######## design 1 ########
==> design_1/sizes.png <==
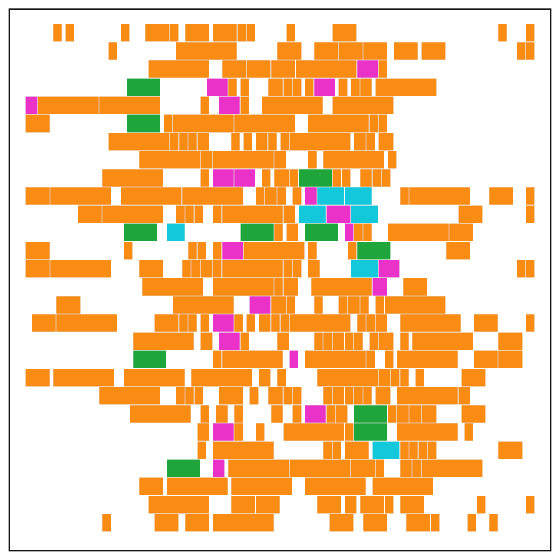

`src/rtl/wb_gpio_bank.sv`:
```
// Wishbone GPIO bank: OUT/IN/DIR/EDGE registers, own address decode, single-cycle ack.
// Optional build macro WB_GPIO_IRQ_EN adds the MASK register and the edge interrupt.
module wb_gpio_bank #(
  parameter int                AWIDTH  = 2,
  parameter logic [AWIDTH-1:0] ADDR    = 2'b01,
  parameter int                NGPIO   = 8,
  parameter logic [NGPIO-1:0]  OUT_RST = '0
) (
  input  logic             wb_clk,
  input  logic             wb_rst_n,
  input  logic [31:0]      wb_adr,
  input  logic [31:0]      wb_dat,
  input  logic [3:0]       wb_sel,
  input  logic             wb_we,
  input  logic             wb_cyc,
  output logic [31:0]      wb_rdt,
  output logic             wb_ack,
  input  logic [NGPIO-1:0] gpio_in,
  output logic [NGPIO-1:0] gpio_out,
  output logic [NGPIO-1:0] gpio_oe,
  output logic             irq
);

  typedef enum logic [1:0] {
    ST_IDLE = 2'd0,
    ST_ACK  = 2'd1,
    ST_WAIT = 2'd2
  } state_t;

  state_t             state_r;
  logic               hit_s;
  logic [2:0]         off_s;
  logic               wr_s;
  logic [31:0]        lane_s;
  logic [NGPIO-1:0]   wmask_s;
  logic [NGPIO-1:0]   wdat_s;
  logic [NGPIO-1:0]   edge_clr_s;
  logic [NGPIO-1:0]   rise_s;
  logic [NGPIO-1:0]   out_r;
  logic [NGPIO-1:0]   dir_r;
  logic [NGPIO-1:0]   edge_r;
  logic [NGPIO-1:0]   meta_r;
  logic [NGPIO-1:0]   sync_r;
  logic [NGPIO-1:0]   prev_r;
  logic [31:0]        rd_mux_s;
  logic [31:0]        wb_rdt_r;
  logic               wb_ack_r;
  logic               unused_s;

  assign hit_s    = wb_cyc && (wb_adr[31:32-AWIDTH] == ADDR);
  assign off_s    = wb_adr[4:2];
  assign rise_s   = sync_r & ~prev_r;
  assign unused_s = ^{wb_adr, wb_dat, wb_sel, lane_s};

  // Write strobe and per-bit lane mask derived from the byte enables
  always_comb begin
    lane_s     = {{8{wb_sel[3]}}, {8{wb_sel[2]}}, {8{wb_sel[1]}}, {8{wb_sel[0]}}};
    wmask_s    = lane_s[NGPIO-1:0];
    wdat_s     = wb_dat[NGPIO-1:0];
    wr_s       = (state_r == ST_ACK) && wb_we;
    edge_clr_s = (wr_s && (off_s == 3'd3)) ? (wmask_s & wdat_s) : '0;
  end

  // OUT and DIR registers
  always_ff @(posedge wb_clk or negedge wb_rst_n) begin
    if (!wb_rst_n) begin
      out_r <= OUT_RST;
      dir_r <= '0;
    end else if (wr_s) begin
      case (off_s)
        3'd0:    out_r <= (out_r & ~wmask_s) | (wdat_s & wmask_s);
        3'd2:    dir_r <= (dir_r & ~wmask_s) | (wdat_s & wmask_s);
        default: ;
      endcase
    end
  end

  // Input synchroniser and rising-edge capture; a new edge beats a same-cycle clear
  always_ff @(posedge wb_clk or negedge wb_rst_n) begin
    if (!wb_rst_n) begin
      meta_r <= '0;
      sync_r <= '0;
      prev_r <= '0;
      edge_r <= '0;
    end else begin
      meta_r <= gpio_in;
      sync_r <= meta_r;
      prev_r <= sync_r;
      edge_r <= (edge_r & ~edge_clr_s) | rise_s;
    end
  end

`ifdef WB_GPIO_IRQ_EN
  logic [NGPIO-1:0] mask_r;
  logic             irq_r;

  // Interrupt mask register and registered level interrupt
  always_ff @(posedge wb_clk or negedge wb_rst_n) begin
    if (!wb_rst_n) begin
      mask_r <= '0;
      irq_r  <= 1'b0;
    end else begin
      if (wr_s && (off_s == 3'd4)) begin
        mask_r <= (mask_r & ~wmask_s) | (wdat_s & wmask_s);
      end else begin
        mask_r <= mask_r;
      end
      irq_r <= |(edge_r & mask_r);
    end
  end

  assign irq = irq_r;
`else
  assign irq = 1'b0;
`endif

  // Register read multiplexer, unused bits and offsets read zero
  always_comb begin
    rd_mux_s = '0;
    case (off_s)
      3'd0:    rd_mux_s[NGPIO-1:0] = out_r;
      3'd1:    rd_mux_s[NGPIO-1:0] = sync_r;
      3'd2:    rd_mux_s[NGPIO-1:0] = dir_r;
      3'd3:    rd_mux_s[NGPIO-1:0] = edge_r;
`ifdef WB_GPIO_IRQ_EN
      3'd4:    rd_mux_s[NGPIO-1:0] = mask_r;
`endif
      default: rd_mux_s = '0;
    endcase
  end

  // Bus handshake: one ack per hit, then wait for the master to release the cycle
  always_ff @(posedge wb_clk or negedge wb_rst_n) begin
    if (!wb_rst_n) begin
      state_r  <= ST_IDLE;
      wb_ack_r <= 1'b0;
      wb_rdt_r <= 32'h0000_0000;
    end else begin
      case (state_r)
        ST_IDLE: begin
          if (hit_s) begin
            state_r  <= ST_ACK;
            wb_ack_r <= 1'b1;
            wb_rdt_r <= rd_mux_s;
          end else begin
            state_r  <= ST_IDLE;
            wb_ack_r <= 1'b0;
            wb_rdt_r <= 32'h0000_0000;
          end
        end
        ST_ACK: begin
          state_r  <= ST_WAIT;
          wb_ack_r <= 1'b0;
          wb_rdt_r <= 32'h0000_0000;
        end
        ST_WAIT: begin
          state_r  <= hit_s ? ST_WAIT : ST_IDLE;
          wb_ack_r <= 1'b0;
          wb_rdt_r <= 32'h0000_0000;
        end
        default: begin
          state_r  <= ST_IDLE;
          wb_ack_r <= 1'b0;
          wb_rdt_r <= 32'h0000_0000;
        end
      endcase
    end
  end

  assign wb_ack   = wb_ack_r;
  assign wb_rdt   = wb_rdt_r;
  assign gpio_out = out_r;
  assign gpio_oe  = dir_r;

endmodule
```
`config.mk`:
```
export PLATFORM = sky130hd
export DESIGN_NAME = wb_gpio_bank
export DESIGN_NICKNAME = d
export VERILOG_FILES = /design/src/rtl/wb_gpio_bank.sv
export SDC_FILE = /design/constraint.sdc
export NUM_CORES = 1
export LEC_CHECK = 0
export ABC_AREA = 1
export CAP_MARGIN = 5
export CORE_MARGIN = 2
export CORE_UTILIZATION = 43
export CTS_CLUSTER_SIZE = 10
export DETAILED_ROUTE_END_ITERATION = 8
export PLACE_DENSITY = 0.86
export SETUP_SLACK_MARGIN = 0.15
export SYNTH_ARGS = -nofsm -noshare
export SYNTH_HDL_FRONTEND = slang
export SYNTH_SLANG_ARGS = --single-unit
```
`constraint.sdc`:
```
create_clock -name wb_clk -period 4.1 [get_ports wb_clk]
set_clock_uncertainty 0.15 [all_clocks]
set_input_delay 0.82 -clock wb_clk [delete_from_list [all_inputs] [get_ports wb_clk]]
set_output_delay 0.82 -clock wb_clk [all_outputs]
set_load 0.1 [all_outputs]
```
######## design 2 ########
==> src/rtl/score_ctrl.sv <==
// score_ctrl: game-flow FSM with BCD score, high score and frame-synchronous display latch
module score_ctrl #(
    parameter int BLINK_FRAMES = 30,
    parameter int OVER_FRAMES  = 180
) (
    input  logic        clk75MHz,
    input  logic        rst_n,
    input  logic        start,
    input  logic        point,
    input  logic        Kollision,
    input  logic        frame_start,
    output logic [15:0] Punkte,
    output logic [15:0] HighScore,
    output logic [1:0]  state,
    output logic        game_active,
    output logic        show_digits
);
    localparam int BW = $clog2(BLINK_FRAMES + 1);

    typedef enum logic [1:0] {IDLE = 2'd0, RUN = 2'd1, OVER = 2'd2} state_t;

    state_t        state_q, state_d;
    logic [15:0]   score_q, score_d, punkte_q, punkte_d, high_q, high_d;
    logic [7:0]    frame_q, frame_d;
    logic [BW-1:0] blink_q, blink_d;
    logic          show_q, show_d;
    logic [15:0]   score_nx;

    // BCD +1 with per-nibble carry; 9999 saturates
    function automatic logic [15:0] bcd_inc(input logic [15:0] v);
        logic [15:0] r;
        logic        c;
        r = v;
        c = 1'b1;
        for (int i = 0; i < 4; i++) begin
            if (c) begin
                if (r[4*i +: 4] == 4'd9) r[4*i +: 4] = 4'd0;
                else begin
                    r[4*i +: 4] = r[4*i +: 4] + 4'd1;
                    c = 1'b0;
                end
            end
        end
        return (v == 16'h9999) ? v : r;
    endfunction

    // next-state, score, high score, blink/frame counters and display latch
    always_comb begin
        state_d  = state_q;
        score_d  = score_q;
        high_d   = high_q;
        frame_d  = frame_q;
        blink_d  = blink_q;
        show_d   = show_q;
        punkte_d = frame_start ? score_q : punkte_q;
        score_nx = point ? bcd_inc(score_q) : score_q;
        case (state_q)
            IDLE: begin
                if (start) begin
                    state_d = RUN;
                    score_d = 16'h0000;
                end
            end
            RUN: begin
                score_d = score_nx;
                if (Kollision) begin
                    state_d = OVER;
                    high_d  = (score_nx > high_q) ? score_nx : high_q;
                    frame_d = 8'd0;
                    blink_d = '0;
                end
            end
            OVER: begin
                if (frame_start) begin
                    frame_d = frame_q + 8'd1;
                    blink_d = (blink_q + BW'(1) == BW'(BLINK_FRAMES)) ? '0 : blink_q + BW'(1);
                    show_d  = (blink_q + BW'(1) == BW'(BLINK_FRAMES)) ? ~show_q : show_q;
                    if (frame_q + 8'd1 == 8'(OVER_FRAMES)) begin
                        state_d = IDLE;
                        show_d  = 1'b1;
                    end
                end
            end
            default: state_d = IDLE;
        endcase
    end

    // state and datapath registers with asynchronous reset
    always_ff @(posedge clk75MHz or negedge rst_n) begin
        if (!rst_n) begin
            state_q  <= IDLE;
            score_q  <= 16'h0000;
            punkte_q <= 16'h0000;
            high_q   <= 16'h0000;
            frame_q  <= 8'd0;
            blink_q  <= '0;
            show_q   <= 1'b1;
        end else begin
            state_q  <= state_d;
            score_q  <= score_d;
            punkte_q <= punkte_d;
            high_q   <= high_d;
            frame_q  <= frame_d;
            blink_q  <= blink_d;
            show_q   <= show_d;
        end
    end

    assign Punkte      = punkte_q;
    assign HighScore   = high_q;
    assign state       = state_q;
    assign game_active = (state_q == RUN);
    assign show_digits = show_q;
endmodule

==> config.mk <==
export PLATFORM = sky130hd
export DESIGN_NAME = score_ctrl
export DESIGN_NICKNAME = d
export VERILOG_FILES = /design/src/rtl/score_ctrl.sv
export SDC_FILE = /design/constraint.sdc
export NUM_CORES = 1
export LEC_CHECK = 0
export CELL_PAD_IN_SITES_DETAIL_PLACEMENT = 0
export CELL_PAD_IN_SITES_GLOBAL_PLACEMENT = 1
export CORE_ASPECT_RATIO = 1.4
export CORE_MARGIN = 3
export CORE_UTILIZATION = 48
export CTS_BUF_LIST = sky130_fd_sc_hd__clkbuf_4 sky130_fd_sc_hd__clkbuf_8 sky130_fd_sc_hd__clkbuf_16
export CTS_CLUSTER_DIAMETER = 150
export DETAILED_ROUTE_END_ITERATION = 7
export HOLD_SLACK_MARGIN = 0.12
export PLACE_DENSITY = 0.95
export RECOVER_POWER = 50
export SLEW_MARGIN = 20
export SYNTH_ARGS = -nofsm -noshare
export SYNTH_HDL_FRONTEND = slang
export SYNTH_SLANG_ARGS = --single-unit
==> constraint.sdc <==
create_clock -name clk75MHz -period 5.06 [get_ports clk75MHz]
set_input_delay 1.012 -clock clk75MHz [delete_from_list [all_inputs] [get_ports clk75MHz]]
set_output_delay 1.012 -clock clk75MHz [all_outputs]
set_load 0.03 [all_outputs]
######## design 3 ########
--- src/rtl/buyruk_alici_pkg.sv ---
// rtl/buyruk_alici_pkg.sv - shared widths, levels and receiver state encodings
package buyruk_alici_pkg;
  localparam int BUYRUK_BIT   = 32;
  localparam int BB_ADRES_BIT = 32;

  localparam logic LOW  = 1'b0;
  localparam logic HIGH = 1'b1;

  typedef enum logic [1:0] {
    ALICI_AKIS  = 2'd0,
    ALICI_ISTEK = 2'd1,
    ALICI_ATLA  = 2'd2
  } alici_durum_t;
endpackage

--- src/rtl/buyruk_fifo.sv ---
// rtl/buyruk_fifo.sv - instruction/PC FIFO with flush and occupancy count
module buyruk_fifo #(
  parameter int DERINLIK = 4,
  parameter int GENISLIK = 64
) (
  input  logic                               clk_g,
  input  logic                               rst_g,
  input  logic                               push,
  input  logic                               pop,
  input  logic                               flush,
  input  logic [GENISLIK-1:0]                yaz_veri,
  output logic [GENISLIK-1:0]                oku_veri,
  output logic [$clog2(DERINLIK+1)-1:0]      count
);
  localparam int PW = $clog2(DERINLIK);

  logic [GENISLIK-1:0] bellek [DERINLIK];
  logic [PW-1:0]       yaz_ptr;
  logic [PW-1:0]       oku_ptr;

  always_ff @(posedge clk_g or posedge rst_g) begin
    if (rst_g) begin
      yaz_ptr <= '0;
      oku_ptr <= '0;
      count   <= '0;
    end else if (flush) begin
      yaz_ptr <= '0;
      oku_ptr <= '0;
      count   <= '0;
    end else begin
      if (push) yaz_ptr <= yaz_ptr + 1'b1;
      if (pop)  oku_ptr <= oku_ptr + 1'b1;
      case ({push, pop})
        2'b10:   count <= count + 1'b1;
        2'b01:   count <= count - 1'b1;
        default: count <= count;
      endcase
    end
  end

  // Storage holds no reset: contents are only visible once count says so.
  always_ff @(posedge clk_g) begin
    if (push && !flush) bellek[yaz_ptr] <= yaz_veri;
  end

  assign oku_veri = bellek[oku_ptr];
endmodule

--- src/rtl/buyruk_alici.sv ---
// rtl/buyruk_alici.sv - GC-side instruction receive buffer with redirect handling
module buyruk_alici
  import buyruk_alici_pkg::*;
#(
  parameter int DERINLIK = 4
) (
  input  logic                    clk_g,
  input  logic                    rst_g,
  input  logic                    bb_buy_gecerli_g,
  input  logic [BUYRUK_BIT-1:0]   bb_buy_g,
  input  logic [BB_ADRES_BIT-1:0] bb_buy_ps_g,
  output logic                    gc_hazir_c,
  output logic                    bb_buy_istek_c,
  output logic [BB_ADRES_BIT-1:0] bb_buy_istek_adres_c,
  input  logic                    yonlendir_g,
  input  logic [BB_ADRES_BIT-1:0] yonlendir_adres_g,
  input  logic                    coz_hazir_g,
  output logic                    coz_gecerli_c,
  output logic [BUYRUK_BIT-1:0]   coz_buyruk_c,
  output logic [BB_ADRES_BIT-1:0] coz_ps_c
);
  localparam int SW = $clog2(DERINLIK+1);

  alici_durum_t                durum;
  logic [BB_ADRES_BIT-1:0]     istek_adres_r;
  logic [SW-1:0]               sayac;
  logic [SW-1:0]               sayac_ns;
  logic                        push;
  logic                        pop;

  assign push = bb_buy_gecerli_g && gc_hazir_c && (durum == ALICI_AKIS) && !yonlendir_g;
  assign pop  = coz_gecerli_c && coz_hazir_g && !yonlendir_g;

  always_comb begin
    sayac_ns = sayac;
    if (yonlendir_g)       sayac_ns = '0;
    else if (push && !pop) sayac_ns = sayac + 1'b1;
    else if (pop && !push) sayac_ns = sayac - 1'b1;
  end

  buyruk_fifo #(
    .DERINLIK (DERINLIK),
    .GENISLIK (BUYRUK_BIT + BB_ADRES_BIT)
  ) u_fifo (
    .clk_g    (clk_g),
    .rst_g    (rst_g),
    .push     (push),
    .pop      (pop),
    .flush    (yonlendir_g),
    .yaz_veri ({bb_buy_g, bb_buy_ps_g}),
    .oku_veri ({coz_buyruk_c, coz_ps_c}),
    .count    (sayac)
  );

  // Ready drops one entry early so the push already in flight still fits.
  always_ff @(posedge clk_g or posedge rst_g) begin
    if (rst_g) begin
      durum          <= ALICI_AKIS;
      gc_hazir_c     <= LOW;
      bb_buy_istek_c <= LOW;
      istek_adres_r  <= '0;
    end else begin
      gc_hazir_c <= (sayac_ns <= SW'(DERINLIK-2));
      if (yonlendir_g) begin
        istek_adres_r  <= yonlendir_adres_g;
        durum          <= ALICI_ISTEK;
        bb_buy_istek_c <= HIGH;
      end else begin
        case (durum)
          ALICI_AKIS: bb_buy_istek_c <= LOW;
          ALICI_ISTEK: begin
            if (gc_hazir_c) begin
              durum          <= ALICI_ATLA;
              bb_buy_istek_c <= LOW;
            end
          end
          ALICI_ATLA: begin
            durum          <= ALICI_AKIS;
            bb_buy_istek_c <= LOW;
          end
          default: begin
            durum          <= ALICI_AKIS;
            bb_buy_istek_c <= LOW;
          end
        endcase
      end
    end
  end

  assign bb_buy_istek_adres_c = istek_adres_r;
  assign coz_gecerli_c        = (sayac != '0);
endmodule

--- config.mk ---
export PLATFORM = sky130hd
export DESIGN_NAME = buyruk_alici
export DESIGN_NICKNAME = d
export VERILOG_FILES = /design/src/rtl/buyruk_alici_pkg.sv /design/src/rtl/buyruk_fifo.sv /design/src/rtl/buyruk_alici.sv
export SDC_FILE = /design/constraint.sdc
export NUM_CORES = 1
export LEC_CHECK = 0
export ABC_AREA = 1
export CAP_MARGIN = 0
export CORE_AREA = 4 4 170 172
export CTS_CLUSTER_SIZE = 25
export DETAILED_ROUTE_END_ITERATION = 8
export DIE_AREA = 0 0 174 176
export GPL_TIMING_DRIVEN = 0
export PLACE_DENSITY = 0.72
export SLEW_MARGIN = 10
export SYNTH_ARGS = -nofsm -noshare
export SYNTH_HDL_FRONTEND = slang
export SYNTH_SLANG_ARGS = --single-unit
--- constraint.sdc ---
create_clock -name clk_g -period 5.6 [get_ports clk_g]
set_clock_uncertainty 0.05 [all_clocks]
set_input_delay 1.12 -clock clk_g [delete_from_list [all_inputs] [get_ports clk_g]]
set_output_delay 1.12 -clock clk_g [all_outputs]
set_load 0.005 [all_outputs]
######## design 4 ########
## src/rtl/fetch_pkg.sv

```systemverilog
// Shared widths, reset default and state encoding for the fetch PC unit.
package fetch_pkg;

    localparam int PC_W        = 32;
    localparam int INSTR_BYTES = 4;

    localparam logic [PC_W-1:0] DEFAULT_RESET_PC = 32'h0000_0000;

    typedef enum logic [1:0] {
        FETCH_RUN        = 2'd0,
        FETCH_WAIT_MEM   = 2'd1,
        FETCH_REDIR_PEND = 2'd2
    } fetch_state_e;

    function automatic logic [PC_W-1:0] align_pc(input logic [PC_W-1:0] pc);
        return {pc[PC_W-1:2], 2'b00};
    endfunction

endpackage

```

## src/rtl/fetch_perf_cnt.sv

```systemverilog
// Pair of 32-bit saturating event counters observing the fetch unit.
module fetch_perf_cnt (
    input  logic        clk,
    input  logic        rst,
    input  logic        i_redirect,
    input  logic        i_miss,
    output logic [31:0] o_redirect_cnt,
    output logic [31:0] o_miss_cyc_cnt
);

    logic [31:0] r_redirect_cnt;
    logic [31:0] r_miss_cyc_cnt;

    // Counters stick at all-ones instead of wrapping back to zero.
    always_ff @(posedge clk) begin
        if (rst) begin
            r_redirect_cnt <= '0;
            r_miss_cyc_cnt <= '0;
        end else begin
            if (i_redirect && (r_redirect_cnt != 32'hFFFF_FFFF))
                r_redirect_cnt <= r_redirect_cnt + 32'd1;
            if (i_miss && (r_miss_cyc_cnt != 32'hFFFF_FFFF))
                r_miss_cyc_cnt <= r_miss_cyc_cnt + 32'd1;
        end
    end

    assign o_redirect_cnt = r_redirect_cnt;
    assign o_miss_cyc_cnt = r_miss_cyc_cnt;

endmodule

```

## src/rtl/fetch_pc_unit.sv

```systemverilog
// IF-stage PC generator feeding the predictor, I-cache and IF/ID register.
// Define FETCH_PERF_CNT_EN to add redirect and miss-cycle counters.
module fetch_pc_unit
    import fetch_pkg::*;
#(
    parameter logic [31:0] RESET_PC = DEFAULT_RESET_PC
) (
    input  logic            clk,
    input  logic            rst,
    output logic [PC_W-1:0] pc_out,
    output logic            fetch_req_out,
    input  logic            pred_taken_in,
    input  logic [PC_W-1:0] pred_target_in,
    input  logic            icache_ready_in,
    input  logic            stall_in,
    input  logic            redirect_in,
    input  logic [PC_W-1:0] redirect_pc_in,
    output logic            if_valid_out,
    output logic [PC_W-1:0] if_pc_out,
    output logic            if_pred_taken_out,
    output logic [PC_W-1:0] if_pred_target_out
`ifdef FETCH_PERF_CNT_EN
    ,
    output logic [31:0]     redirect_cnt_out,
    output logic [31:0]     miss_cyc_cnt_out
`endif
);

    fetch_state_e    r_state;
    fetch_state_e    w_state_nxt;
    logic [PC_W-1:0] r_pc;
    logic [PC_W-1:0] w_pc_nxt;
    logic [PC_W-1:0] r_pend_pc;
    logic [PC_W-1:0] w_pend_pc_nxt;
    logic            r_fetch_req;
    logic            r_if_valid;
    logic            w_if_valid_nxt;
    logic [PC_W-1:0] r_if_pc;
    logic [PC_W-1:0] w_if_pc_nxt;
    logic            r_if_pred_taken;
    logic            w_if_pred_taken_nxt;
    logic [PC_W-1:0] r_if_pred_target;
    logic [PC_W-1:0] w_if_pred_target_nxt;

    logic            w_ready;
    logic [PC_W-1:0] w_seq_pc;
    logic [PC_W-1:0] w_next_pc;

    // No request is outstanding in the first cycle after reset, so a ready then is not a fetch.
    assign w_ready   = icache_ready_in && r_fetch_req;
    assign w_seq_pc  = r_pc + PC_W'(INSTR_BYTES);
    assign w_next_pc = pred_taken_in ? align_pc(pred_target_in) : w_seq_pc;

    always_ff @(posedge clk) begin
        if (rst) begin
            r_state          <= FETCH_RUN;
            r_pc             <= RESET_PC;
            r_pend_pc        <= '0;
            r_fetch_req      <= 1'b0;
            r_if_valid       <= 1'b0;
            r_if_pc          <= '0;
            r_if_pred_taken  <= 1'b0;
            r_if_pred_target <= '0;
        end else begin
            r_state          <= w_state_nxt;
            r_pc             <= w_pc_nxt;
            r_pend_pc        <= w_pend_pc_nxt;
            r_fetch_req      <= 1'b1;
            r_if_valid       <= w_if_valid_nxt;
            r_if_pc          <= w_if_pc_nxt;
            r_if_pred_taken  <= w_if_pred_taken_nxt;
            r_if_pred_target <= w_if_pred_target_nxt;
        end
    end

    always_comb begin
        w_state_nxt          = r_state;
        w_pc_nxt             = r_pc;
        w_pend_pc_nxt        = r_pend_pc;
        w_if_valid_nxt       = r_if_valid;
        w_if_pc_nxt          = r_if_pc;
        w_if_pred_taken_nxt  = r_if_pred_taken;
        w_if_pred_target_nxt = r_if_pred_target;

        case (r_state)
            FETCH_RUN, FETCH_WAIT_MEM: begin
                if (redirect_in) begin
                    w_if_valid_nxt = 1'b0;
                    // An outstanding miss cannot be aborted, so the target is parked until it returns.
                    if (w_ready || (stall_in && (r_state == FETCH_RUN))) begin
                        w_pc_nxt    = redirect_pc_in;
                        w_state_nxt = FETCH_RUN;
                    end else begin
                        w_pend_pc_nxt = redirect_pc_in;
                        w_state_nxt   = FETCH_REDIR_PEND;
                    end
                end else if (stall_in) begin
                    w_state_nxt = r_state;
                end else if (w_ready) begin
                    w_if_valid_nxt       = 1'b1;
                    w_if_pc_nxt          = r_pc;
                    w_if_pred_taken_nxt  = pred_taken_in;
                    w_if_pred_target_nxt = pred_target_in;
                    w_pc_nxt             = w_next_pc;
                    w_state_nxt          = FETCH_RUN;
                end else begin
                    w_if_valid_nxt = 1'b0;
                    w_state_nxt    = FETCH_WAIT_MEM;
                end
            end

            FETCH_REDIR_PEND: begin
                w_if_valid_nxt = 1'b0;
                if (w_ready) begin
                    w_pc_nxt    = redirect_in ? redirect_pc_in : r_pend_pc;
                    w_state_nxt = FETCH_RUN;
                end else if (redirect_in) begin
                    w_pend_pc_nxt = redirect_pc_in;
                end
            end

            default: begin
                w_state_nxt = FETCH_RUN;
            end
        endcase
    end

    assign pc_out             = r_pc;
    assign fetch_req_out      = r_fetch_req;
    assign if_valid_out       = r_if_valid;
    assign if_pc_out          = r_if_pc;
    assign if_pred_taken_out  = r_if_pred_taken;
    assign if_pred_target_out = r_if_pred_target;

`ifdef FETCH_PERF_CNT_EN
    fetch_perf_cnt u_perf_cnt (
        .clk            (clk),
        .rst            (rst),
        .i_redirect     (redirect_in),
        .i_miss         (r_fetch_req && !icache_ready_in),
        .o_redirect_cnt (redirect_cnt_out),
        .o_miss_cyc_cnt (miss_cyc_cnt_out)
    );
`else
    // Default build carries no performance counters.
`endif

endmodule

```

## config.mk

```make
export PLATFORM = sky130hd
export DESIGN_NAME = fetch_pc_unit
export DESIGN_NICKNAME = d
export VERILOG_FILES = /design/src/rtl/fetch_pkg.sv /design/src/rtl/fetch_perf_cnt.sv /design/src/rtl/fetch_pc_unit.sv
export SDC_FILE = /design/constraint.sdc
export NUM_CORES = 1
export LEC_CHECK = 0
export CAP_MARGIN = 10
export CORE_ASPECT_RATIO = 0.6
export CORE_MARGIN = 10
export CORE_UTILIZATION = 53
export CTS_CLUSTER_DIAMETER = 80
export DETAILED_ROUTE_END_ITERATION = 6
export PLACE_DENSITY = 0.86
export SLEW_MARGIN = 20
export SYNTH_ARGS = -nofsm -noshare
export SYNTH_HDL_FRONTEND = slang
export SYNTH_SLANG_ARGS = --single-unit
```

## constraint.sdc

```tcl
create_clock -name clk -period 3 [get_ports clk]
set_input_delay 0.6 -clock clk [delete_from_list [all_inputs] [get_ports clk]]
set_output_delay 0.6 -clock clk [all_outputs]
set_load 0.05 [all_outputs]
```

######## design 5 ########
--- config.mk ---
export PLATFORM = sky130hd
export DESIGN_NAME = mod47_lut_arbiter
export DESIGN_NICKNAME = d
export VERILOG_FILES = /design/src/rtl/mod47_lut_arbiter.sv
export SDC_FILE = /design/constraint.sdc
export NUM_CORES = 1
export LEC_CHECK = 0
export CORE_MARGIN = 2
export CORE_UTILIZATION = 30
export CTS_CLUSTER_SIZE = 8
export DETAILED_ROUTE_END_ITERATION = 6
export GPL_TIMING_DRIVEN = 0
export PLACE_DENSITY = 0.65
export SYNTH_ARGS = -nofsm -noshare
export SYNTH_HDL_FRONTEND = slang
export SYNTH_SLANG_ARGS = --single-unit
--- constraint.sdc ---
create_clock -name clk -period 5.45 [get_ports clk]
set_input_delay 1.09 -clock clk [delete_from_list [all_inputs] [get_ports clk]]
set_output_delay 1.09 -clock clk [all_outputs]
set_load 0.05 [all_outputs]
--- src/rtl/mod47_lut_arbiter.sv ---
// Round-robin arbiter sharing one external mod-47 constant-multiply LUT among N_REQ requesters.
// Latency: result registered 1 cycle after req_valid&req_ready; back-to-back accepts give 1 result/cycle.
// Backpressure: with the one-entry output buffer full and out_ready low, all req_ready bits are held low.
module mod47_lut_arbiter #(
    parameter int N_REQ = 4,
    parameter int W     = 6,
    parameter int MOD   = 47,
    parameter int IDW   = 2
) (
    input  logic               clk,
    input  logic               rst,
    input  logic [N_REQ-1:0]   req_valid,
    input  logic [N_REQ*W-1:0] req_data,
    output logic [N_REQ-1:0]   req_ready,
    output logic [W-1:0]       lut_x,
    input  logic [W-1:0]       lut_z,
    output logic               out_valid,
    input  logic               out_ready,
    output logic [W-1:0]       out_data,
    output logic [IDW-1:0]     out_id,
    output logic               lut_err,
    input  logic               err_clr
);

    localparam logic [W-1:0]   MOD_W   = W'(MOD);
    localparam logic [IDW-1:0] LAST_ID = IDW'(N_REQ - 1);

    typedef enum logic {EMPTY, FULL} state_t;

    state_t         state_q, state_d;
    logic [IDW-1:0] rr_ptr;
    logic           can_accept;
    logic           accept;
    logic           hi_vld, lo_vld;
    logic [IDW-1:0] hi_id, lo_id, gnt_id;
    logic [W-1:0]   gnt_data, red_data;

    assign can_accept = (state_q == EMPTY) || out_ready;
    assign out_valid  = (state_q == FULL);

    // Lowest valid index at/above rr_ptr wins; otherwise wrap to the lowest valid index overall.
    always_comb begin
        hi_vld = 1'b0;
        hi_id  = '0;
        lo_vld = 1'b0;
        lo_id  = '0;
        for (int i = N_REQ - 1; i >= 0; i--) begin
            if (req_valid[i]) begin
                lo_vld = 1'b1;
                lo_id  = IDW'(i);
                if (IDW'(i) >= rr_ptr) begin
                    hi_vld = 1'b1;
                    hi_id  = IDW'(i);
                end
            end
        end
    end

    assign gnt_id = hi_vld ? hi_id : lo_id;
    assign accept = can_accept && lo_vld;

    always_comb begin
        req_ready = '0;
        gnt_data  = '0;
        for (int i = 0; i < N_REQ; i++) begin
            if (gnt_id == IDW'(i)) begin
                req_ready[i] = accept;
                gnt_data     = req_data[i*W +: W];
            end
        end
    end

    // One conditional subtract is enough since 2^W-1 < 2*MOD.
    assign red_data = (gnt_data >= MOD_W) ? (gnt_data - MOD_W) : gnt_data;
    assign lut_x    = accept ? red_data : '0;

    always_comb begin
        state_d = state_q;
        case (state_q)
            EMPTY: if (accept) state_d = FULL;
            FULL:  if (out_ready && !accept) state_d = EMPTY;
            default: state_d = EMPTY;
        endcase
    end

    always_ff @(posedge clk or posedge rst) begin
        if (rst) begin
            state_q  <= EMPTY;
            rr_ptr   <= '0;
            out_data <= '0;
            out_id   <= '0;
            lut_err  <= 1'b0;
        end else begin
            state_q <= state_d;
            if (accept) begin
                out_data <= lut_z;
                out_id   <= gnt_id;
                rr_ptr   <= (gnt_id == LAST_ID) ? '0 : gnt_id + IDW'(1);
            end
            // A new error outranks a simultaneous clear.
            if (accept && (lut_z >= MOD_W)) begin
                lut_err <= 1'b1;
            end else if (err_clr) begin
                lut_err <= 1'b0;
            end
        end
    end

endmodule

==> design_3/sizes.png <==
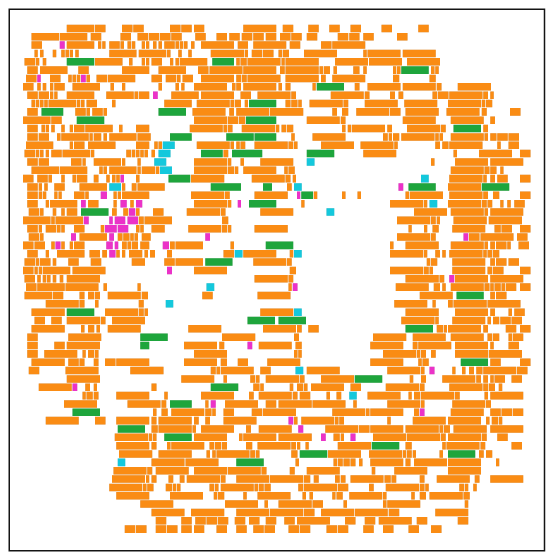
_0 and _1 cells -> orange  # cells 1008, share 91%, most used edfxtp_1
_6 and larger -> green  # cells 44, share 4.0%, most used clkbuf_16
_2 cells -> magenta  # cells 40, share 3.6%, most used buf_2
_3 and _4 cells -> cyan  # cells 18, share 1.6%, most used buf_4

==> impl_metrics.py, design 3 <==
# Metrics from the implementation run
metrics = {
    "outcome": {
        "status": "complete, no violations",
    },
    "worst_setup_path": {
        "crit_type": "flip-flop to output port",
        "crit_cells": 5,
        "worstPathRequired_ps": 4430,
    },
    "drt": {
        "wirelength_um": 26910,
        "vias": 7411,
        "dr.pass1.iters": 5,
    },
    "sta": {
        "relSlewSlack_pct": 47.34,
        "finalSetupTns_ps": 0,
        "finalMaxSlewViolations": 0,
    },
    "layout": {
        "largest_register_ff_count": 256,
        "comb-cell-share_pct": 15.28,
        "clockNetworkAreaShare_pct": 6.088,
        "final_cell_mix": "256 x edfxtp_1, 199 x clkdlybuf4s50_1, 135 x nor2_1",
        "mostFrequentLayoutCell": "edfxtp_1",
    },
    "clocking": {
        "cts_resized": 0,
        "holdBufCountCts": 0,
    },
    "floorplan": {
        "tap_cells": 346,
        "die_w_um": 174,
    },
    "yosys": {
        "async_reset_ff_share_pct": 14.38,
        "topCellsByArea": "edfxtp_1 68%, dfrtp_1 9.5%, nor2_1 4.6%",
        "numSynthFlops": 299,
    },
    "hold_path": {
        "hold_class": "flip-flop to flip-flop",
    },
    "grt": {
        "grt_use_total_pct": 16.94,
    },
}
design 3: per-layer routing:
layer  GRT usage (%)  routed length, µm  vias to the layer above
met5               0                 34                        -
met2           30.62              13730                      223
met3           4.818               2068                       32
li1                -                  -                     3526
met4           2.507                250                        4
met1           20.82              10820                     3626
design 3: kinds of logic (layout without fill, tap and decap cells):
logic type / count (synthesis) / after routing / share of synthesized area (%)
fa+ha+maj: 7 / 7 / 0.7726
flops: 299 / 299 / 77.31
buf+inv: 69 / 336 / 2.848
compound gates: 200 / 200 / 9.625
simple gates: 266 / 266 / 9.294
xor+xnor: 2 / 2 / 0.1546
design 3: power groups by stage:
| stage | Clock, mW | Sequential (mW) | Combinational, mW |
|---|---|---|---|
| finish | 1.83 | 2.51 | 0.786 |
| global route | 1.96 | 2.52 | 0.860 |
| CTS | 1.87 | 2.51 | 0.798 |
| detailed placement | 0 | 2.56 | 0.793 |
| global placement | 0 | 2.56 | 0.773 |
| floorplan | 0 | 2.56 | 0.326 |
design 3: tightest hold or removal path: stages, from the launching register on:
cell	delay, ps
dfrtp_1	340
nand2_1	50
nand2_1	50
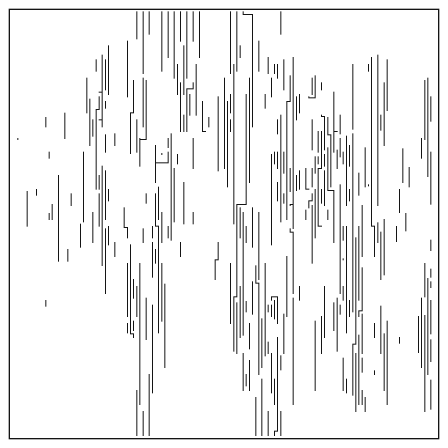
(design_5/layer_met2.png)
main direction = vertical
wire length on this layer = 1620 µm
nets with wire on the layer = 199
share of all routed wire = 50%

==> design_5/sizes.png <==
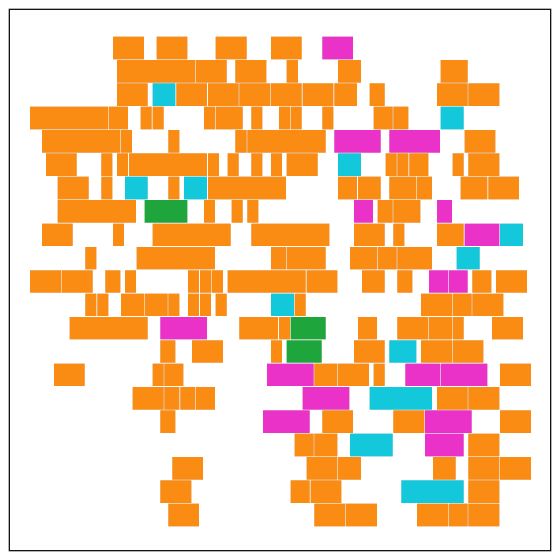
_3 and _4 cells -> cyan  # cells 12, share 6.4%, most used buf_4
_0 and _1 cells -> orange  # cells 157, share 84%, most used clkdlybuf4s50_1
_2 cells -> magenta  # cells 16, share 8.5%
_6 and larger -> green  # cells 3, share 1.6%, most used buf_6
setup ws final: 226.5 ps
bufs w/o clock: 64
area grow syn2layout: 68.03%
design area: 1749 µm²

==> impl_metrics.py, design 5 <==
# Metrics from the implementation run
metrics = {
    "power_and_ir_drop": {
        "powerDensity_nw_per_um2": 393.4,
        "p_comb_uw": 502,
        "clockNetworkPower_uw": 70.2,
    },
    "yosys": {
        "syn-cell-area_um2": 1041,
        "edf_count": 0,
        "synth.distinct_cells": 46,
    },
    "outcome": {
        "status": "complete, no violations",
    },
    "layout": {
        "drive_gt1_share_pct": 16.49,
        "reg_top3": "out_data x6, out_id x2, rr_ptr x2",
    },
    "grt": {
        "grt_pass1_vias": 1177,
        "grt_use_met1_pct": 20.31,
        "grt_max_degree": 13,
        "grt_use_total_pct": 16.55,
    },
    "drt": {
        "drc": 0,
    },
    "sta": {
        "rsz0062_at_grt": "false",
        "period_used_pct": 95.84,
        "period_minus_slack_ps": 5224,
    },
    "worst_setup_path": {
        "rrSetupSlack_ps": 3900,
        "r2r-end": "rr_ptr[0]$_DFFE_PP0P_",
    },
}
## design 5: cell families after synthesis
family	Yosys count	share of synthesized area, %
adder cells (fa/ha/maj)	5	6.010
multiplexers	1	0.9616
buffers and inverters	13	6.130
AND-OR/OR-AND	36	29.09
flip-flops	12	28.85
AND/OR/NAND/NOR	57	28.97
## design 5: area by class of cell
cell class / instances / area, µm² / share of cell area (%)
multi-input combinational: 99 / 708.2 / 40.49
inverter: 9 / 33.78 / 1.931
sequential: 12 / 300.3 / 17.17
buffer: 4 / 30.03 / 1.717
timing repair buffer: 60 / 583.1 / 33.33
tap: 46 / 57.56 / 3.290
clock buffer: 4 / 36.28 / 2.074
## design 5: Yosys cell counts, drive strengths merged, types with 3 or more instances
library cell  instances  share of area [%]
o21ai                 3                1.4
a221o                 3                3.0
dfrtp                12                 29
a211oi                4                4.6
a21oi                 6                2.9
nand2                32                 12
inv                   9                3.2
o22ai                 4                2.4
a221oi                3                3.1
ha                    5                6.0
and2                  5                3.0
nor2                  4                1.4
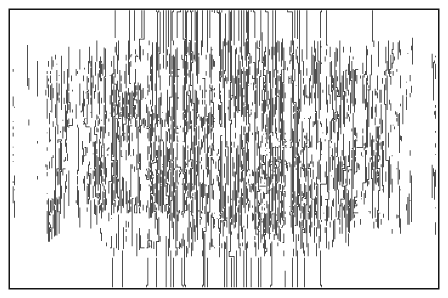
(design_4/layer_met2.png)
longest straight run = 44.2 µm
nets with wire on the layer = 918
share of all routed wire = 43%
wire length on this layer = 10300 µm

==> impl_metrics.py, design 4 <==
# Metrics from the implementation run
metrics = {
    "clocking": {
        "clk_latency_ps": 430,
        "clock-sinks": 133,
    },
    "worst_setup_path": {
        "crit_cells": 1,
        "rrSetupSlack_ps": 730,
        "crit_arrival_ps": 2000,
        "path_delay_family": "buffers and inverters",
    },
    "grt": {
        "grt_use_met1_pct": 35.85,
        "grt_overflow": 0,
    },
    "power_and_ir_drop": {
        "power_mw": 4.731,
        "maxPowerGroup": "registers",
        "p_seq_share_pct": 41.3,
    },
    "outcome": {
        "status": "complete, no violations",
    },
    "layout": {
        "syn2layout_area_growth_pct": 37.63,
        "fillerInstances": 959,
        "inverters_excl_clock": 10,
        "seq_cell_count": 133,
    },
    "drt": {
        "drt-initial-drc-count": 878,
    },
    "place": {
        "routabilityCongestion": 1.022,
    },
    "yosys": {
        "largest_area_cell": "dfxtp_1",
    },
    "flow_run": {
        "warnings": 26,
    },
    "sta": {
        "finalSetupTns_ps": 0,
        "worst_slack_ps": 402.0,
    },
}
-- design 4: placed cells by master, fill, tap and decap left out, types with 4 or more instances in the layout --
| cell type | count |
|---|---|
| mux2i_1 | 15 |
| nand2_1 | 266 |
| clkdlybuf4s50_1 | 167 |
| o21ai_0 | 23 |
| nor4_2 | 5 |
| nand4_1 | 10 |
| a31oi_1 | 10 |
| a21oi_1 | 123 |
| a211oi_1 | 10 |
| inv_6 | 4 |
| xor2_1 | 4 |
| clkinv_2 | 4 |
| a2111oi_0 | 5 |
| buf_4 | 31 |
| dfxtp_1 | 133 |
| clkbuf_16 | 17 |
| nor2_1 | 41 |
| nand2b_1 | 6 |
| nand3_1 | 29 |
| o32ai_1 | 6 |
| a32o_1 | 5 |
| o211ai_1 | 4 |
| inv_1 | 8 |
| clkinvlp_4 | 5 |
| nor3_1 | 13 |
-- design 4: state kept, by name, summed over array words and instances (netlist names) --
signal and flops:
if_pred_taken_out 1, if_pc_out 32, r_state 2, if_valid_out 1, pc_out 32, r_pend_pc 32, fetch_req_out 1, if_pred_target_out 32
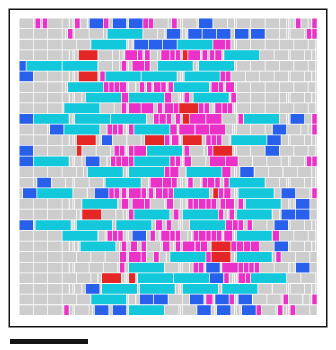
(design_1/placement_by_type.png)
The bar under the picture is 20 µm long. Fill, decap, tap and diode cells in gray.
sequential cells -> cyan  # cells 59, share of their area 48%
remaining buffers and delay cells -> blue  # cells 51, share of their area 16%
combinational and other logic -> magenta  # cells 192, share of their area 29%
clock drivers and dummy loads -> red  # cells 16, share of their area 5.7%
Seq area share: 46.94%
design area: 3146 µm²

==> design_1/layer_met2.png <==
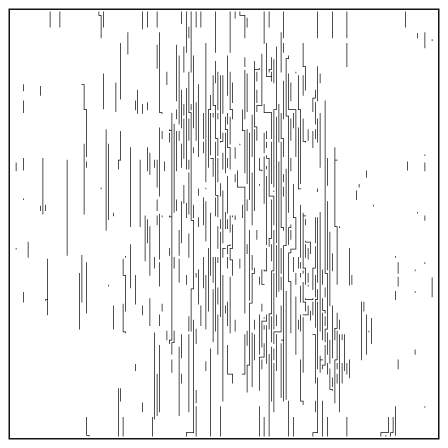
wire length on this layer = 2690 µm
main direction = vertical
share of all routed wire = 52%
vias: 1867
met2 GRT Util: 28.68%
drt total wl: 5180 µm

## Picture notes: design_1/sizes.png
_0 and _1 cells -> orange  # cells 280, share 88%, most used nand2_1
_2 cells -> magenta  # cells 20, share 6.3%, most used o21ai_2
_3 and _4 cells -> cyan  # cells 7, share 2.2%
_6 and larger -> green  # cells 11, share 3.5%, most used clkbuf_8
area grow syn2layout: 23.60%
bufs w/o clock: 51
setup ws final: 1243 ps

==> impl_metrics.py, design 1 <==
# Metrics from the implementation run
metrics = {
    "outcome": {
        "status": "complete, no violations",
    },
    "floorplan": {
        "die_w_um": 80.93,
        "core_um2": 5816,
        "fp_util_pct": 43.76,
    },
    "sta": {
        "relSlewSlack_pct": 34.27,
        "fmax_ghz": 0.3500,
        "hold_viol_final": 0,
    },
    "grt": {
        "grt_use_met1_pct": 20.57,
        "use_met3_pct": 6.556,
        "grt_max_degree": 36,
    },
    "yosys": {
        "syn_area_per_cell_um2": 9.826,
        "numSynthFlops": 59,
        "netlist_instances": 259,
        "ys_seq_share_pct": 58.01,
    },
    "clocking": {
        "clk_pin_slew_worst_paths_ps": 60,
        "clk_latency_ps": 330,
        "cts_buffers": 9,
        "cts_root_buf": "clkbuf_8",
    },
    "worst_setup_path": {
        "crit_type": "flip-flop to output port",
        "r2r_start": "state_r[1]$_DFF_PN0_",
        "rrSetupSlack_ps": 2490,
        "crit_path_end_kind": "output port",
        "path_buffers": 1,
    },
    "place": {
        "place_ws_ps": 1395,
        "place_inst": 377,
        "hpwl_um": 3483,
    },
    "layout": {
        "antenna_cells": 0,
        "final_cell_mix": "68 x nand2_1, 59 x dfrtp_1, 49 x clkdlybuf4s50_1",
        "comb_area_um2": 820.8,
        "drive_gt1_share_pct": 11.95,
        "mostFrequentLayoutCell": "nand2_1",
        "fillerInstances": 498,
    },
    "drt": {
        "routedWlPerCell_um": 13.18,
        "ant_nets": 0,
        "wl_met3_um": 355,
    },
}
design 1: cell families after synthesis:
| kind of cell | count (synthesis) | synth area share (%) |
|---|---|---|
| AND-OR/OR-AND | 17 | 5.260 |
| buffers and inverters | 53 | 13.27 |
| flip-flops | 59 | 58.01 |
| other | 1 | 0.1474 |
| AND/OR/NAND/NOR | 129 | 23.30 |
design 1: cell type report:
class,count,share of cell area [%]
Tap cell,75,2.983
Clock buffer,14,5.171
Timing Repair Buffer,51,15.99
Multi-Input combinational cell,171,26.09
Inverter,21,2.506
Sequential cell,59,46.94
Clock inverter,2,0.3182
design 1: worst reg2reg max path, cell delays in order, from the launching register on:
cell and delay (ps):
dfrtp_1 410, inv_1 90, nand2_1 90, nor2_4 330
nand2_4 230, nand2_1 140, o21ai_2 60
design 1: metrics by stage:
step	cell area, µm²	hold slack (ps)
floorplan	2635	181.2
global placement	2973	181.5
detailed placement	2973	184.7
CTS	3146	198.4
global route	3146	206.6
finish	3146	196.9
design 1: where the power goes:
part           total, mW  switching [mW]  internal (mW)
logic              0.313           0.254         0.0588
registers          0.626          0.0177          0.609
clock network      0.460           0.209          0.251
total               1.40           0.481          0.918
==> design_2/placement_by_type.png <==
The bar under the picture is 20 µm long. Fill, decap, tap and diode cells in gray.
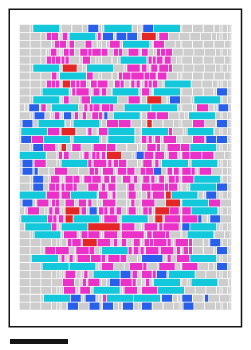
clock drivers and dummy loads -> red  # cells 16, share of their area 4.6%
combinational and other logic -> magenta  # cells 270, share of their area 46%
remaining buffers and delay cells -> blue  # cells 50, share of their area 11%
sequential cells -> cyan  # cells 64, share of their area 38%

==> impl_metrics.py, design 2 <==
# Metrics from the implementation run
metrics = {
    "outcome": {
        "status": "finished with violations",
        "violations": "capacitance limit, slew limit",
    },
    "worst_setup_path": {
        "rrSetupSlack_ps": 1290,
    },
    "power_and_ir_drop": {
        "ir_drop_mv": 0.2611,
    },
    "yosys": {
        "ys_seq_share_pct": 44.65,
        "yosysMostFrequentCell": "dfrtp_1",
        "syn-num-nets": 375,
    },
    "drt": {
        "vias_per_cell": 5.659,
    },
    "layout": {
        "final_util_pct": 60.78,
        "stdcell_count": 495,
        "drive_gt1_share_pct": 15.00,
    },
    "floorplan": {
        "die_w_um": 79.09,
    },
    "clocking": {
        "clock-sinks": 64,
    },
    "grt": {
        "grt_pass1_vias": 2836,
    },
    "flow_run": {
        "drv_cap": 1,
    },
    "sta": {
        "finalMaxSlewViolations": 39,
        "fin_skew_ps": 8.814,
    },
}
-- design 2: cells in the final DEF, fill, tap and decap left out, types with 5 or more instances in the layout --
cell,instances
o21ai_0,25
ha_1,27
nand3_1,9
clkdlybuf4s50_1,39
nand4_1,7
a22o_1,11
clkbuf_8,9
inv_1,27
dfrtp_1,63
mux2_4,6
o31ai_1,5
a21oi_1,13
mux2_2,25
nor2_1,12
nand2_1,40
buf_4,5
-- design 2: cell families after synthesis --
group	count (synthesis)	synth area share [%]
XOR/XNOR	5	1.220
buffers and inverters	35	4.148
multiplexers	35	11.47
adder cells (fa/ha/maj)	27	9.411
AND-OR/OR-AND	77	14.78
AND/OR/NAND/NOR	99	14.32
flip-flops	64	44.65
-- design 2: power breakdown --
group | switching, mW | total, mW | internal, mW
Clock | 0.184 | 0.425 | 0.241
Combinational | 0.204 | 0.316 | 0.112
Sequential | 0.0447 | 0.593 | 0.548
-- design 2: area by class of cell --
cell class | instances | area, µm²
Timing Repair Buffer | 50 | 473.0
Sequential cell | 64 | 1603
Clock buffer | 12 | 146.4
Inverter | 27 | 101.3
Tap cell | 95 | 118.9
Fill cell | 658 | 2791
Clock inverter | 4 | 45.04
Multi-Input combinational cell | 243 | 1838

==> layout pictures side by side <==
The clock network.
(a)
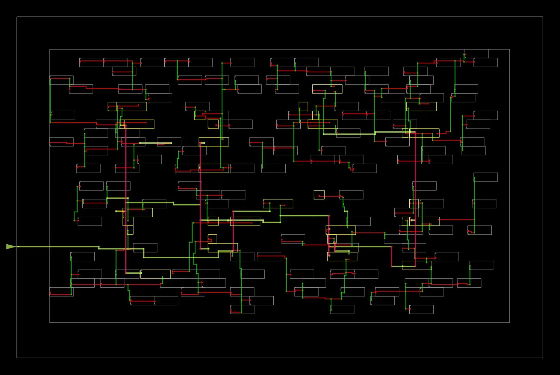
(b)
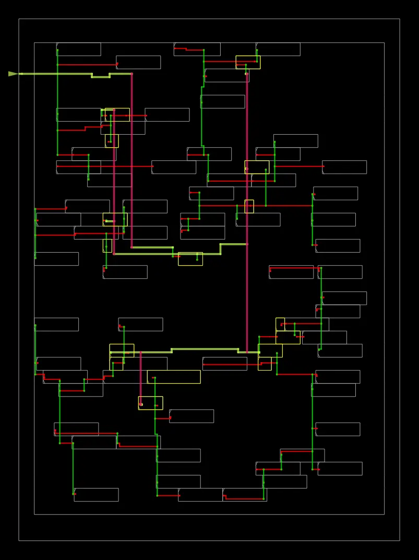
(c)
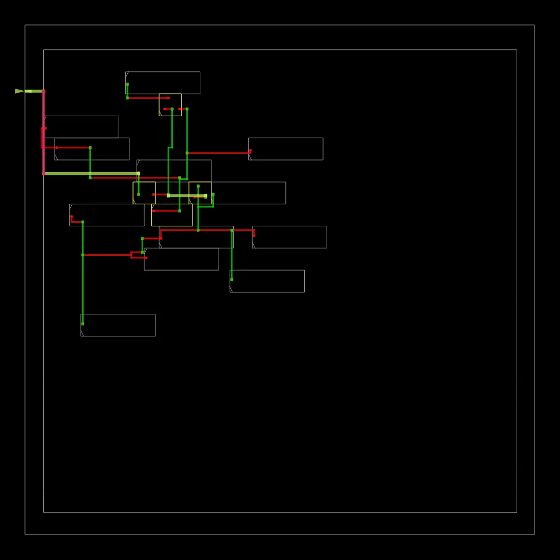
(d)
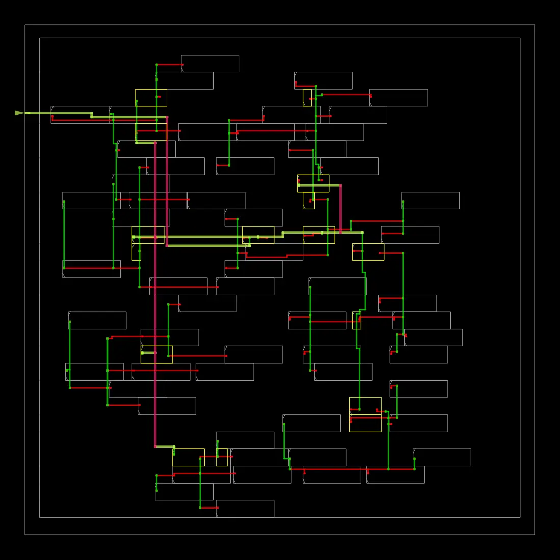
(e)
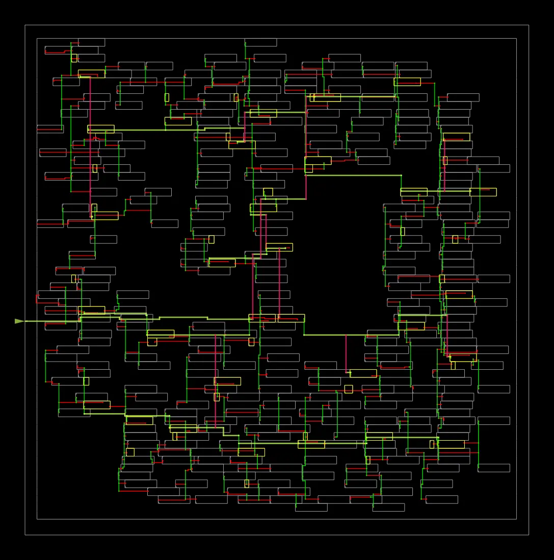
- (b) = design 2
- (c) = design 5
- (d) = design 1
- (a) = design 4
- (e) = design 3
- fewest sequential cells: (c)
- fewest clock buffers: (c)


######## design 6 ########
## src/rtl/error_stats_monitor_pkg.sv

```systemverilog
//------------------------------------------------------------------------------
// error_stats_monitor_pkg
// Shared state encoding and default sizing for the error statistics monitor.
// Revision: 1.0
//------------------------------------------------------------------------------
`default_nettype none

package error_stats_monitor_pkg;

  localparam int DEF_WIDTH = 16;
  localparam int DEF_CNT_W = 32;
  localparam int DEF_ACC_W = 48;

  typedef enum logic [1:0] {
    ST_RUN    = 2'd0,
    ST_DRAIN  = 2'd1,
    ST_REPORT = 2'd2
  } state_t;

endpackage

`default_nettype wire

```

## src/rtl/error_stats_monitor_abs_err_stage.sv

```systemverilog
//------------------------------------------------------------------------------
// abs_err_stage
// Registers the absolute error between an approximate sum and the exact sum.
// Revision: 1.0
//------------------------------------------------------------------------------
`default_nettype none

import error_stats_monitor_pkg::*;

module abs_err_stage #(
  parameter int WIDTH = DEF_WIDTH
) (
  input  logic             clk,
  input  logic             rst_n,
  input  logic             i_accept,
  input  logic             i_flush,
  input  logic [WIDTH-1:0] i_a,
  input  logic [WIDTH-1:0] i_b,
  input  logic [WIDTH:0]   i_approx,
  output logic             o_valid,
  output logic [WIDTH:0]   o_exact,
  output logic [WIDTH:0]   o_err
);

  logic [WIDTH:0] w_exact;
  logic [WIDTH:0] w_err;
  logic           r_valid;
  logic [WIDTH:0] r_exact;
  logic [WIDTH:0] r_err;

  always_comb begin
    w_exact = {1'b0, i_a} + {1'b0, i_b};
    w_err   = (i_approx >= w_exact) ? (i_approx - w_exact) : (w_exact - i_approx);
  end

  // Flush wins over a same-cycle accept so the sample is dropped entirely.
  always_ff @(posedge clk or negedge rst_n) begin
    if (!rst_n) begin
      r_valid <= 1'b0;
      r_exact <= '0;
      r_err   <= '0;
    end else begin
      r_valid <= i_accept & ~i_flush;
      if (i_accept) begin
        r_exact <= w_exact;
        r_err   <= w_err;
      end
    end
  end

  assign o_valid = r_valid;
  assign o_exact = r_exact;
  assign o_err   = r_err;

endmodule

`default_nettype wire

```

## src/rtl/error_stats_monitor.sv

```systemverilog
//------------------------------------------------------------------------------
// error_stats_monitor
// Accumulates saturating error statistics of an approximate adder, with snapshot handshake.
// Revision: 1.0
//------------------------------------------------------------------------------
`default_nettype none

import error_stats_monitor_pkg::*;

module error_stats_monitor #(
  parameter int WIDTH = DEF_WIDTH,
  parameter int CNT_W = DEF_CNT_W,
  parameter int ACC_W = DEF_ACC_W
) (
  input  logic             clk,
  input  logic             rst_n,
  input  logic             in_valid,
  output logic             in_ready,
  input  logic [WIDTH-1:0] in_a,
  input  logic [WIDTH-1:0] in_b,
  input  logic [WIDTH:0]   in_approx,
  input  logic             clear,
  input  logic             stat_req,
  output logic             stat_valid,
  input  logic             stat_ack,
  output logic [CNT_W-1:0] stat_count,
  output logic [CNT_W-1:0] stat_err_count,
  output logic [WIDTH:0]   stat_max_err,
  output logic [ACC_W-1:0] stat_sum_err
);

  localparam int SUM_W = ((ACC_W > WIDTH + 1) ? ACC_W : WIDTH + 1) + 1;

  state_t           r_state;
  state_t           w_state_nxt;
  logic             w_in_ready;
  logic             w_snap;
  logic             w_clear_run;
  logic             w_accept;
  logic             w_s1_valid;
  logic [WIDTH:0]   w_s1_exact;
  logic [WIDTH:0]   w_s1_err;
  logic [SUM_W-1:0] w_sum_ext;
  logic [ACC_W-1:0] w_sum_nxt;

  logic [CNT_W-1:0] r_count;
  logic [CNT_W-1:0] r_err_count;
  logic [WIDTH:0]   r_max_err;
  logic [ACC_W-1:0] r_sum_err;
  logic [CNT_W-1:0] r_snap_count;
  logic [CNT_W-1:0] r_snap_err_count;
  logic [WIDTH:0]   r_snap_max_err;
  logic [ACC_W-1:0] r_snap_sum_err;

  assign w_clear_run = clear & (r_state == ST_RUN);
  assign w_accept    = in_valid & w_in_ready;

  abs_err_stage #(.WIDTH(WIDTH)) u_abs_err_stage (
    .clk      (clk),
    .rst_n    (rst_n),
    .i_accept (w_accept),
    .i_flush  (w_clear_run),
    .i_a      (in_a),
    .i_b      (in_b),
    .i_approx (in_approx),
    .o_valid  (w_s1_valid),
    .o_exact  (w_s1_exact),
    .o_err    (w_s1_err)
  );

  always_ff @(posedge clk or negedge rst_n) begin
    if (!rst_n) r_state <= ST_RUN;
    else        r_state <= w_state_nxt;
  end

  always_comb begin
    w_state_nxt = r_state;
    w_in_ready  = 1'b0;
    w_snap      = 1'b0;
    case (r_state)
      ST_RUN: begin
        w_in_ready = 1'b1;
        if (!clear && stat_req) w_state_nxt = ST_DRAIN;
      end
      // Wait for the in-flight sample to land in the accumulators first.
      ST_DRAIN: begin
        if (!w_s1_valid) begin
          w_snap      = 1'b1;
          w_state_nxt = ST_REPORT;
        end
      end
      ST_REPORT: begin
        if (stat_ack) w_state_nxt = ST_RUN;
      end
      default: w_state_nxt = ST_RUN;
    endcase
  end

  always_comb begin
    w_sum_ext = SUM_W'(r_sum_err) + SUM_W'(w_s1_err);
    w_sum_nxt = (w_sum_ext > SUM_W'({ACC_W{1'b1}})) ? {ACC_W{1'b1}} : w_sum_ext[ACC_W-1:0];
  end

  always_ff @(posedge clk or negedge rst_n) begin
    if (!rst_n) begin
      r_count     <= '0;
      r_err_count <= '0;
      r_max_err   <= '0;
      r_sum_err   <= '0;
    end else if (w_clear_run) begin
      r_count     <= '0;
      r_err_count <= '0;
      r_max_err   <= '0;
      r_sum_err   <= '0;
    end else if (w_s1_valid) begin
      if (r_count != '1) r_count <= r_count + 1'b1;
      if ((w_s1_err != '0) && (r_err_count != '1)) r_err_count <= r_err_count + 1'b1;
      if (w_s1_err > r_max_err) r_max_err <= w_s1_err;
      r_sum_err <= w_sum_nxt;
    end
  end

  always_ff @(posedge clk or negedge rst_n) begin
    if (!rst_n) begin
      r_snap_count     <= '0;
      r_snap_err_count <= '0;
      r_snap_max_err   <= '0;
      r_snap_sum_err   <= '0;
    end else if (w_snap) begin
      r_snap_count     <= r_count;
      r_snap_err_count <= r_err_count;
      r_snap_max_err   <= r_max_err;
      r_snap_sum_err   <= r_sum_err;
    end
  end

  // The exact sum is carried for debug visibility only; fold it into a no-op.
  logic w_unused;
  assign w_unused = ^w_s1_exact;

  assign in_ready       = w_in_ready & ~w_unused | w_in_ready & w_unused;
  assign stat_valid     = (r_state == ST_REPORT);
  assign stat_count     = r_snap_count;
  assign stat_err_count = r_snap_err_count;
  assign stat_max_err   = r_snap_max_err;
  assign stat_sum_err   = r_snap_sum_err;

endmodule

`default_nettype wire
```

## config.mk

```make
export PLATFORM = sky130hd
export DESIGN_NAME = error_stats_monitor
export DESIGN_NICKNAME = d
export VERILOG_FILES = /design/src/rtl/error_stats_monitor_pkg.sv /design/src/rtl/error_stats_monitor_abs_err_stage.sv /design/src/rtl/error_stats_monitor.sv
export SDC_FILE = /design/constraint.sdc
export NUM_CORES = 1
export LEC_CHECK = 0
export ABC_CLOCK_PERIOD_IN_PS = 4000
export CAP_MARGIN = 30
export CELL_PAD_IN_SITES_DETAIL_PLACEMENT = 1
export CELL_PAD_IN_SITES_GLOBAL_PLACEMENT = 2
export CORE_MARGIN = 4
export CORE_UTILIZATION = 33
export DETAILED_ROUTE_END_ITERATION = 8
export DONT_BUFFER_PORTS = 1
export PLACE_DENSITY_LB_ADDON = 0.08
export SLEW_MARGIN = 5
export SYNTH_ARGS = -nofsm -noshare
export SYNTH_HDL_FRONTEND = slang
export SYNTH_SLANG_ARGS = --single-unit
```

## constraint.sdc

```tcl
create_clock -name clk -period 4 [get_ports clk]
set_input_delay 0.4 -clock clk [delete_from_list [all_inputs] [get_ports clk]]
set_output_delay 0.4 -clock clk [all_outputs]
set_load 0.03 [all_outputs]
```

######## design 7 ########
### config.mk
export PLATFORM = sky130hd
export DESIGN_NAME = eeprom_block_read_seq
export DESIGN_NICKNAME = d
export VERILOG_FILES = /design/src/rtl/eeprom_pkg.sv /design/src/rtl/eeprom_block_read_seq.sv
export SDC_FILE = /design/constraint.sdc
export NUM_CORES = 1
export LEC_CHECK = 0
export CAP_MARGIN = 10
export CORE_ASPECT_RATIO = 1.4
export CORE_MARGIN = 3
export CORE_UTILIZATION = 40
export DETAILED_ROUTE_END_ITERATION = 10
export SETUP_SLACK_MARGIN = 0.4
export SLEW_MARGIN = 20
export SYNTH_ARGS = -nofsm -noshare
export SYNTH_HDL_FRONTEND = slang
export SYNTH_SLANG_ARGS = --single-unit
### constraint.sdc
create_clock -name clk -period 21.7 [get_ports clk]
set_input_delay 5.425 -clock clk [delete_from_list [all_inputs] [get_ports clk]]
set_output_delay 5.425 -clock clk [all_outputs]
set_load 0.02 [all_outputs]
### src/rtl/eeprom_pkg.sv
`default_nettype none
// +----------------------------------------------------------------------------+
// | eeprom_pkg: shared FSM encodings and timing constants for the FMC EEPROM   |
// | block reader and the byte reader.          Revision: 1.0                   |
// +----------------------------------------------------------------------------+
package eeprom_pkg;

  localparam logic [2:0] c_st_idle   = 3'd0;
  localparam logic [2:0] c_st_gap    = 3'd1;
  localparam logic [2:0] c_st_issue  = 3'd2;
  localparam logic [2:0] c_st_wait   = 3'd3;
  localparam logic [2:0] c_st_store  = 3'd4;
  localparam logic [2:0] c_st_retry  = 3'd5;
  localparam logic [2:0] c_st_finish = 3'd6;

  localparam int c_gap_cycles_def     = 8;
  localparam int c_timeout_cycles_def = 8_000_000;
  // 10 ms at 125 MHz, the write-cycle pause the byte reader also honours
  localparam int c_pause_10ms_cycles  = 1_250_000;

endpackage
`default_nettype wire

### src/rtl/eeprom_block_read_seq.sv
`default_nettype none
// +----------------------------------------------------------------------------+
// | eeprom_block_read_seq: fetches a block of consecutive EEPROM bytes via the |
// | byte reader into a local buffer, with per-byte retry and timeout.          |
// | Revision: 1.0                                                              |
// +----------------------------------------------------------------------------+
module eeprom_block_read_seq
  import eeprom_pkg::*;
#(
  parameter int MAX_BYTES      = 16,
  parameter int CNT_W          = 5,
  parameter int MAX_RETRY      = 3,
  parameter int GAP_CYCLES     = c_gap_cycles_def,
  parameter int TIMEOUT_CYCLES = c_timeout_cycles_def
) (
  input  logic             clk,
  input  logic             reset,
  input  logic             start,
  input  logic             dev_ext,
  input  logic [6:0]       dev_adr,
  input  logic [7:0]       base_adr,
  input  logic [CNT_W-1:0] num_bytes,
  output logic             rd_start,
  output logic             rd_dev_ext,
  output logic [6:0]       rd_dev_adr,
  output logic [7:0]       rd_reg_adr,
  input  logic             rd_byte_rdy,
  input  logic [7:0]       rd_dat,
  input  logic             rd_error,
  input  logic [CNT_W-1:0] buf_adr,
  output logic [7:0]       buf_dat,
  output logic             busy,
  output logic             done,
  output logic             fail,
  output logic             timeout,
  output logic [CNT_W-1:0] bytes_ok
);

  localparam int c_idx_w = $clog2(MAX_BYTES);
  localparam int c_rty_w = $clog2(MAX_RETRY + 1);
  localparam int c_gap_w = $clog2(GAP_CYCLES + 1);
  localparam int c_tmr_w = $clog2(TIMEOUT_CYCLES + 1);

  logic [2:0]         r_state;
  logic               r_dev_ext;
  logic [6:0]         r_dev_adr;
  logic [7:0]         r_base;
  logic [CNT_W-1:0]   r_count;
  logic [CNT_W-1:0]   r_idx;
  logic [c_rty_w-1:0] r_retry;
  logic               r_err;
  logic [c_gap_w-1:0] r_gap;
  logic [c_tmr_w-1:0] r_timer;
  logic               r_fail;
  logic               r_timeout;
  logic [CNT_W-1:0]   r_bytes_ok;
  logic [7:0]         r_buf [MAX_BYTES];

  logic [CNT_W-1:0]   w_clamped;
  logic               w_err;

  assign w_clamped = (num_bytes > CNT_W'(MAX_BYTES)) ? CNT_W'(MAX_BYTES) : num_bytes;
  // rd_error may coincide with rd_byte_rdy on an early reader; treat it as sticky either way
  assign w_err     = r_err | rd_error;

  always_ff @(posedge clk or posedge reset) begin
    if (reset) begin
      r_state    <= c_st_idle;
      r_dev_ext  <= 1'b0;
      r_dev_adr  <= '0;
      r_base     <= '0;
      r_count    <= '0;
      r_idx      <= '0;
      r_retry    <= '0;
      r_err      <= 1'b0;
      r_gap      <= c_gap_w'(GAP_CYCLES);
      r_timer    <= '0;
      r_fail     <= 1'b0;
      r_timeout  <= 1'b0;
      r_bytes_ok <= '0;
      for (int i = 0; i < MAX_BYTES; i++) r_buf[i] <= '0;
    end else begin
      case (r_state)
        c_st_idle: begin
          if (start) begin
            r_dev_ext  <= dev_ext;
            r_dev_adr  <= dev_adr;
            r_base     <= base_adr;
            r_count    <= w_clamped;
            r_idx      <= '0;
            r_retry    <= '0;
            r_err      <= 1'b0;
            r_bytes_ok <= '0;
            r_fail     <= 1'b0;
            r_timeout  <= 1'b0;
            r_gap      <= c_gap_w'(GAP_CYCLES);
            r_state    <= (w_clamped == '0) ? c_st_finish : c_st_gap;
          end
        end
        c_st_gap: begin
          if (r_gap == c_gap_w'(1)) r_state <= c_st_issue;
          else                      r_gap   <= r_gap - 1'b1;
        end
        c_st_issue: begin
          // loaded one short so done lands TIMEOUT_CYCLES after the rd_start cycle
          r_timer <= c_tmr_w'(TIMEOUT_CYCLES - 1);
          r_err   <= 1'b0;
          r_state <= c_st_wait;
        end
        c_st_wait: begin
          if (rd_byte_rdy) begin
            if (!w_err) begin
              r_buf[r_idx[c_idx_w-1:0]] <= rd_dat;
              r_idx      <= r_idx + 1'b1;
              r_bytes_ok <= r_bytes_ok + 1'b1;
              r_retry    <= '0;
              r_state    <= c_st_store;
            end else if (r_retry < c_rty_w'(MAX_RETRY)) begin
              r_state <= c_st_retry;
            end else begin
              r_fail    <= 1'b1;
              r_timeout <= 1'b0;
              r_state   <= c_st_finish;
            end
          end else begin
            if (rd_error) r_err <= 1'b1;
            if (r_timer == c_tmr_w'(1)) begin
              r_fail    <= 1'b1;
              r_timeout <= 1'b1;
              r_state   <= c_st_finish;
            end else begin
              r_timer <= r_timer - 1'b1;
            end
          end
        end
        c_st_store: begin
          r_gap   <= c_gap_w'(GAP_CYCLES);
          r_state <= (r_idx == r_count) ? c_st_finish : c_st_gap;
        end
        c_st_retry: begin
          r_retry <= r_retry + 1'b1;
          r_err   <= 1'b0;
          r_gap   <= c_gap_w'(GAP_CYCLES);
          r_state <= c_st_gap;
        end
        c_st_finish: r_state <= c_st_idle;
        default:     r_state <= c_st_idle;
      endcase
    end
  end

  assign rd_start   = (r_state == c_st_issue);
  assign rd_dev_ext = r_dev_ext;
  assign rd_dev_adr = r_dev_adr;
  assign rd_reg_adr = r_base + 8'(r_idx);
  assign buf_dat    = (buf_adr < CNT_W'(MAX_BYTES)) ? r_buf[buf_adr[c_idx_w-1:0]] : 8'h00;
  assign busy       = (r_state != c_st_idle) && (r_state != c_st_finish);
  assign done       = (r_state == c_st_finish);
  assign fail       = r_fail;
  assign timeout    = r_timeout;
  assign bytes_ok   = r_bytes_ok;

endmodule
`default_nettype wire

######## design 8 ########
**src/rtl/alarm_pkg.sv**
```systemverilog
// Shared types and default constants for the intrusion-alarm controller.
package alarm_pkg;

  localparam int unsigned NUM_SEN_DEF  = 4;
  localparam logic [3:0]  SEN_MASK_DEF = 4'b1111;

  typedef enum logic [1:0] {
    DISARMED = 2'd0,
    ARMED    = 2'd1,
    ALARM    = 2'd2
  } state_e;

endpackage

```
**src/rtl/alarm_sensor_mask.sv**
```systemverilog
// Qualifies raw sensor levels with the per-sensor enable mask.
module alarm_sensor_mask
  import alarm_pkg::*;
#(
  parameter int unsigned          NUM_SEN  = NUM_SEN_DEF,
  parameter logic [NUM_SEN-1:0]   SEN_MASK = SEN_MASK_DEF
) (
  input  logic [NUM_SEN-1:0] sen,
  output logic [NUM_SEN-1:0] act_c,
  output logic               any_c
);

  always_comb begin
    act_c = sen & SEN_MASK;
    any_c = |act_c;
  end

endmodule

```
**src/rtl/alarm_controller.sv**
```systemverilog
// Arm/disarm alarm FSM with registered Moore outputs; latching or follow mode
// selected by LATCH.
module alarm_controller
  import alarm_pkg::*;
#(
  parameter int unsigned          NUM_SEN  = NUM_SEN_DEF,
  parameter logic [NUM_SEN-1:0]   SEN_MASK = SEN_MASK_DEF,
  parameter bit                   LATCH    = 1'b1
) (
  input  logic               clk,
  input  logic               rst,
  input  logic [NUM_SEN-1:0] sen,
  input  logic               en,
  output logic               alarm_out,
  output logic               armed,
  output logic [NUM_SEN-1:0] trip_sen
);

  logic [NUM_SEN-1:0] act_c;
  logic               any_c;
  state_e             state;

  alarm_sensor_mask #(
    .NUM_SEN  (NUM_SEN),
    .SEN_MASK (SEN_MASK)
  ) u_mask (
    .sen   (sen),
    .act_c (act_c),
    .any_c (any_c)
  );

  // State and outputs update together so the outputs always decode the new state.
  always_ff @(posedge clk) begin
    if (rst) begin
      state     <= DISARMED;
      alarm_out <= 1'b0;
      armed     <= 1'b0;
      trip_sen  <= '0;
    end else begin
      case (state)
        DISARMED: begin
          if (en) begin
            state     <= ARMED;
            alarm_out <= 1'b0;
            armed     <= 1'b1;
            trip_sen  <= '0;
          end
        end
        ARMED: begin
          if (!en) begin
            state     <= DISARMED;
            alarm_out <= 1'b0;
            armed     <= 1'b0;
            trip_sen  <= '0;
          end else if (any_c) begin
            state     <= ALARM;
            alarm_out <= 1'b1;
            armed     <= 1'b1;
            trip_sen  <= act_c;
          end
        end
        ALARM: begin
          // Disarm wins over any sensor activity.
          if (!en) begin
            state     <= DISARMED;
            alarm_out <= 1'b0;
            armed     <= 1'b0;
            trip_sen  <= '0;
          end else if (LATCH) begin
            trip_sen  <= trip_sen | act_c;
          end else if (!any_c) begin
            state     <= ARMED;
            alarm_out <= 1'b0;
            armed     <= 1'b1;
            trip_sen  <= '0;
          end else begin
            trip_sen  <= act_c;
          end
        end
        default: begin
          state     <= DISARMED;
          alarm_out <= 1'b0;
          armed     <= 1'b0;
          trip_sen  <= '0;
        end
      endcase
    end
  end

endmodule

```
**config.mk**
```make
export PLATFORM = sky130hd
export DESIGN_NAME = alarm_controller
export DESIGN_NICKNAME = d
export VERILOG_FILES = /design/src/rtl/alarm_pkg.sv /design/src/rtl/alarm_sensor_mask.sv /design/src/rtl/alarm_controller.sv
export SDC_FILE = /design/constraint.sdc
export NUM_CORES = 1
export LEC_CHECK = 0
export ABC_AREA = 0
export CELL_PAD_IN_SITES_DETAIL_PLACEMENT = 0
export CELL_PAD_IN_SITES_GLOBAL_PLACEMENT = 1
export CORE_MARGIN = 4
export CORE_UTILIZATION = 30
export CTS_CLUSTER_DIAMETER = 120
export DETAILED_ROUTE_END_ITERATION = 7
export PLACE_DENSITY_LB_ADDON = 0.1
export SYNTH_ARGS = -nofsm -noshare
export SYNTH_HDL_FRONTEND = slang
export SYNTH_SLANG_ARGS = --single-unit
```
**constraint.sdc**
```tcl
create_clock -name clk -period 2 [get_ports clk]
set_input_delay 0.5 -clock clk [delete_from_list [all_inputs] [get_ports clk]]
set_output_delay 0.5 -clock clk [all_outputs]
set_load 0.02 [all_outputs]
```
######## design 9 ########
[src/rtl/chr_vram_ctrl.sv]
// chr_vram_ctrl: write-side controller for the character generator VRAM port.
// Arbitrates the single write port between a host single-write requester
// (fixed priority) and a screen-fill engine. Writes are only issued while
// WIN_i is high. All outputs are registered.
// Optional feature macro: CHR_VRAM_CTRL_AUTOINC_EN (adds HOST_INC_i and a
// host address cursor).
module chr_vram_ctrl #(
    parameter int C_AW = 10,
    parameter int C_DW = 8
) (
    input  logic            FSC32_CK_i,
    input  logic            XSYS_R_i,
    input  logic            WIN_i,
    input  logic            HOST_REQ_i,
    input  logic [C_AW-1:0] HOST_WAs_i,
    input  logic [C_DW-1:0] HOST_WDs_i,
`ifdef CHR_VRAM_CTRL_AUTOINC_EN
    input  logic            HOST_INC_i,
`endif
    output logic            HOST_ACK_o,
    input  logic            FILL_REQ_i,
    input  logic [C_DW-1:0] FILL_CHRs_i,
    output logic            FILL_BUSY_o,
    output logic            FILL_DONE_o,
    output logic            VRAM_WE_o,
    output logic [C_AW-1:0] VRAM_WAs_o,
    output logic [C_DW-1:0] VRAM_WDs_o,
    output logic            CPU_USE_o
);

    typedef enum logic {S_IDLE = 1'b0, S_FILL = 1'b1} state_t;

    localparam logic [C_AW-1:0] CNT_LAST = '1;

    state_t          state, state_nxt;
    logic [C_AW-1:0] cnt;
    logic [C_DW-1:0] fill_chr;
    logic [C_AW-1:0] host_wa;
    logic            host_acc, fill_wr, fill_last;

    // next values of the registered outputs
    logic            we_d, ack_d, busy_d, done_d, cpu_d;
    logic [C_AW-1:0] wa_d;
    logic [C_DW-1:0] wd_d;

    // Host accept excludes the ACK cycle so a held REQ cannot issue twice.
    assign host_acc  = HOST_REQ_i & WIN_i & ~HOST_ACK_o;
    // Fill writes only when the host does not take the slot; the counter
    // simply stalls on a host cycle so no fill address is skipped.
    assign fill_wr   = (state == S_FILL) & WIN_i & ~host_acc;
    assign fill_last = fill_wr & (cnt == CNT_LAST);

`ifdef CHR_VRAM_CTRL_AUTOINC_EN
    logic [C_AW-1:0] cursor;

    assign host_wa = HOST_INC_i ? cursor : HOST_WAs_i;

    // Cursor follows the last accepted host address; the fill never moves it.
    always_ff @(posedge FSC32_CK_i or negedge XSYS_R_i) begin
        if (!XSYS_R_i)     cursor <= '0;
        else if (host_acc) cursor <= host_wa + 1'b1;
    end
`else
    assign host_wa = HOST_WAs_i;
`endif

    // State register.
    always_ff @(posedge FSC32_CK_i or negedge XSYS_R_i) begin
        if (!XSYS_R_i) state <= S_IDLE;
        else           state <= state_nxt;
    end

    // Next state: start on FILL_REQ in IDLE, leave on the last fill write.
    always_comb begin
        state_nxt = state;
        case (state)
            S_IDLE:  if (FILL_REQ_i) state_nxt = S_FILL;
            S_FILL:  if (fill_last)  state_nxt = S_IDLE;
            default: state_nxt = S_IDLE;
        endcase
    end

    // Fill counter and latched fill character; counter wraps to 0 after the last write.
    always_ff @(posedge FSC32_CK_i or negedge XSYS_R_i) begin
        if (!XSYS_R_i) begin
            cnt      <= '0;
            fill_chr <= '0;
        end else if (state == S_IDLE && FILL_REQ_i) begin
            cnt      <= '0;
            fill_chr <= FILL_CHRs_i;
        end else if (fill_wr) begin
            cnt      <= cnt + 1'b1;
        end
    end

    // Output decode: host wins the write slot, otherwise the fill engine.
    always_comb begin
        we_d   = host_acc | fill_wr;
        wa_d   = VRAM_WAs_o;
        wd_d   = VRAM_WDs_o;
        ack_d  = host_acc;
        busy_d = (state_nxt == S_FILL);
        done_d = fill_last;
        cpu_d  = (state == S_FILL) | HOST_REQ_i | HOST_ACK_o;
        if (host_acc) begin
            wa_d = host_wa;
            wd_d = HOST_WDs_i;
        end else if (fill_wr) begin
            wa_d = cnt;
            wd_d = fill_chr;
        end
    end

    // Output registers; address/data hold their last value between writes.
    always_ff @(posedge FSC32_CK_i or negedge XSYS_R_i) begin
        if (!XSYS_R_i) begin
            VRAM_WE_o   <= 1'b0;
            VRAM_WAs_o  <= '0;
            VRAM_WDs_o  <= '0;
            HOST_ACK_o  <= 1'b0;
            FILL_BUSY_o <= 1'b0;
            FILL_DONE_o <= 1'b0;
            CPU_USE_o   <= 1'b0;
        end else begin
            VRAM_WE_o   <= we_d;
            VRAM_WAs_o  <= wa_d;
            VRAM_WDs_o  <= wd_d;
            HOST_ACK_o  <= ack_d;
            FILL_BUSY_o <= busy_d;
            FILL_DONE_o <= done_d;
            CPU_USE_o   <= cpu_d;
        end
    end

endmodule

[config.mk]
export PLATFORM = sky130hd
export DESIGN_NAME = chr_vram_ctrl
export DESIGN_NICKNAME = d
export VERILOG_FILES = /design/src/rtl/chr_vram_ctrl.sv
export SDC_FILE = /design/constraint.sdc
export NUM_CORES = 1
export LEC_CHECK = 0
export ABC_AREA = 1
export CAP_MARGIN = 40
export CORE_ASPECT_RATIO = 1.1
export CORE_MARGIN = 2
export CORE_UTILIZATION = 44
export DETAILED_ROUTE_END_ITERATION = 16
export PLACE_DENSITY = 0.75
export SLEW_MARGIN = 20
export SYNTH_ARGS = -nofsm -noshare
export SYNTH_HDL_FRONTEND = slang
export SYNTH_SLANG_ARGS = --single-unit
[constraint.sdc]
create_clock -name FSC32_CK_i -period 1.4 [get_ports FSC32_CK_i]
set_input_delay 0.14 -clock FSC32_CK_i [delete_from_list [all_inputs] [get_ports FSC32_CK_i]]
set_output_delay 0.14 -clock FSC32_CK_i [all_outputs]
set_load 0.005 [all_outputs]
######## design 10 ########
File: src/rtl/serial_sub.sv
// serial_sub: bit-serial subtractor, D = A - B - Bin, LSB first, one bit per clock.
// Operands and the initial borrow are captured on an accepted start. The
// difference bits are shifted into D from the MSB side, so after WIDTH RUN
// edges D holds the full result with its LSB in D[0].
// Ports:
//   clk, rst     clock; synchronous active-high reset
//   start        request, accepted only while not running (IDLE or DONE)
//   A, B, Bin    minuend, subtrahend and initial borrow, captured on accept
//   busy         high while bits are being processed
//   done         one-cycle pulse, D/Bout valid
//   D, Bout      registered difference and final borrow, held until next accept
module serial_sub #(
  parameter int WIDTH = 8
) (
  input  logic             clk,
  input  logic             rst,
  input  logic             start,
  input  logic [WIDTH-1:0] A,
  input  logic [WIDTH-1:0] B,
  input  logic             Bin,
  output logic             busy,
  output logic             done,
  output logic [WIDTH-1:0] D,
  output logic             Bout
);
  localparam int CW = (WIDTH > 2) ? $clog2(WIDTH) : 1;

  typedef enum logic [1:0] {IDLE, RUN, DONE} state_t;

  state_t           state, state_n;
  logic [WIDTH-1:0] a_sr, b_sr;
  logic             br;
  logic [CW-1:0]    cnt;
  logic             a, b, d_bit, br_next, accept, last;

  // 1-bit subtract cell on the current LSBs
  assign a       = a_sr[0];
  assign b       = b_sr[0];
  assign d_bit   = a ^ b ^ br;
  assign br_next = (~a & b) | (~(a ^ b) & br);

  // start is honoured in DONE too, which gives back-to-back operation
  assign accept = start && (state != RUN);
  assign last   = (cnt == CW'(WIDTH - 1));

  always_ff @(posedge clk) begin
    if (rst) state <= IDLE;
    else     state <= state_n;
  end

  always_comb begin
    state_n = state;
    case (state)
      IDLE:    if (start) state_n = RUN;
      RUN:     if (last)  state_n = DONE;
      DONE:    state_n = start ? RUN : IDLE;
      default: state_n = IDLE;
    endcase
  end

  always_ff @(posedge clk) begin
    if (rst) begin
      a_sr <= '0;
      b_sr <= '0;
      br   <= 1'b0;
      cnt  <= '0;
      busy <= 1'b0;
      done <= 1'b0;
      D    <= '0;
      Bout <= 1'b0;
    end else begin
      done <= 1'b0;
      if (accept) begin
        a_sr <= A;
        b_sr <= B;
        br   <= Bin;
        cnt  <= '0;
        busy <= 1'b1;
        D    <= '0;
      end else if (state == RUN) begin
        D    <= {d_bit, D[WIDTH-1:1]};
        a_sr <= a_sr >> 1;
        b_sr <= b_sr >> 1;
        br   <= br_next;
        if (last) begin
          busy <= 1'b0;
          done <= 1'b1;
          Bout <= br_next;
        end else begin
          cnt <= cnt + 1'b1;
        end
      end
    end
  end

endmodule

File: config.mk
export PLATFORM = sky130hd
export DESIGN_NAME = serial_sub
export DESIGN_NICKNAME = d
export VERILOG_FILES = /design/src/rtl/serial_sub.sv
export SDC_FILE = /design/constraint.sdc
export NUM_CORES = 1
export LEC_CHECK = 0
export ABC_AREA = 1
export ABC_CLOCK_PERIOD_IN_PS = 1420
export CAP_MARGIN = 30
export CORE_MARGIN = 3
export CORE_UTILIZATION = 50
export CTS_BUF_LIST = sky130_fd_sc_hd__clkbuf_2 sky130_fd_sc_hd__clkbuf_4 sky130_fd_sc_hd__clkbuf_8
export DETAILED_ROUTE_END_ITERATION = 7
export PLACE_DENSITY_LB_ADDON = 0.2
export SLEW_MARGIN = 20
export SYNTH_ARGS = -nofsm -noshare
export SYNTH_HDL_FRONTEND = slang
export SYNTH_SLANG_ARGS = --single-unit
File: constraint.sdc
create_clock -name clk -period 1.42 [get_ports clk]
set_clock_uncertainty 0.15 [all_clocks]
set_input_delay 0.142 -clock clk [delete_from_list [all_inputs] [get_ports clk]]
set_output_delay 0.142 -clock clk [all_outputs]
set_load 0.02 [all_outputs]
==> design_7/clocks.png <==
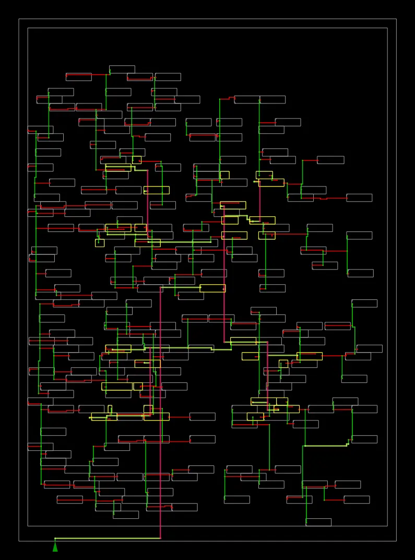
# clock sinks: 194
clock buffers: 18

==> design_7/placement_by_type.png <==
The bar under the picture is 50 µm long. Fill, decap, tap and diode cells in gray.
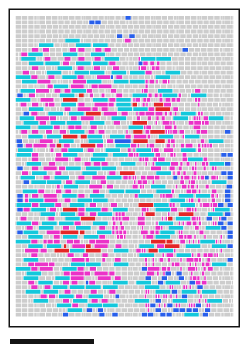
clock drivers and dummy loads -> red  # cells 32, share of their area 5.8%
combinational and other logic -> magenta  # cells 524, share of their area 42%
remaining buffers and delay cells -> blue  # cells 77, share of their area 7.2%
sequential cells -> cyan  # cells 194, share of their area 45%
core box area: 23290 µm²
design area: 11090 µm²
Seq area share: 43.80%
FP Rows: 66
fin util: 47.60%

==> impl_metrics.py, design 7 <==
# Metrics from the implementation run
metrics = {
    "power_and_ir_drop": {
        "internal_power_uw": 704.3,
        "maxPowerGroup": "registers",
        "p_comb_uw": 260,
        "comb_power_share_pct": 25.0,
    },
    "sta": {
        "fmax_ghz": 0.07612,
        "fin_skew_ps": 15.77,
    },
    "worst_setup_path": {
        "crit_path_end_kind": "output port",
        "path_delay_family": "buffers and inverters",
        "worst_path_max_delay_cell": "buf_2",
        "cp-start-kind": "primary input",
        "crit_type": "primary input to output port",
        "crit_start": "buf_adr[0]",
    },
    "floorplan": {
        "die-area_um2": 25640,
    },
    "clocking": {
        "cts_tree": "built",
        "clk_latency_ps": 440,
    },
    "layout": {
        "area.sequential_um2": 4856,
        "nMultiInputCombCells": 508,
        "final_cell_mix": "193 x dfrtp_1, 129 x mux2_2, 87 x nand2_1",
    },
    "place": {
        "hpwl_um": 13840,
        "port_buffers": 72,
    },
    "yosys": {
        "xor_share_pct": 2.215,
        "ff_type": "dfrtp_1",
        "edf_count": 0,
        "async_reset_ff_share_pct": 100.0,
    },
    "grt": {
        "antenna_found_initial": 0,
    },
    "outcome": {
        "status": "complete, no violations",
    },
    "drt": {
        "met2_length_um": 10750,
    },
}
## design 7: registers in the layout, summed over array words and instances (netlist names), 2 cells and up
register / cells
r_buf: 128
r_timer: 23
r_base: 8
rd_dev_adr: 7
bytes_ok: 5
r_count: 5
r_idx: 5
r_gap: 4
r_state: 3
r_retry: 2
## design 7: cells in the mapped netlist, types with 4 or more instances
cell type | count | area [µm²]
or4_1 | 4 | 30.03
nor2b_1 | 6 | 37.54
xor2_1 | 16 | 140.1
mux4_2 | 32 | 720.7
nand2_1 | 87 | 326.6
nor3b_1 | 5 | 37.54
inv_1 | 16 | 60.06
nor2_1 | 37 | 138.9
mux2_2 | 129 | 1453
nand3_1 | 19 | 95.09
clkbuf_1 | 25 | 93.84
nand3b_1 | 5 | 37.54
a21oi_1 | 9 | 45.04
and2_1 | 4 | 25.02
nor3_1 | 10 | 50.05
nor4_1 | 6 | 37.54
nand2b_1 | 4 | 25.02
nand4_1 | 7 | 43.79
buf_1 | 5 | 18.77
mux2i_1 | 21 | 210.2
dfrtp_1 | 193 | 4830
buf_2 | 8 | 40.04
o21ai_0 | 19 | 95.09
ha_1 | 15 | 187.7
o22ai_1 | 9 | 56.30
xnor2_1 | 8 | 70.07
==> design_8/layer_met2.png <==
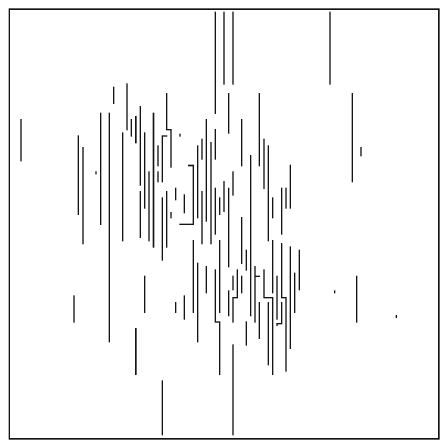
wire length on this layer = 491 µm
share of all routed wire = 47%
longest straight run = 23.8 µm
main direction = vertical
nets with wire on the layer = 64
vias: 409
met2 GRT Util: 19.20%

==> impl_metrics.py, design 8 <==
# Metrics from the implementation run
metrics = {
    "clocking": {
        "clk_latency_ps": 260,
        "clk_pin_slew_worst_paths_ps": 60,
    },
    "worst_setup_path": {
        "crit_type": "primary input to flip-flop",
        "rr_worst_depth": 5,
        "worstPathMaxFanout": 4,
        "crit_arrival_ps": 2080,
        "path_buffers": 1,
    },
    "outcome": {
        "status": "complete, no violations",
    },
    "drt": {
        "drc": 0,
    },
    "yosys": {
        "topCellsByArea": "dfxtp_1 35%, a21oi_1 11%, ha_1 9.3%",
        "yosysWarnings": 0,
        "largest_area_cell": "dfxtp_1",
        "netlist_instances": 43,
        "numSynthFlops": 7,
    },
    "floorplan": {
        "core_um2": 1186,
        "fp_util_pct": 33.86,
    },
    "sta": {
        "rsz0062_at_grt": "false",
        "fmax_ghz": 0.5279,
    },
    "layout": {
        "layout.nonclk_buf_share_pct": 24.26,
        "antenna_cells": 0,
        "fin_nets": 73,
        "stdcell_count": 76,
        "reg_top3": "trip_sen x4, state x2, armed x1",
    },
    "hold_path": {
        "hold_class": "flip-flop to flip-flop",
    },
    "flow_run": {
        "warnings": 28,
    },
    "place": {
        "routabilityCongestion": 0.7457,
        "port_buffers": 12,
    },
}
[design 8: power breakdown]
part / internal [mW] / switching (mW) / total [mW]
logic: 0.180 / 0.199 / 0.379
clock network: 0.0765 / 0.0576 / 0.134
registers: 0.181 / 0.0249 / 0.205
[design 8: how the worst max path moves through the flow]
stage	from	to	depth (start not counted)
detailed placement	sen[0]	trip_sen[3]$_SDFFE_PP0P_	4
global route	sen[0]	trip_sen[3]$_SDFFE_PP0P_	4
CTS	sen[0]	trip_sen[3]$_SDFFE_PP0P_	4
floorplan	sen[0]	armed$_SDFFE_PP0P_	3
global placement	sen[0]	trip_sen[1]$_SDFFE_PP0P_	4
finish	sen[0]	trip_sen[3]$_SDFFE_PP0P_	4
[design 8: routing by layer]
layer / up-vias / track usage (%) / part of all wire [%]
met1: 191 / 13.88 / 45
li1: 201 / - / -
met3: 2 / 6.098 / 8.1
met2: 15 / 19.20 / 47
met5: - / 0 / 0
met4: 0 / 6.024 / 0.38
[design 8: stage by stage]
stage                     hold WS, ps  instance area, µm²  setup TNS, ps
after floorplan                 486.5               401.6              0
after global placement          485.5               561.8         -529.9
after detailed placement        496.6               561.8         -772.6
after CTS                       510.4               588.1              0
after global routing            545.5               588.1              0
final                           503.8               588.1              0
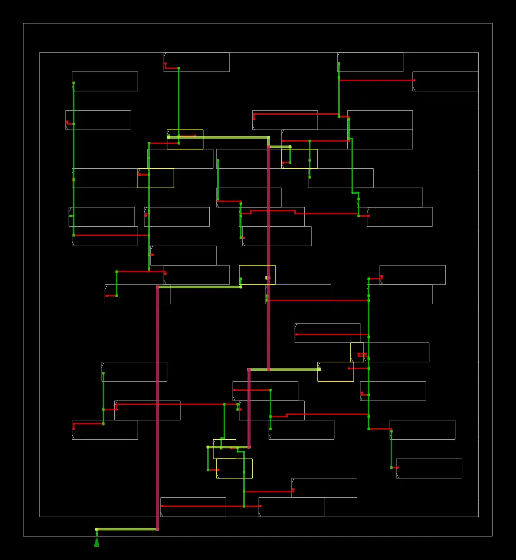
(design_9/clocks.png)
Power Clock: 814 µW
clock buffers: 6

==> impl_metrics.py, design 9 <==
# Metrics from the implementation run
metrics = {
    "clocking": {
        "clock-sinks": 41,
        "clock_path_buffers": 2,
    },
    "grt": {
        "grt_pass1_wl_um": 7231,
        "busiest_layer": "met2",
        "met2_usage_pct": 30.08,
        "grt_use_met1_pct": 28.57,
    },
    "layout": {
        "fillerInstances": 363,
        "final_cell_mix": "93 x nand2_1, 52 x clkdlybuf4s50_1, 40 x dfrtp_1",
        "syn2layout_area_growth_pct": 38.48,
    },
    "sta": {
        "fmax_ghz": 0.7403,
        "hold_viol_final": 0,
        "relSlewSlack_pct": 65.85,
        "period_minus_slack_ps": 1351,
        "worst_slack_ps": 49.25,
    },
    "worst_setup_path": {
        "crit_type": "flip-flop to output port",
        "crit_arrival_ps": 1210,
        "r2r_start": "cnt[0]$_DFFE_PN0P_",
    },
    "outcome": {
        "status": "complete, no violations",
    },
    "drt": {
        "drt-initial-drc-count": 139,
        "wl_met1_um": 1934,
        "routedWlPerCell_um": 12.45,
    },
    "power_and_ir_drop": {
        "ir_drop_mv": 0.6493,
    },
    "place": {
        "routabilityCongestion": 0.8672,
        "placed_cell_area_um2": 2454,
        "port_buffers": 53,
    },
    "floorplan": {
        "rows": 24,
        "die_w_um": 65.94,
    },
    "yosys": {
        "syn_area_per_cell_um2": 8.289,
        "largest_area_cell": "dfrtp_1",
        "synth.distinct_cells": 21,
    },
}
==> design 9: layout make-up <==
class,count,area [µm²],area share [%]
multi-input combinational,159,708.2,27.54
timing repair buffer,64,610.6,23.75
clock buffer,6,82.58,3.212
clock inverter,2,13.76,0.5353
sequential,41,1027,39.95
inverter,17,63.81,2.482
tap,52,65.06,2.530
==> design 9: logic make-up (layout without fill, tap and decap cells) <==
logic type / count (synthesis) / count (layout) / share of synthesized area, %
simple gates: 140 / 140 / 31.60
compound gates: 18 / 18 / 5.728
buf+inv: 24 / 89 / 6.738
flops: 41 / 41 / 55.26
fa+ha+maj: 1 / 1 / 0.6737
==> design 9: synth_stat cells (all sizes together) <==
library cell,n
o211ai,5
nand2,95
nand3b,1
o21ai,8
nand3,16
nand4,4
nor3,2
buf,7
nor2,22
a21oi,5
ha,1
dfrtp,41
inv,17
==> design 9: report_power, final <==
part	switching [mW]	internal, mW
sequential	0.171	1.45
clock	0.415	0.399
combinational	0.412	0.492
==> design 9: timing repair <==
item                       in CTS  in global routing
hold buffers                    1                  0
hold endpoints to repair       41                  0
setup endpoints to repair       1                  3
setup buffers                   0                  1
gates resized                   1                  1
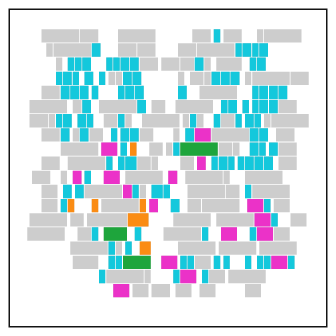
(design_10/logic_types.png)
nand cells -> cyan  # cells 109
fa/ha/maj cells -> green  # cells 3
aoi and oai cells -> magenta  # cells 16
nor cells -> orange  # cells 6
most used logic cell in the final layout: nand2_1
Final Instance Count excl. Fillers: 272

==> impl_metrics.py, design 10 <==
# Metrics from the implementation run
metrics = {
    "outcome": {
        "status": "complete, no violations",
    },
    "hold_path": {
        "hold_class": "primary input to flip-flop",
    },
    "yosys": {
        "yosysMostFrequentCell": "nand2_1",
        "ys_chip_area_um2": 1498,
        "syn-cell-area_um2": 1498,
    },
    "sta": {
        "fmax_ghz": 0.7412,
        "period_used_pct": 95.01,
    },
    "drt": {
        "wirelength_um": 3246,
    },
    "power_and_ir_drop": {
        "comb_power_share_pct": 16.3,
        "maxPowerGroup": "registers",
        "p_seq_share_pct": 52.3,
    },
    "clocking": {
        "clk_latency_ps": 330,
        "cts_tree": "built",
    },
    "grt": {
        "grt_overflow": 0,
    },
    "layout": {
        "final_util_pct": 69.09,
        "final_cell_mix": "59 x nand2_1, 48 x nand3_1, 32 x dfxtp_1",
        "fillerInstances": 242,
    },
    "worst_setup_path": {
        "r2r-end": "cnt[1]$_SDFFE_PP0P_",
        "crit_type": "flip-flop to flip-flop",
    },
    "flow_run": {
        "warnings": 26,
    },
}
design 10: cell families (layout without fill, tap and decap cells):
logic type | after synthesis | in the layout | synth area share [%]
simple gates | 115 | 115 | 33.67
compound gates | 16 | 16 | 8.103
buf+inv | 35 | 74 | 11.11
flops | 33 | 33 | 44.11
fa+ha+maj | 3 | 3 | 3.007
design 10: critical path, stage by stage (launching register included):
cell	delay (ps)
dfxtp_2	340
ha_1	200
ha_2	200
nor2_2	140
nand2_1	100
a21oi_2	160
design 10: through the flow:
stage                     worst slack (ps)  cells  area [µm²]  total power, mW
after floorplan                      157.0    202        1498            1.191
after global placement               33.77    264        1876            1.307
after detailed placement             13.47    264        1876            1.315
after CTS                            10.01    272        1934            1.902
after global routing                 13.78    272        1938            1.991
final                                70.83    272        1938            1.890
design 10: final cells by class:
cell class	instances	area (µm²)	share of cell area, %
Sequential cell	33	661.9	34.15
Tap cell	31	38.79	2.001
Timing Repair Buffer	42	401.6	20.72
Clock buffer	7	65.06	3.357
Clock inverter	1	5.005	0.2582
Multi-Input combinational cell	134	675.6	34.86
Inverter	24	90.09	4.648
design 10: what timing repair did:
item,in CTS,in global routing
cloned,0,0
buffers inserted,0,0
resized,12,2
endpoints found under the setup margin,12,3
==> design_6/clocks.png <==
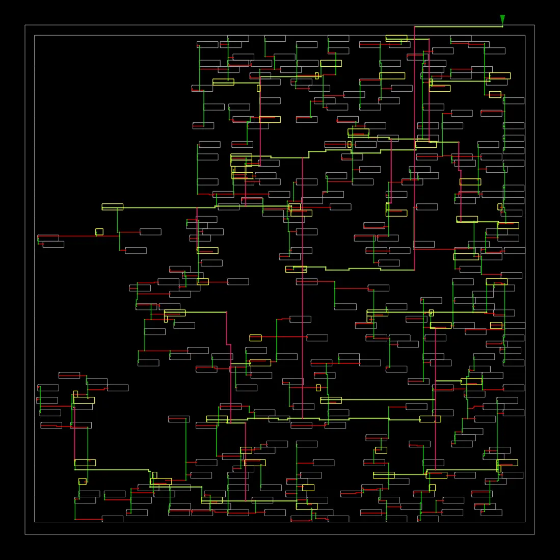
Power Clock: 3.23 mW
clk latency late pin: 530 ps
# clock sinks: 278
seq_cells: 278

==> impl_metrics.py, design 6 <==
# Metrics from the implementation run
metrics = {
    "outcome": {
        "status": "finished with violations",
        "violations": "hold timing, setup timing",
    },
    "drt": {
        "vias": 11260,
        "routedWlPerCell_um": 19.92,
    },
    "yosys": {
        "edf_count": 0,
        "xor_share_pct": 5.096,
        "topCellsByArea": "dfrtp_1 46%, mux2_2 9.8%, ha_1 7.0%",
        "logic_family": "simple AND/OR/NAND/NOR gates",
        "synth.distinct_cells": 70,
    },
    "grt": {
        "use_met3_pct": 3.840,
        "grt_max_degree": 279,
    },
    "worst_setup_path": {
        "rrSetupSlack_ps": 470,
        "crit_arrival_ps": 4560,
        "r2r_start": "u_abs_err_stage.o_err[8]$_DFFE_PN0P_",
        "crit_path_end_kind": "flip-flop",
        "crit_start": "in_a[0]",
    },
    "place": {
        "routabilityCongestion": 0.8353,
        "placed_cell_area_um2": 16480,
    },
    "sta": {
        "setup_viol": 12,
        "worst_slack_ps": -171.7,
        "fmax_ghz": 0.2397,
        "hold_slack_ps": -432.4,
        "fin_skew_ps": 13.23,
        "hold_viol_final": 278,
    },
    "layout": {
        "antenna_cells": 0,
        "syn2layout_area_growth_pct": 18.66,
        "mostFrequentLayoutCell": "dfrtp_1",
        "fin_nets": 1702,
        "final_cell_mix": "277 x dfrtp_1, 130 x mux2_2, 122 x nor2_1",
    },
    "clocking": {
        "cts_setup_buffers": 1,
        "cts_tree": "built",
    },
    "hold_path": {
        "hold_class": "primary input to async pin",
    },
    "floorplan": {
        "rows": 78,
        "core_um2": 45380,
    },
}
-- design 6: per-stage QoR --
step                setup slack (ps)  instances
CTS                           -189.2       2171
floorplan                     -542.6       1464
global route                  -378.1       2184
global placement              -781.9       2104
detailed placement            -854.5       2104
finish                        -171.7       2184
-- design 6: critical path, stage by stage --
cell      delay [ps]
ha_4             140
fa_2             330
a21o_1           190
a21oi_2          150
o21bai_1          90
a21oi_2          200
o21bai_2         100
a211oi_2         230
o21bai_1          90
a21o_1           220
xor2_2           170
ha_4             290
nand2_2           50
or2_4            230
o41a_1           330
nand4b_1         180
a21oi_2          110
nor2_4           240
mux2_4           340
a221oi_2         230
xor2_1           180
o21ai_1           70
-- design 6: cell type report --
type                    instances  area share, %
clock buffers                  52          5.919
repair buffers                116          5.271
inverters                      79          1.652
flip-flops and latches        278          38.77
multi-input cells            1047          43.53
clock inverters                12         0.6693
well taps                     600          4.183
-- design 6: per-layer routing --
metal | share of wire, % | vias up
met5 | 0 | -
met4 | 1.4 | 0
met3 | 4.4 | 37
met2 | 49 | 141
met1 | 46 | 5686
li1 | - | 5392

######## design 11 ########
==> design_11/layer_met2.png <==
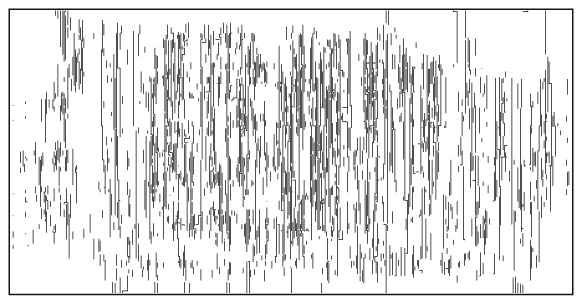

**src/rtl/inner_dot_t9_requant.sv**
```systemverilog
// Window sequencer for an external 3x3 MAC, followed by bias/round/ReLU/saturate
// requantization and a first-word-fall-through result FIFO with registered outputs.
module inner_dot_t9_requant #(
  parameter int SUM_WIDTH  = 20,
  parameter int TAPS       = 9,
  parameter int FIFO_DEPTH = 4
) (
  input  logic                        clk,
  input  logic                        rst_n,
  input  logic                        tap_valid,
  output logic                        tap_ready,
  output logic                        accum_clr,
  input  logic signed [SUM_WIDTH-1:0] sum,
  input  logic signed [15:0]          bias,
  input  logic        [3:0]           shift,
  input  logic                        relu_en,
  output logic signed [7:0]           q_data,
  output logic                        q_valid,
  input  logic                        q_ready
);

  localparam int CW  = (TAPS > 1) ? $clog2(TAPS) : 1;
  localparam int OW  = $clog2(FIFO_DEPTH + 1);
  localparam int PW  = (FIFO_DEPTH > 1) ? $clog2(FIFO_DEPTH) : 1;
  localparam int S1W = SUM_WIDTH + 1;
  localparam int S2W = SUM_WIDTH + 2;

  localparam logic signed [S2W-1:0] MAX_Q = S2W'(127);
  localparam logic signed [S2W-1:0] MIN_Q = -S2W'(128);

  // Both handshakes transfer on a rising edge only when valid && ready are high
  // together; valid never waits on ready, and ready may depend on valid-free state.
  logic [CW-1:0] cnt;
  logic [OW-1:0] outst;
  logic          tap_take;
  logic          win_start;
  logic          last_tap;
  logic          pop;
  logic          push;

  assign tap_ready = (cnt != '0) || (outst < OW'(FIFO_DEPTH));
  assign tap_take  = tap_valid && tap_ready;
  assign win_start = tap_take && (cnt == '0);
  assign last_tap  = (cnt == CW'(TAPS - 1));
  assign accum_clr = win_start;
  assign pop       = q_valid && q_ready;

  always_ff @(posedge clk or negedge rst_n) begin
    if (!rst_n) begin
      cnt <= '0;
    end else if (tap_take) begin
      cnt <= last_tap ? '0 : cnt + 1'b1;
    end
  end

  // Windows in flight or buffered; caps the FIFO so a push can never find it full.
  always_ff @(posedge clk or negedge rst_n) begin
    if (!rst_n) begin
      outst <= '0;
    end else begin
      case ({win_start, pop})
        2'b10:   outst <= outst + 1'b1;
        2'b01:   outst <= outst - 1'b1;
        default: outst <= outst;
      endcase
    end
  end

  // Stage 1: the sum is final the cycle after the last tap; capture it with bias.
  logic                  done_d;
  logic signed [S1W-1:0] s1;
  logic                  s1_v;
  logic        [3:0]     shift_q;
  logic                  relu_q;
  logic signed [S1W-1:0] sum_ext;
  logic signed [S1W-1:0] bias_ext;

  assign sum_ext  = {sum[SUM_WIDTH-1], sum};
  assign bias_ext = {{(S1W-16){bias[15]}}, bias};

  always_ff @(posedge clk or negedge rst_n) begin
    if (!rst_n) begin
      done_d  <= 1'b0;
      s1      <= '0;
      s1_v    <= 1'b0;
      shift_q <= '0;
      relu_q  <= 1'b0;
    end else begin
      done_d <= tap_take && last_tap;
      s1_v   <= done_d;
      if (done_d) begin
        s1      <= sum_ext + bias_ext;
        shift_q <= shift;
        relu_q  <= relu_en;
      end
    end
  end

  // Stage 2: round-half-up arithmetic shift, optional ReLU, saturate to int8.
  logic signed [S2W-1:0] s1_wide;
  logic signed [S2W-1:0] rnd;
  logic signed [S2W-1:0] rsum;
  logic signed [S2W-1:0] r;
  logic signed [7:0]     q_res;

  always_comb begin
    s1_wide = {s1[S1W-1], s1};
    rnd     = '0;
    if (shift_q != 4'd0) rnd = S2W'(1) << (shift_q - 4'd1);
    rsum = s1_wide + rnd;
    r    = rsum >>> shift_q;
    if (relu_q && (r < 0)) r = '0;
    if (r > MAX_Q)      q_res = 8'sd127;
    else if (r < MIN_Q) q_res = -8'sd128;
    else                q_res = r[7:0];
  end

  assign push = s1_v;

  // FIFO: q_data/q_valid are registers that always mirror the next head entry.
  logic signed [7:0] mem [FIFO_DEPTH];
  logic [PW-1:0]     wr_ptr;
  logic [PW-1:0]     rd_ptr;
  logic [PW-1:0]     rd_ptr_n;
  logic [OW-1:0]     fifo_cnt;
  logic [OW-1:0]     cnt_after_pop;

  function automatic logic [PW-1:0] ptr_inc(input logic [PW-1:0] p);
    return (p == PW'(FIFO_DEPTH - 1)) ? '0 : p + 1'b1;
  endfunction

  always_comb begin
    cnt_after_pop = fifo_cnt - OW'(pop);
    rd_ptr_n      = pop ? ptr_inc(rd_ptr) : rd_ptr;
  end

  always_ff @(posedge clk) begin
    if (push) mem[wr_ptr] <= q_res;
  end

  always_ff @(posedge clk or negedge rst_n) begin
    if (!rst_n) begin
      wr_ptr   <= '0;
      rd_ptr   <= '0;
      fifo_cnt <= '0;
      q_valid  <= 1'b0;
      q_data   <= '0;
    end else begin
      rd_ptr   <= rd_ptr_n;
      fifo_cnt <= cnt_after_pop + OW'(push);
      if (push) wr_ptr <= ptr_inc(wr_ptr);
      q_valid <= (cnt_after_pop != '0) || push;
      if (cnt_after_pop != '0) q_data <= mem[rd_ptr_n];
      else if (push)           q_data <= q_res;
    end
  end

endmodule

```
**config.mk**
```make
export PLATFORM = sky130hd
export DESIGN_NAME = inner_dot_t9_requant
export DESIGN_NICKNAME = d
export VERILOG_FILES = /design/src/rtl/inner_dot_t9_requant.sv
export SDC_FILE = /design/constraint.sdc
export NUM_CORES = 1
export LEC_CHECK = 0
export CELL_PAD_IN_SITES_DETAIL_PLACEMENT = 1
export CELL_PAD_IN_SITES_GLOBAL_PLACEMENT = 2
export CORE_ASPECT_RATIO = 0.5
export CORE_UTILIZATION = 34
export CTS_CLUSTER_DIAMETER = 120
export DETAILED_ROUTE_END_ITERATION = 6
export DONT_BUFFER_PORTS = 1
export GPL_TIMING_DRIVEN = 0
export MAX_ROUTING_LAYER = met4
export PLACE_DENSITY = 0.74
export SLEW_MARGIN = 25
export SYNTH_ARGS = -nofsm -noshare
export SYNTH_HDL_FRONTEND = slang
export SYNTH_SLANG_ARGS = --single-unit
```
**constraint.sdc**
```tcl
create_clock -name clk -period 5.2 [get_ports clk]
set_input_delay 0.52 -clock clk [delete_from_list [all_inputs] [get_ports clk]]
set_output_delay 0.52 -clock clk [all_outputs]
set_load 0.005 [all_outputs]
```
######## design 12 ########
==> src/rtl/map_tile_store.sv <==
// map_tile_store: 21x21 Pacman maze tile memory.
// - Rebuilds the maze one tile per cycle after reset or restart.
// - Serves combinational display reads and wall queries.
// - Handles the eat handshake, the remaining-orb count and the saturating score.
module map_tile_store #(
    parameter int GRID      = 21,
    parameter int SMALL_PTS = 10,
    parameter int BIG_PTS   = 50
) (
    input  logic        clock_50,
    input  logic        reset,
    input  logic        restart,
    input  logic [4:0]  map_x,
    input  logic [4:0]  map_y,
    output logic [2:0]  sprite_type,
    input  logic [4:0]  query_x,
    input  logic [4:0]  query_y,
    output logic        is_wall,
    input  logic        eat_req,
    input  logic [4:0]  eat_x,
    input  logic [4:0]  eat_y,
    output logic        eat_ack,
    output logic [2:0]  eat_type,
    output logic        big_eaten,
    output logic [8:0]  orbs_left,
    output logic [15:0] score,
    output logic        ready,
    output logic        level_clear
);

    localparam int         CELLS = GRID * GRID;
    localparam logic [4:0] LIM   = 5'(GRID);
    localparam logic [4:0] LAST  = 5'(GRID - 1);
    localparam logic [4:0] NEAR  = 5'(GRID - 2);

    localparam logic [2:0] T_BLACK = 3'b000;
    localparam logic [2:0] T_BIG   = 3'b001;
    localparam logic [2:0] T_SMALL = 3'b010;
    localparam logic [2:0] T_BLUE  = 3'b011;
    localparam logic [2:0] T_GREY  = 3'b100;

    typedef enum logic [0:0] {ST_FILL = 1'b0, ST_RUN = 1'b1} state_t;

    // Initial maze layout: first matching rule wins.
    function automatic logic [2:0] fill_tile(input logic [4:0] x, input logic [4:0] y);
        logic [2:0] t;
        if (x == 5'd0 || x == LAST || y == 5'd0 || y == LAST) begin
            t = T_BLUE;
        end else if (!x[0] && !y[0]) begin
            t = T_BLUE;
        end else if (x >= 5'd8 && x <= 5'd12 && y >= 5'd9 && y <= 5'd11) begin
            t = T_GREY;
        end else if ((x == 5'd1 || x == NEAR) && (y == 5'd1 || y == NEAR)) begin
            t = T_BIG;
        end else begin
            t = T_SMALL;
        end
        return t;
    endfunction

    function automatic logic [8:0] cell_idx(input logic [4:0] x, input logic [4:0] y);
        return 9'(y) * 9'(GRID) + 9'(x);
    endfunction

    function automatic logic is_orb(input logic [2:0] t);
        return (t == T_BIG) || (t == T_SMALL);
    endfunction

    logic [2:0]  tiles_q [0:CELLS-1];

    state_t      state_q, state_d;
    logic [4:0]  fill_x_q, fill_x_d;
    logic [4:0]  fill_y_q, fill_y_d;
    logic [8:0]  orbs_left_q, orbs_left_d;
    logic [15:0] score_q, score_d;
    logic        ready_q, ready_d;
    logic        eat_ack_q, eat_ack_d;
    logic [2:0]  eat_type_q, eat_type_d;
    logic        big_eaten_q, big_eaten_d;
    logic        level_clear_q, level_clear_d;

    logic        we_s;
    logic [8:0]  wr_idx_s;
    logic [2:0]  wr_data_s;
    logic [2:0]  rd_tile_s, q_tile_s, eat_tile_s, new_tile_s;
    logic [16:0] score_sum_s;

    // Display and wall-query read ports; out-of-range cells read as blue wall.
    always_comb begin
        rd_tile_s = T_BLUE;
        q_tile_s  = T_BLUE;
        if (map_x < LIM && map_y < LIM) begin
            rd_tile_s = tiles_q[cell_idx(map_x, map_y)];
        end else begin
            rd_tile_s = T_BLUE;
        end
        if (query_x < LIM && query_y < LIM) begin
            q_tile_s = tiles_q[cell_idx(query_x, query_y)];
        end else begin
            q_tile_s = T_BLUE;
        end
        if (ready_q) begin
            sprite_type = rd_tile_s;
            is_wall     = (q_tile_s == T_BLUE) || (q_tile_s == T_GREY);
        end else begin
            sprite_type = T_BLACK;
            is_wall     = 1'b1;
        end
    end

    // Tile under the eat coordinates plus the saturating score candidate.
    always_comb begin
        eat_tile_s  = T_BLUE;
        new_tile_s  = fill_tile(fill_x_q, fill_y_q);
        if (eat_x < LIM && eat_y < LIM) begin
            eat_tile_s = tiles_q[cell_idx(eat_x, eat_y)];
        end else begin
            eat_tile_s = T_BLUE;
        end
        score_sum_s = {1'b0, score_q} +
                      ((eat_tile_s == T_BIG) ? 17'(BIG_PTS) : 17'(SMALL_PTS));
    end

    // Next-state logic for the fill sequencer and the eat handshake.
    always_comb begin
        state_d       = state_q;
        fill_x_d      = fill_x_q;
        fill_y_d      = fill_y_q;
        orbs_left_d   = orbs_left_q;
        score_d       = score_q;
        ready_d       = ready_q;
        eat_ack_d     = 1'b0;
        eat_type_d    = eat_type_q;
        big_eaten_d   = 1'b0;
        we_s          = 1'b0;
        wr_idx_s      = 9'd0;
        wr_data_s     = T_BLACK;
        case (state_q)
            ST_FILL: begin
                if (restart) begin
                    fill_x_d    = 5'd0;
                    fill_y_d    = 5'd0;
                    orbs_left_d = 9'd0;
                end else begin
                    we_s      = 1'b1;
                    wr_idx_s  = cell_idx(fill_x_q, fill_y_q);
                    wr_data_s = new_tile_s;
                    if (is_orb(new_tile_s)) begin
                        orbs_left_d = orbs_left_q + 9'd1;
                    end else begin
                        orbs_left_d = orbs_left_q;
                    end
                    if (fill_x_q == LAST) begin
                        fill_x_d = 5'd0;
                        if (fill_y_q == LAST) begin
                            fill_y_d = 5'd0;
                            state_d  = ST_RUN;
                            ready_d  = 1'b1;
                        end else begin
                            fill_y_d = fill_y_q + 5'd1;
                        end
                    end else begin
                        fill_x_d = fill_x_q + 5'd1;
                    end
                end
            end
            ST_RUN: begin
                if (restart) begin
                    state_d     = ST_FILL;
                    fill_x_d    = 5'd0;
                    fill_y_d    = 5'd0;
                    orbs_left_d = 9'd0;
                    ready_d     = 1'b0;
                end else if (eat_req) begin
                    eat_ack_d  = 1'b1;
                    eat_type_d = eat_tile_s;
                    if (is_orb(eat_tile_s)) begin
                        we_s        = 1'b1;
                        wr_idx_s    = cell_idx(eat_x, eat_y);
                        wr_data_s   = T_BLACK;
                        big_eaten_d = (eat_tile_s == T_BIG);
                        if (orbs_left_q != 9'd0) begin
                            orbs_left_d = orbs_left_q - 9'd1;
                        end else begin
                            orbs_left_d = 9'd0;
                        end
                        if (score_sum_s[16]) begin
                            score_d = 16'hFFFF;
                        end else begin
                            score_d = score_sum_s[15:0];
                        end
                    end else begin
                        we_s = 1'b0;
                    end
                end else begin
                    eat_ack_d = 1'b0;
                end
            end
            default: begin
                state_d     = ST_FILL;
                fill_x_d    = 5'd0;
                fill_y_d    = 5'd0;
                orbs_left_d = 9'd0;
                ready_d     = 1'b0;
            end
        endcase
        level_clear_d = ready_d && (orbs_left_d == 9'd0);
    end

    // Control and output registers with synchronous reset.
    always_ff @(posedge clock_50) begin
        if (reset) begin
            state_q       <= ST_FILL;
            fill_x_q      <= 5'd0;
            fill_y_q      <= 5'd0;
            orbs_left_q   <= 9'd0;
            score_q       <= 16'd0;
            ready_q       <= 1'b0;
            eat_ack_q     <= 1'b0;
            eat_type_q    <= T_BLACK;
            big_eaten_q   <= 1'b0;
            level_clear_q <= 1'b0;
        end else begin
            state_q       <= state_d;
            fill_x_q      <= fill_x_d;
            fill_y_q      <= fill_y_d;
            orbs_left_q   <= orbs_left_d;
            score_q       <= score_d;
            ready_q       <= ready_d;
            eat_ack_q     <= eat_ack_d;
            eat_type_q    <= eat_type_d;
            big_eaten_q   <= big_eaten_d;
            level_clear_q <= level_clear_d;
        end
    end

    // Single tile write port shared by the fill sequencer and eats.
    always_ff @(posedge clock_50) begin
        if (!reset && we_s) begin
            tiles_q[wr_idx_s] <= wr_data_s;
        end
    end

    assign eat_ack     = eat_ack_q;
    assign eat_type    = eat_type_q;
    assign big_eaten   = big_eaten_q;
    assign orbs_left   = orbs_left_q;
    assign score       = score_q;
    assign ready       = ready_q;
    assign level_clear = level_clear_q;

endmodule

==> config.mk <==
export PLATFORM = sky130hd
export DESIGN_NAME = map_tile_store
export DESIGN_NICKNAME = d
export VERILOG_FILES = /design/src/rtl/map_tile_store.sv
export SDC_FILE = /design/constraint.sdc
export NUM_CORES = 2
export LEC_CHECK = 0
export CAP_MARGIN = 10
export CORE_ASPECT_RATIO = 0.8
export CORE_MARGIN = 4
export CORE_UTILIZATION = 35
export DETAILED_ROUTE_END_ITERATION = 10
export GPL_ROUTABILITY_DRIVEN = 0
export PLACE_DENSITY_LB_ADDON = 0.2
export SETUP_SLACK_MARGIN = 0.1
export SYNTH_ARGS = -nofsm -noshare
export SYNTH_HDL_FRONTEND = slang
export SYNTH_SLANG_ARGS = --single-unit
==> constraint.sdc <==
create_clock -name clock_50 -period 40.3 [get_ports clock_50]
set_clock_uncertainty 0.05 [all_clocks]
set_input_delay 6.045 -clock clock_50 [delete_from_list [all_inputs] [get_ports clock_50]]
set_output_delay 6.045 -clock clock_50 [all_outputs]
set_load 0.01 [all_outputs]
==> design_12/clocks.png <==
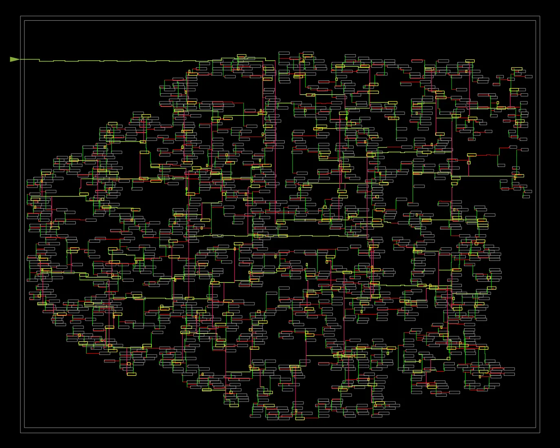
Power Clock: 1.45 mW
# clock sinks: 1366
total CTS buffers: 154
clock buffers: 179

==> impl_metrics.py, design 12 <==
# Metrics from the implementation run
metrics = {
    "outcome": {
        "status": "complete, no violations",
    },
    "floorplan": {
        "die_h_um": 434.5,
        "core_um2": 226000,
        "tap_cells": 3002,
    },
    "drt": {
        "top_layer_used": "met5",
        "drc": 0,
        "drt-initial-drc-count": 7153,
    },
    "layout": {
        "seq_share_pct": 45.87,
        "comb-cell-share_pct": 41.78,
        "seq_cell_count": 1366,
    },
    "grt": {
        "use_met3_pct": 7.989,
        "met2_usage_pct": 34.22,
    },
    "yosys": {
        "ys_cells": 4618,
        "netlist_instances": 4618,
        "numSynthFlops": 1366,
    },
}
==> design 12: registers in the layout, summed over array words and instances (netlist names) <==
| name | count |
|---|---|
| level_clear | 1 |
| eat_ack | 1 |
| tiles_q | 1323 |
| score | 16 |
| orbs_left | 9 |
| fill_x_q | 5 |
| fill_y_q | 5 |
| state_q | 1 |
| ready | 1 |
| big_eaten | 1 |
| eat_type | 3 |
==> design 12: power breakdown <==
part | switching [mW] | internal, mW
Clock | 0.603 | 0.848
Combinational | 0.932 | 0.514
Sequential | 0.000978 | 1.55
==> design 12: per-stage QoR <==
step,instances,hold WS (ps),power [mW],utilization [%]
global route,7676,421.7,4.562,39.15
global placement,7402,392.1,2.998,36.92
floorplan,4618,419.6,2.414,-
finish,7679,402.6,4.449,39.15
CTS,7676,405.2,4.438,39.15
detailed placement,7403,395.7,2.996,36.92
==> design 12: critical path, stage by stage <==
cell	delay [ps]
clkdlybuf4s50_1	510
ha_4	650
buf_4	760
buf_4	670
buf_4	730
buf_4	670
mux4_2	590
mux4_2	520
mux4_2	470
nor2b_1	160
a211oi_1	250
a211oi_1	140
a21oi_1	610
a21boi_0	220
clkdlybuf4s50_1	520
==> design_11/logic_types.png <==
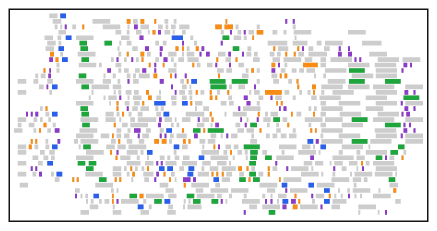
nand cells -> purple  # cells 119, where all over the die
mux cells -> green  # cells 48, where all over the die
nor cells -> orange  # cells 113
xor and xnor cells -> blue  # cells 33, where all over the die
most used logic cell in the final layout: nor2_1
logic share of the area: 58.72%
Final Instance Count excl. Fillers: 1081

About design_11/layer_met2.png:
longest straight run = 70.0 µm
wire length on this layer = 9700 µm
drt total wl: 21460 µm
vias: 6069
met2 GRT Util: 32.43%

==> impl_metrics.py, design 11 <==
# Metrics from the implementation run
metrics = {
    "grt": {
        "busiest_layer": "met2",
        "grt_use_total_pct": 20.93,
        "grt_overflow": 0,
    },
    "sta": {
        "fin_skew_ps": 7.607,
        "period_minus_slack_ps": 4975,
        "finalSetupTns_ps": 0,
    },
    "floorplan": {
        "die_h_um": 105.0,
        "ios": 56,
    },
    "outcome": {
        "status": "complete, no violations",
    },
    "layout": {
        "final_util_pct": 39.15,
        "final_cell_mix": "82 x nor2_1, 78 x nand2_1, 51 x dfrtp_1",
        "syn2layout_area_growth_pct": 12.15,
    },
    "clocking": {
        "cts_resized": 20,
        "clock-sinks": 83,
        "cts_root_buf": "clkbuf_16",
        "cts_tree": "built",
        "cts_buffers": 9,
        "clk_pin_slew_worst_paths_ps": 70,
    },
    "power_and_ir_drop": {
        "comb_power_share_pct": 67.3,
        "switchingPower_mw": 2.674,
        "clockNetworkPower_uw": 662,
        "powerDensity_nw_per_um2": 667.0,
        "p_sw_share_pct": 49.60,
        "internal_power_mw": 2.717,
        "maxPowerGroup": "combinational logic",
        "power_mw": 5.391,
    },
    "drt": {
        "drt-initial-drc-count": 271,
        "vias_per_cell": 5.614,
        "top_layer_used": "met4",
    },
    "yosys": {
        "async_reset_ff_share_pct": 61.45,
        "synth.area.mux_share_pct": 9.115,
        "largest_area_cell": "dfrtp_1",
        "ys_cells": 786,
        "ff_type": "dfrtp_1",
        "yosysMostFrequentCell": "nor2_1",
        "numSynthFlops": 83,
        "ys_chip_area_um2": 7207,
        "logic_family": "AND-OR/OR-AND gates",
        "yosys.area.top_type_share_pct": 17.71,
    },
    "worst_setup_path": {
        "crit_start": "shift_q[0]$_DFFE_PN0P_",
        "cp_slowest_stage_delay_ps": 500,
        "cpMostUsedCell": "inv_1",
    },
    "place": {
        "placed_cell_area_um2": 7548,
    },
}
design 11: cell families after synthesis:
family	after synthesis
xor gates and xnor gates	33
buffers and inverters	79
other	1
adders and majority gates	51
and+or+nand+nor	268
AOI/OAI and AO/OA	223
DFF	83
muxes	48
design 11: registers in the layout, summed over array words and instances (netlist names), 2 cells and up:
signal	flops
mem	32
s1	21
q_data	8
cnt	4
shift_q	4
fifo_cnt	3
outst	3
rd_ptr	2
wr_ptr	2
design 11: worst reg2reg max path: stages, from the launching register on:
cell and delay (ps):
dfrtp_1 380, buf_6 140, inv_1 150, nand2_1 400, nor2_1 230, ha_2 340, a211oi_4 290, o221ai_2 200
a21oi_1 260, xnor2_1 220, inv_1 70, mux4_2 500, o221a_4 290, nor4b_4 300, o21bai_2 140, nor4_4 380
nor2_2 160, o21ai_1 320
design 11: layout make-up:
class                           instances  area, µm²  area share (%)
Multi-Input combinational cell        624       4746           58.72
Sequential cell                        83       2237           27.68
Tap cell                              273      341.6           4.226
Clock buffer                            9      225.2           2.786
Buffer                                 34      220.2           2.724
Inverter                               45      172.7           2.136
Clock inverter                          7      75.07          0.9288
Timing Repair Buffer                    6      65.06          0.8050


==> layout pictures side by side <==
Placed cells, one color a class.
shot_01.png
The bar under the picture is 50 µm long. Fill, decap, tap and diode cells in gray.
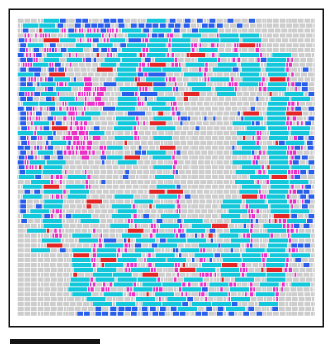
shot_02.png
The bar under the picture is 50 µm long. Fill, decap, tap and diode cells in gray.
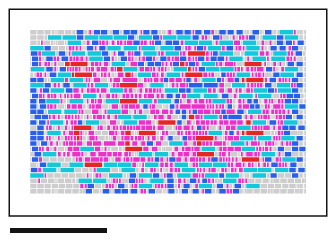
shot_03.png
The bar under the picture is 20 µm long. Fill, decap, tap and diode cells in gray.
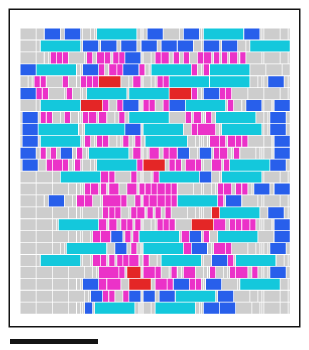
shot_04.png
The bar under the picture is 200 µm long. Fill, decap, tap and diode cells in gray.
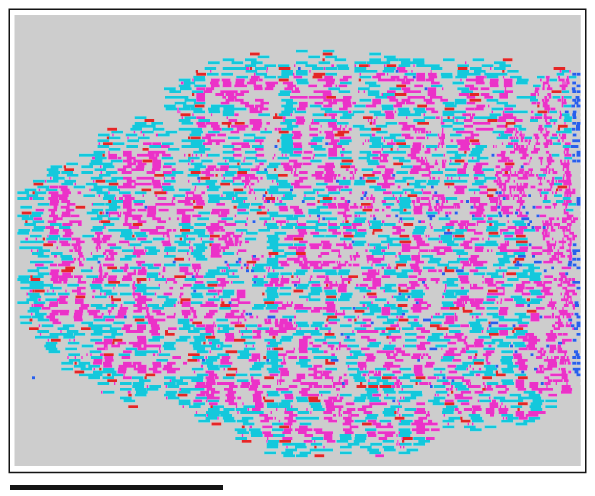
shot_05.png
The bar under the picture is 20 µm long. Fill, decap, tap and diode cells in gray.
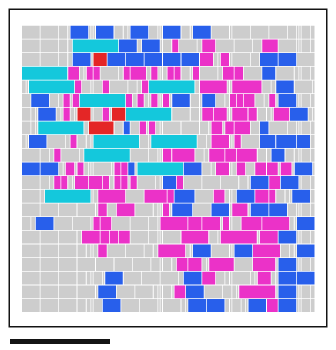
shot_06.png
The bar under the picture is 50 µm long. Fill, decap, tap and diode cells in gray.
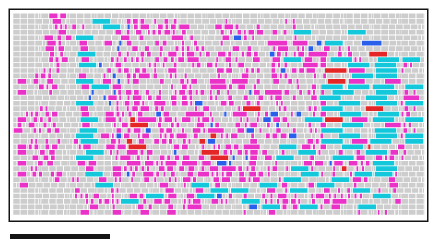
design 3 -> shot_01.png
design 4 -> shot_02.png
design 11 -> shot_06.png
design 9 -> shot_03.png
design 12 -> shot_04.png
design 5 -> shot_05.png
- smallest die: shot_05.png
- fewest cells: shot_05.png


==> layout pictures side by side <==
Sizing map.
image #1
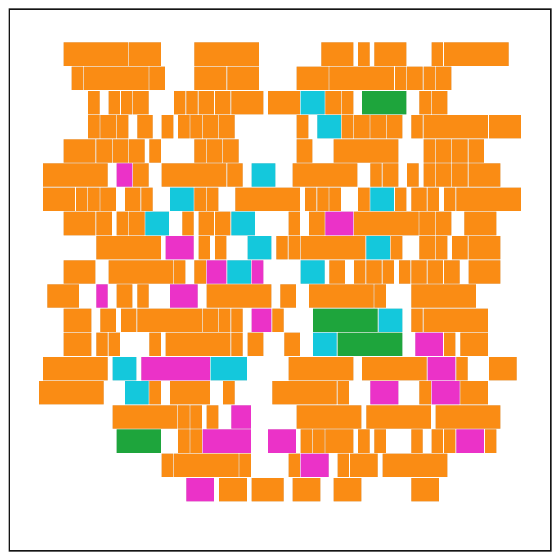
image #2
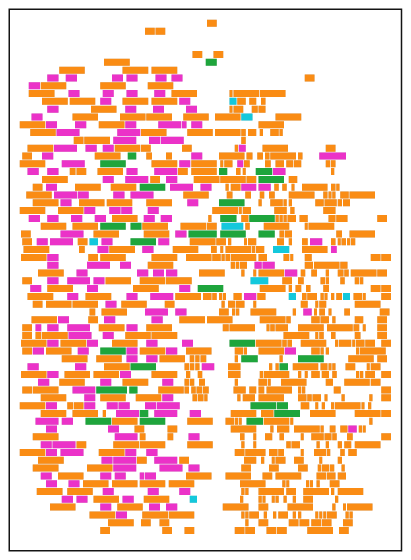
image #3
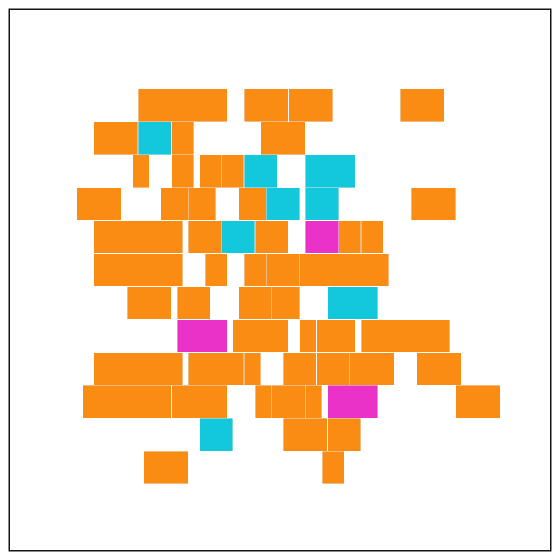
image #4
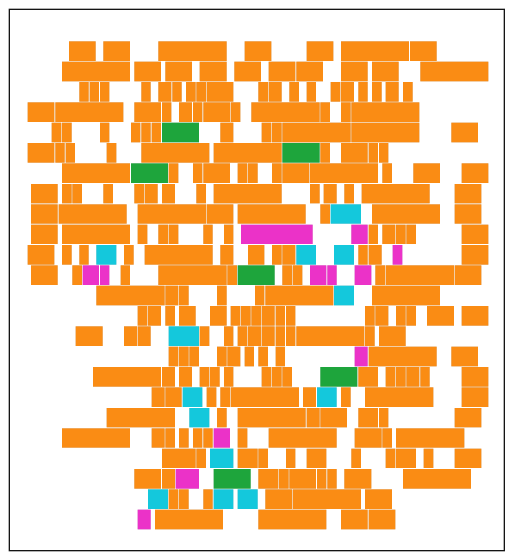
image #5
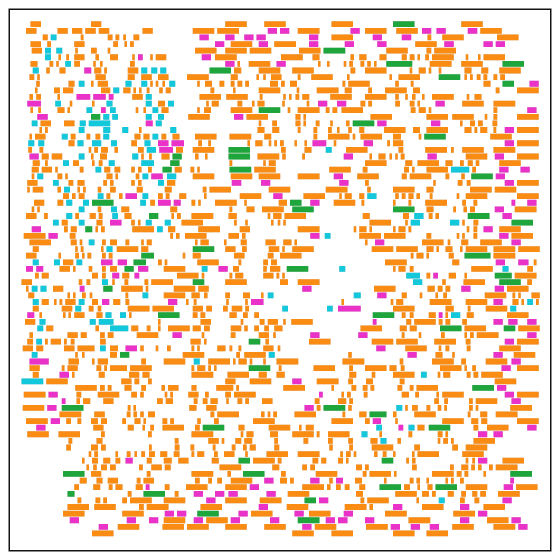
image #6
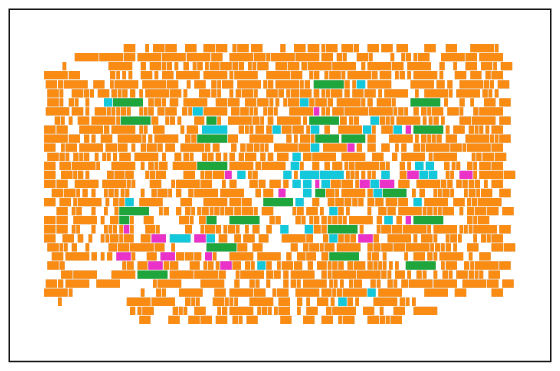
design 9: image #4
design 7: image #2
design 8: image #3
design 10: image #1
design 4: image #6
design 6: image #5
Of these, fewest cells: image #3
Of these, most cells: image #5

Power and IR drop assume default switching activity.
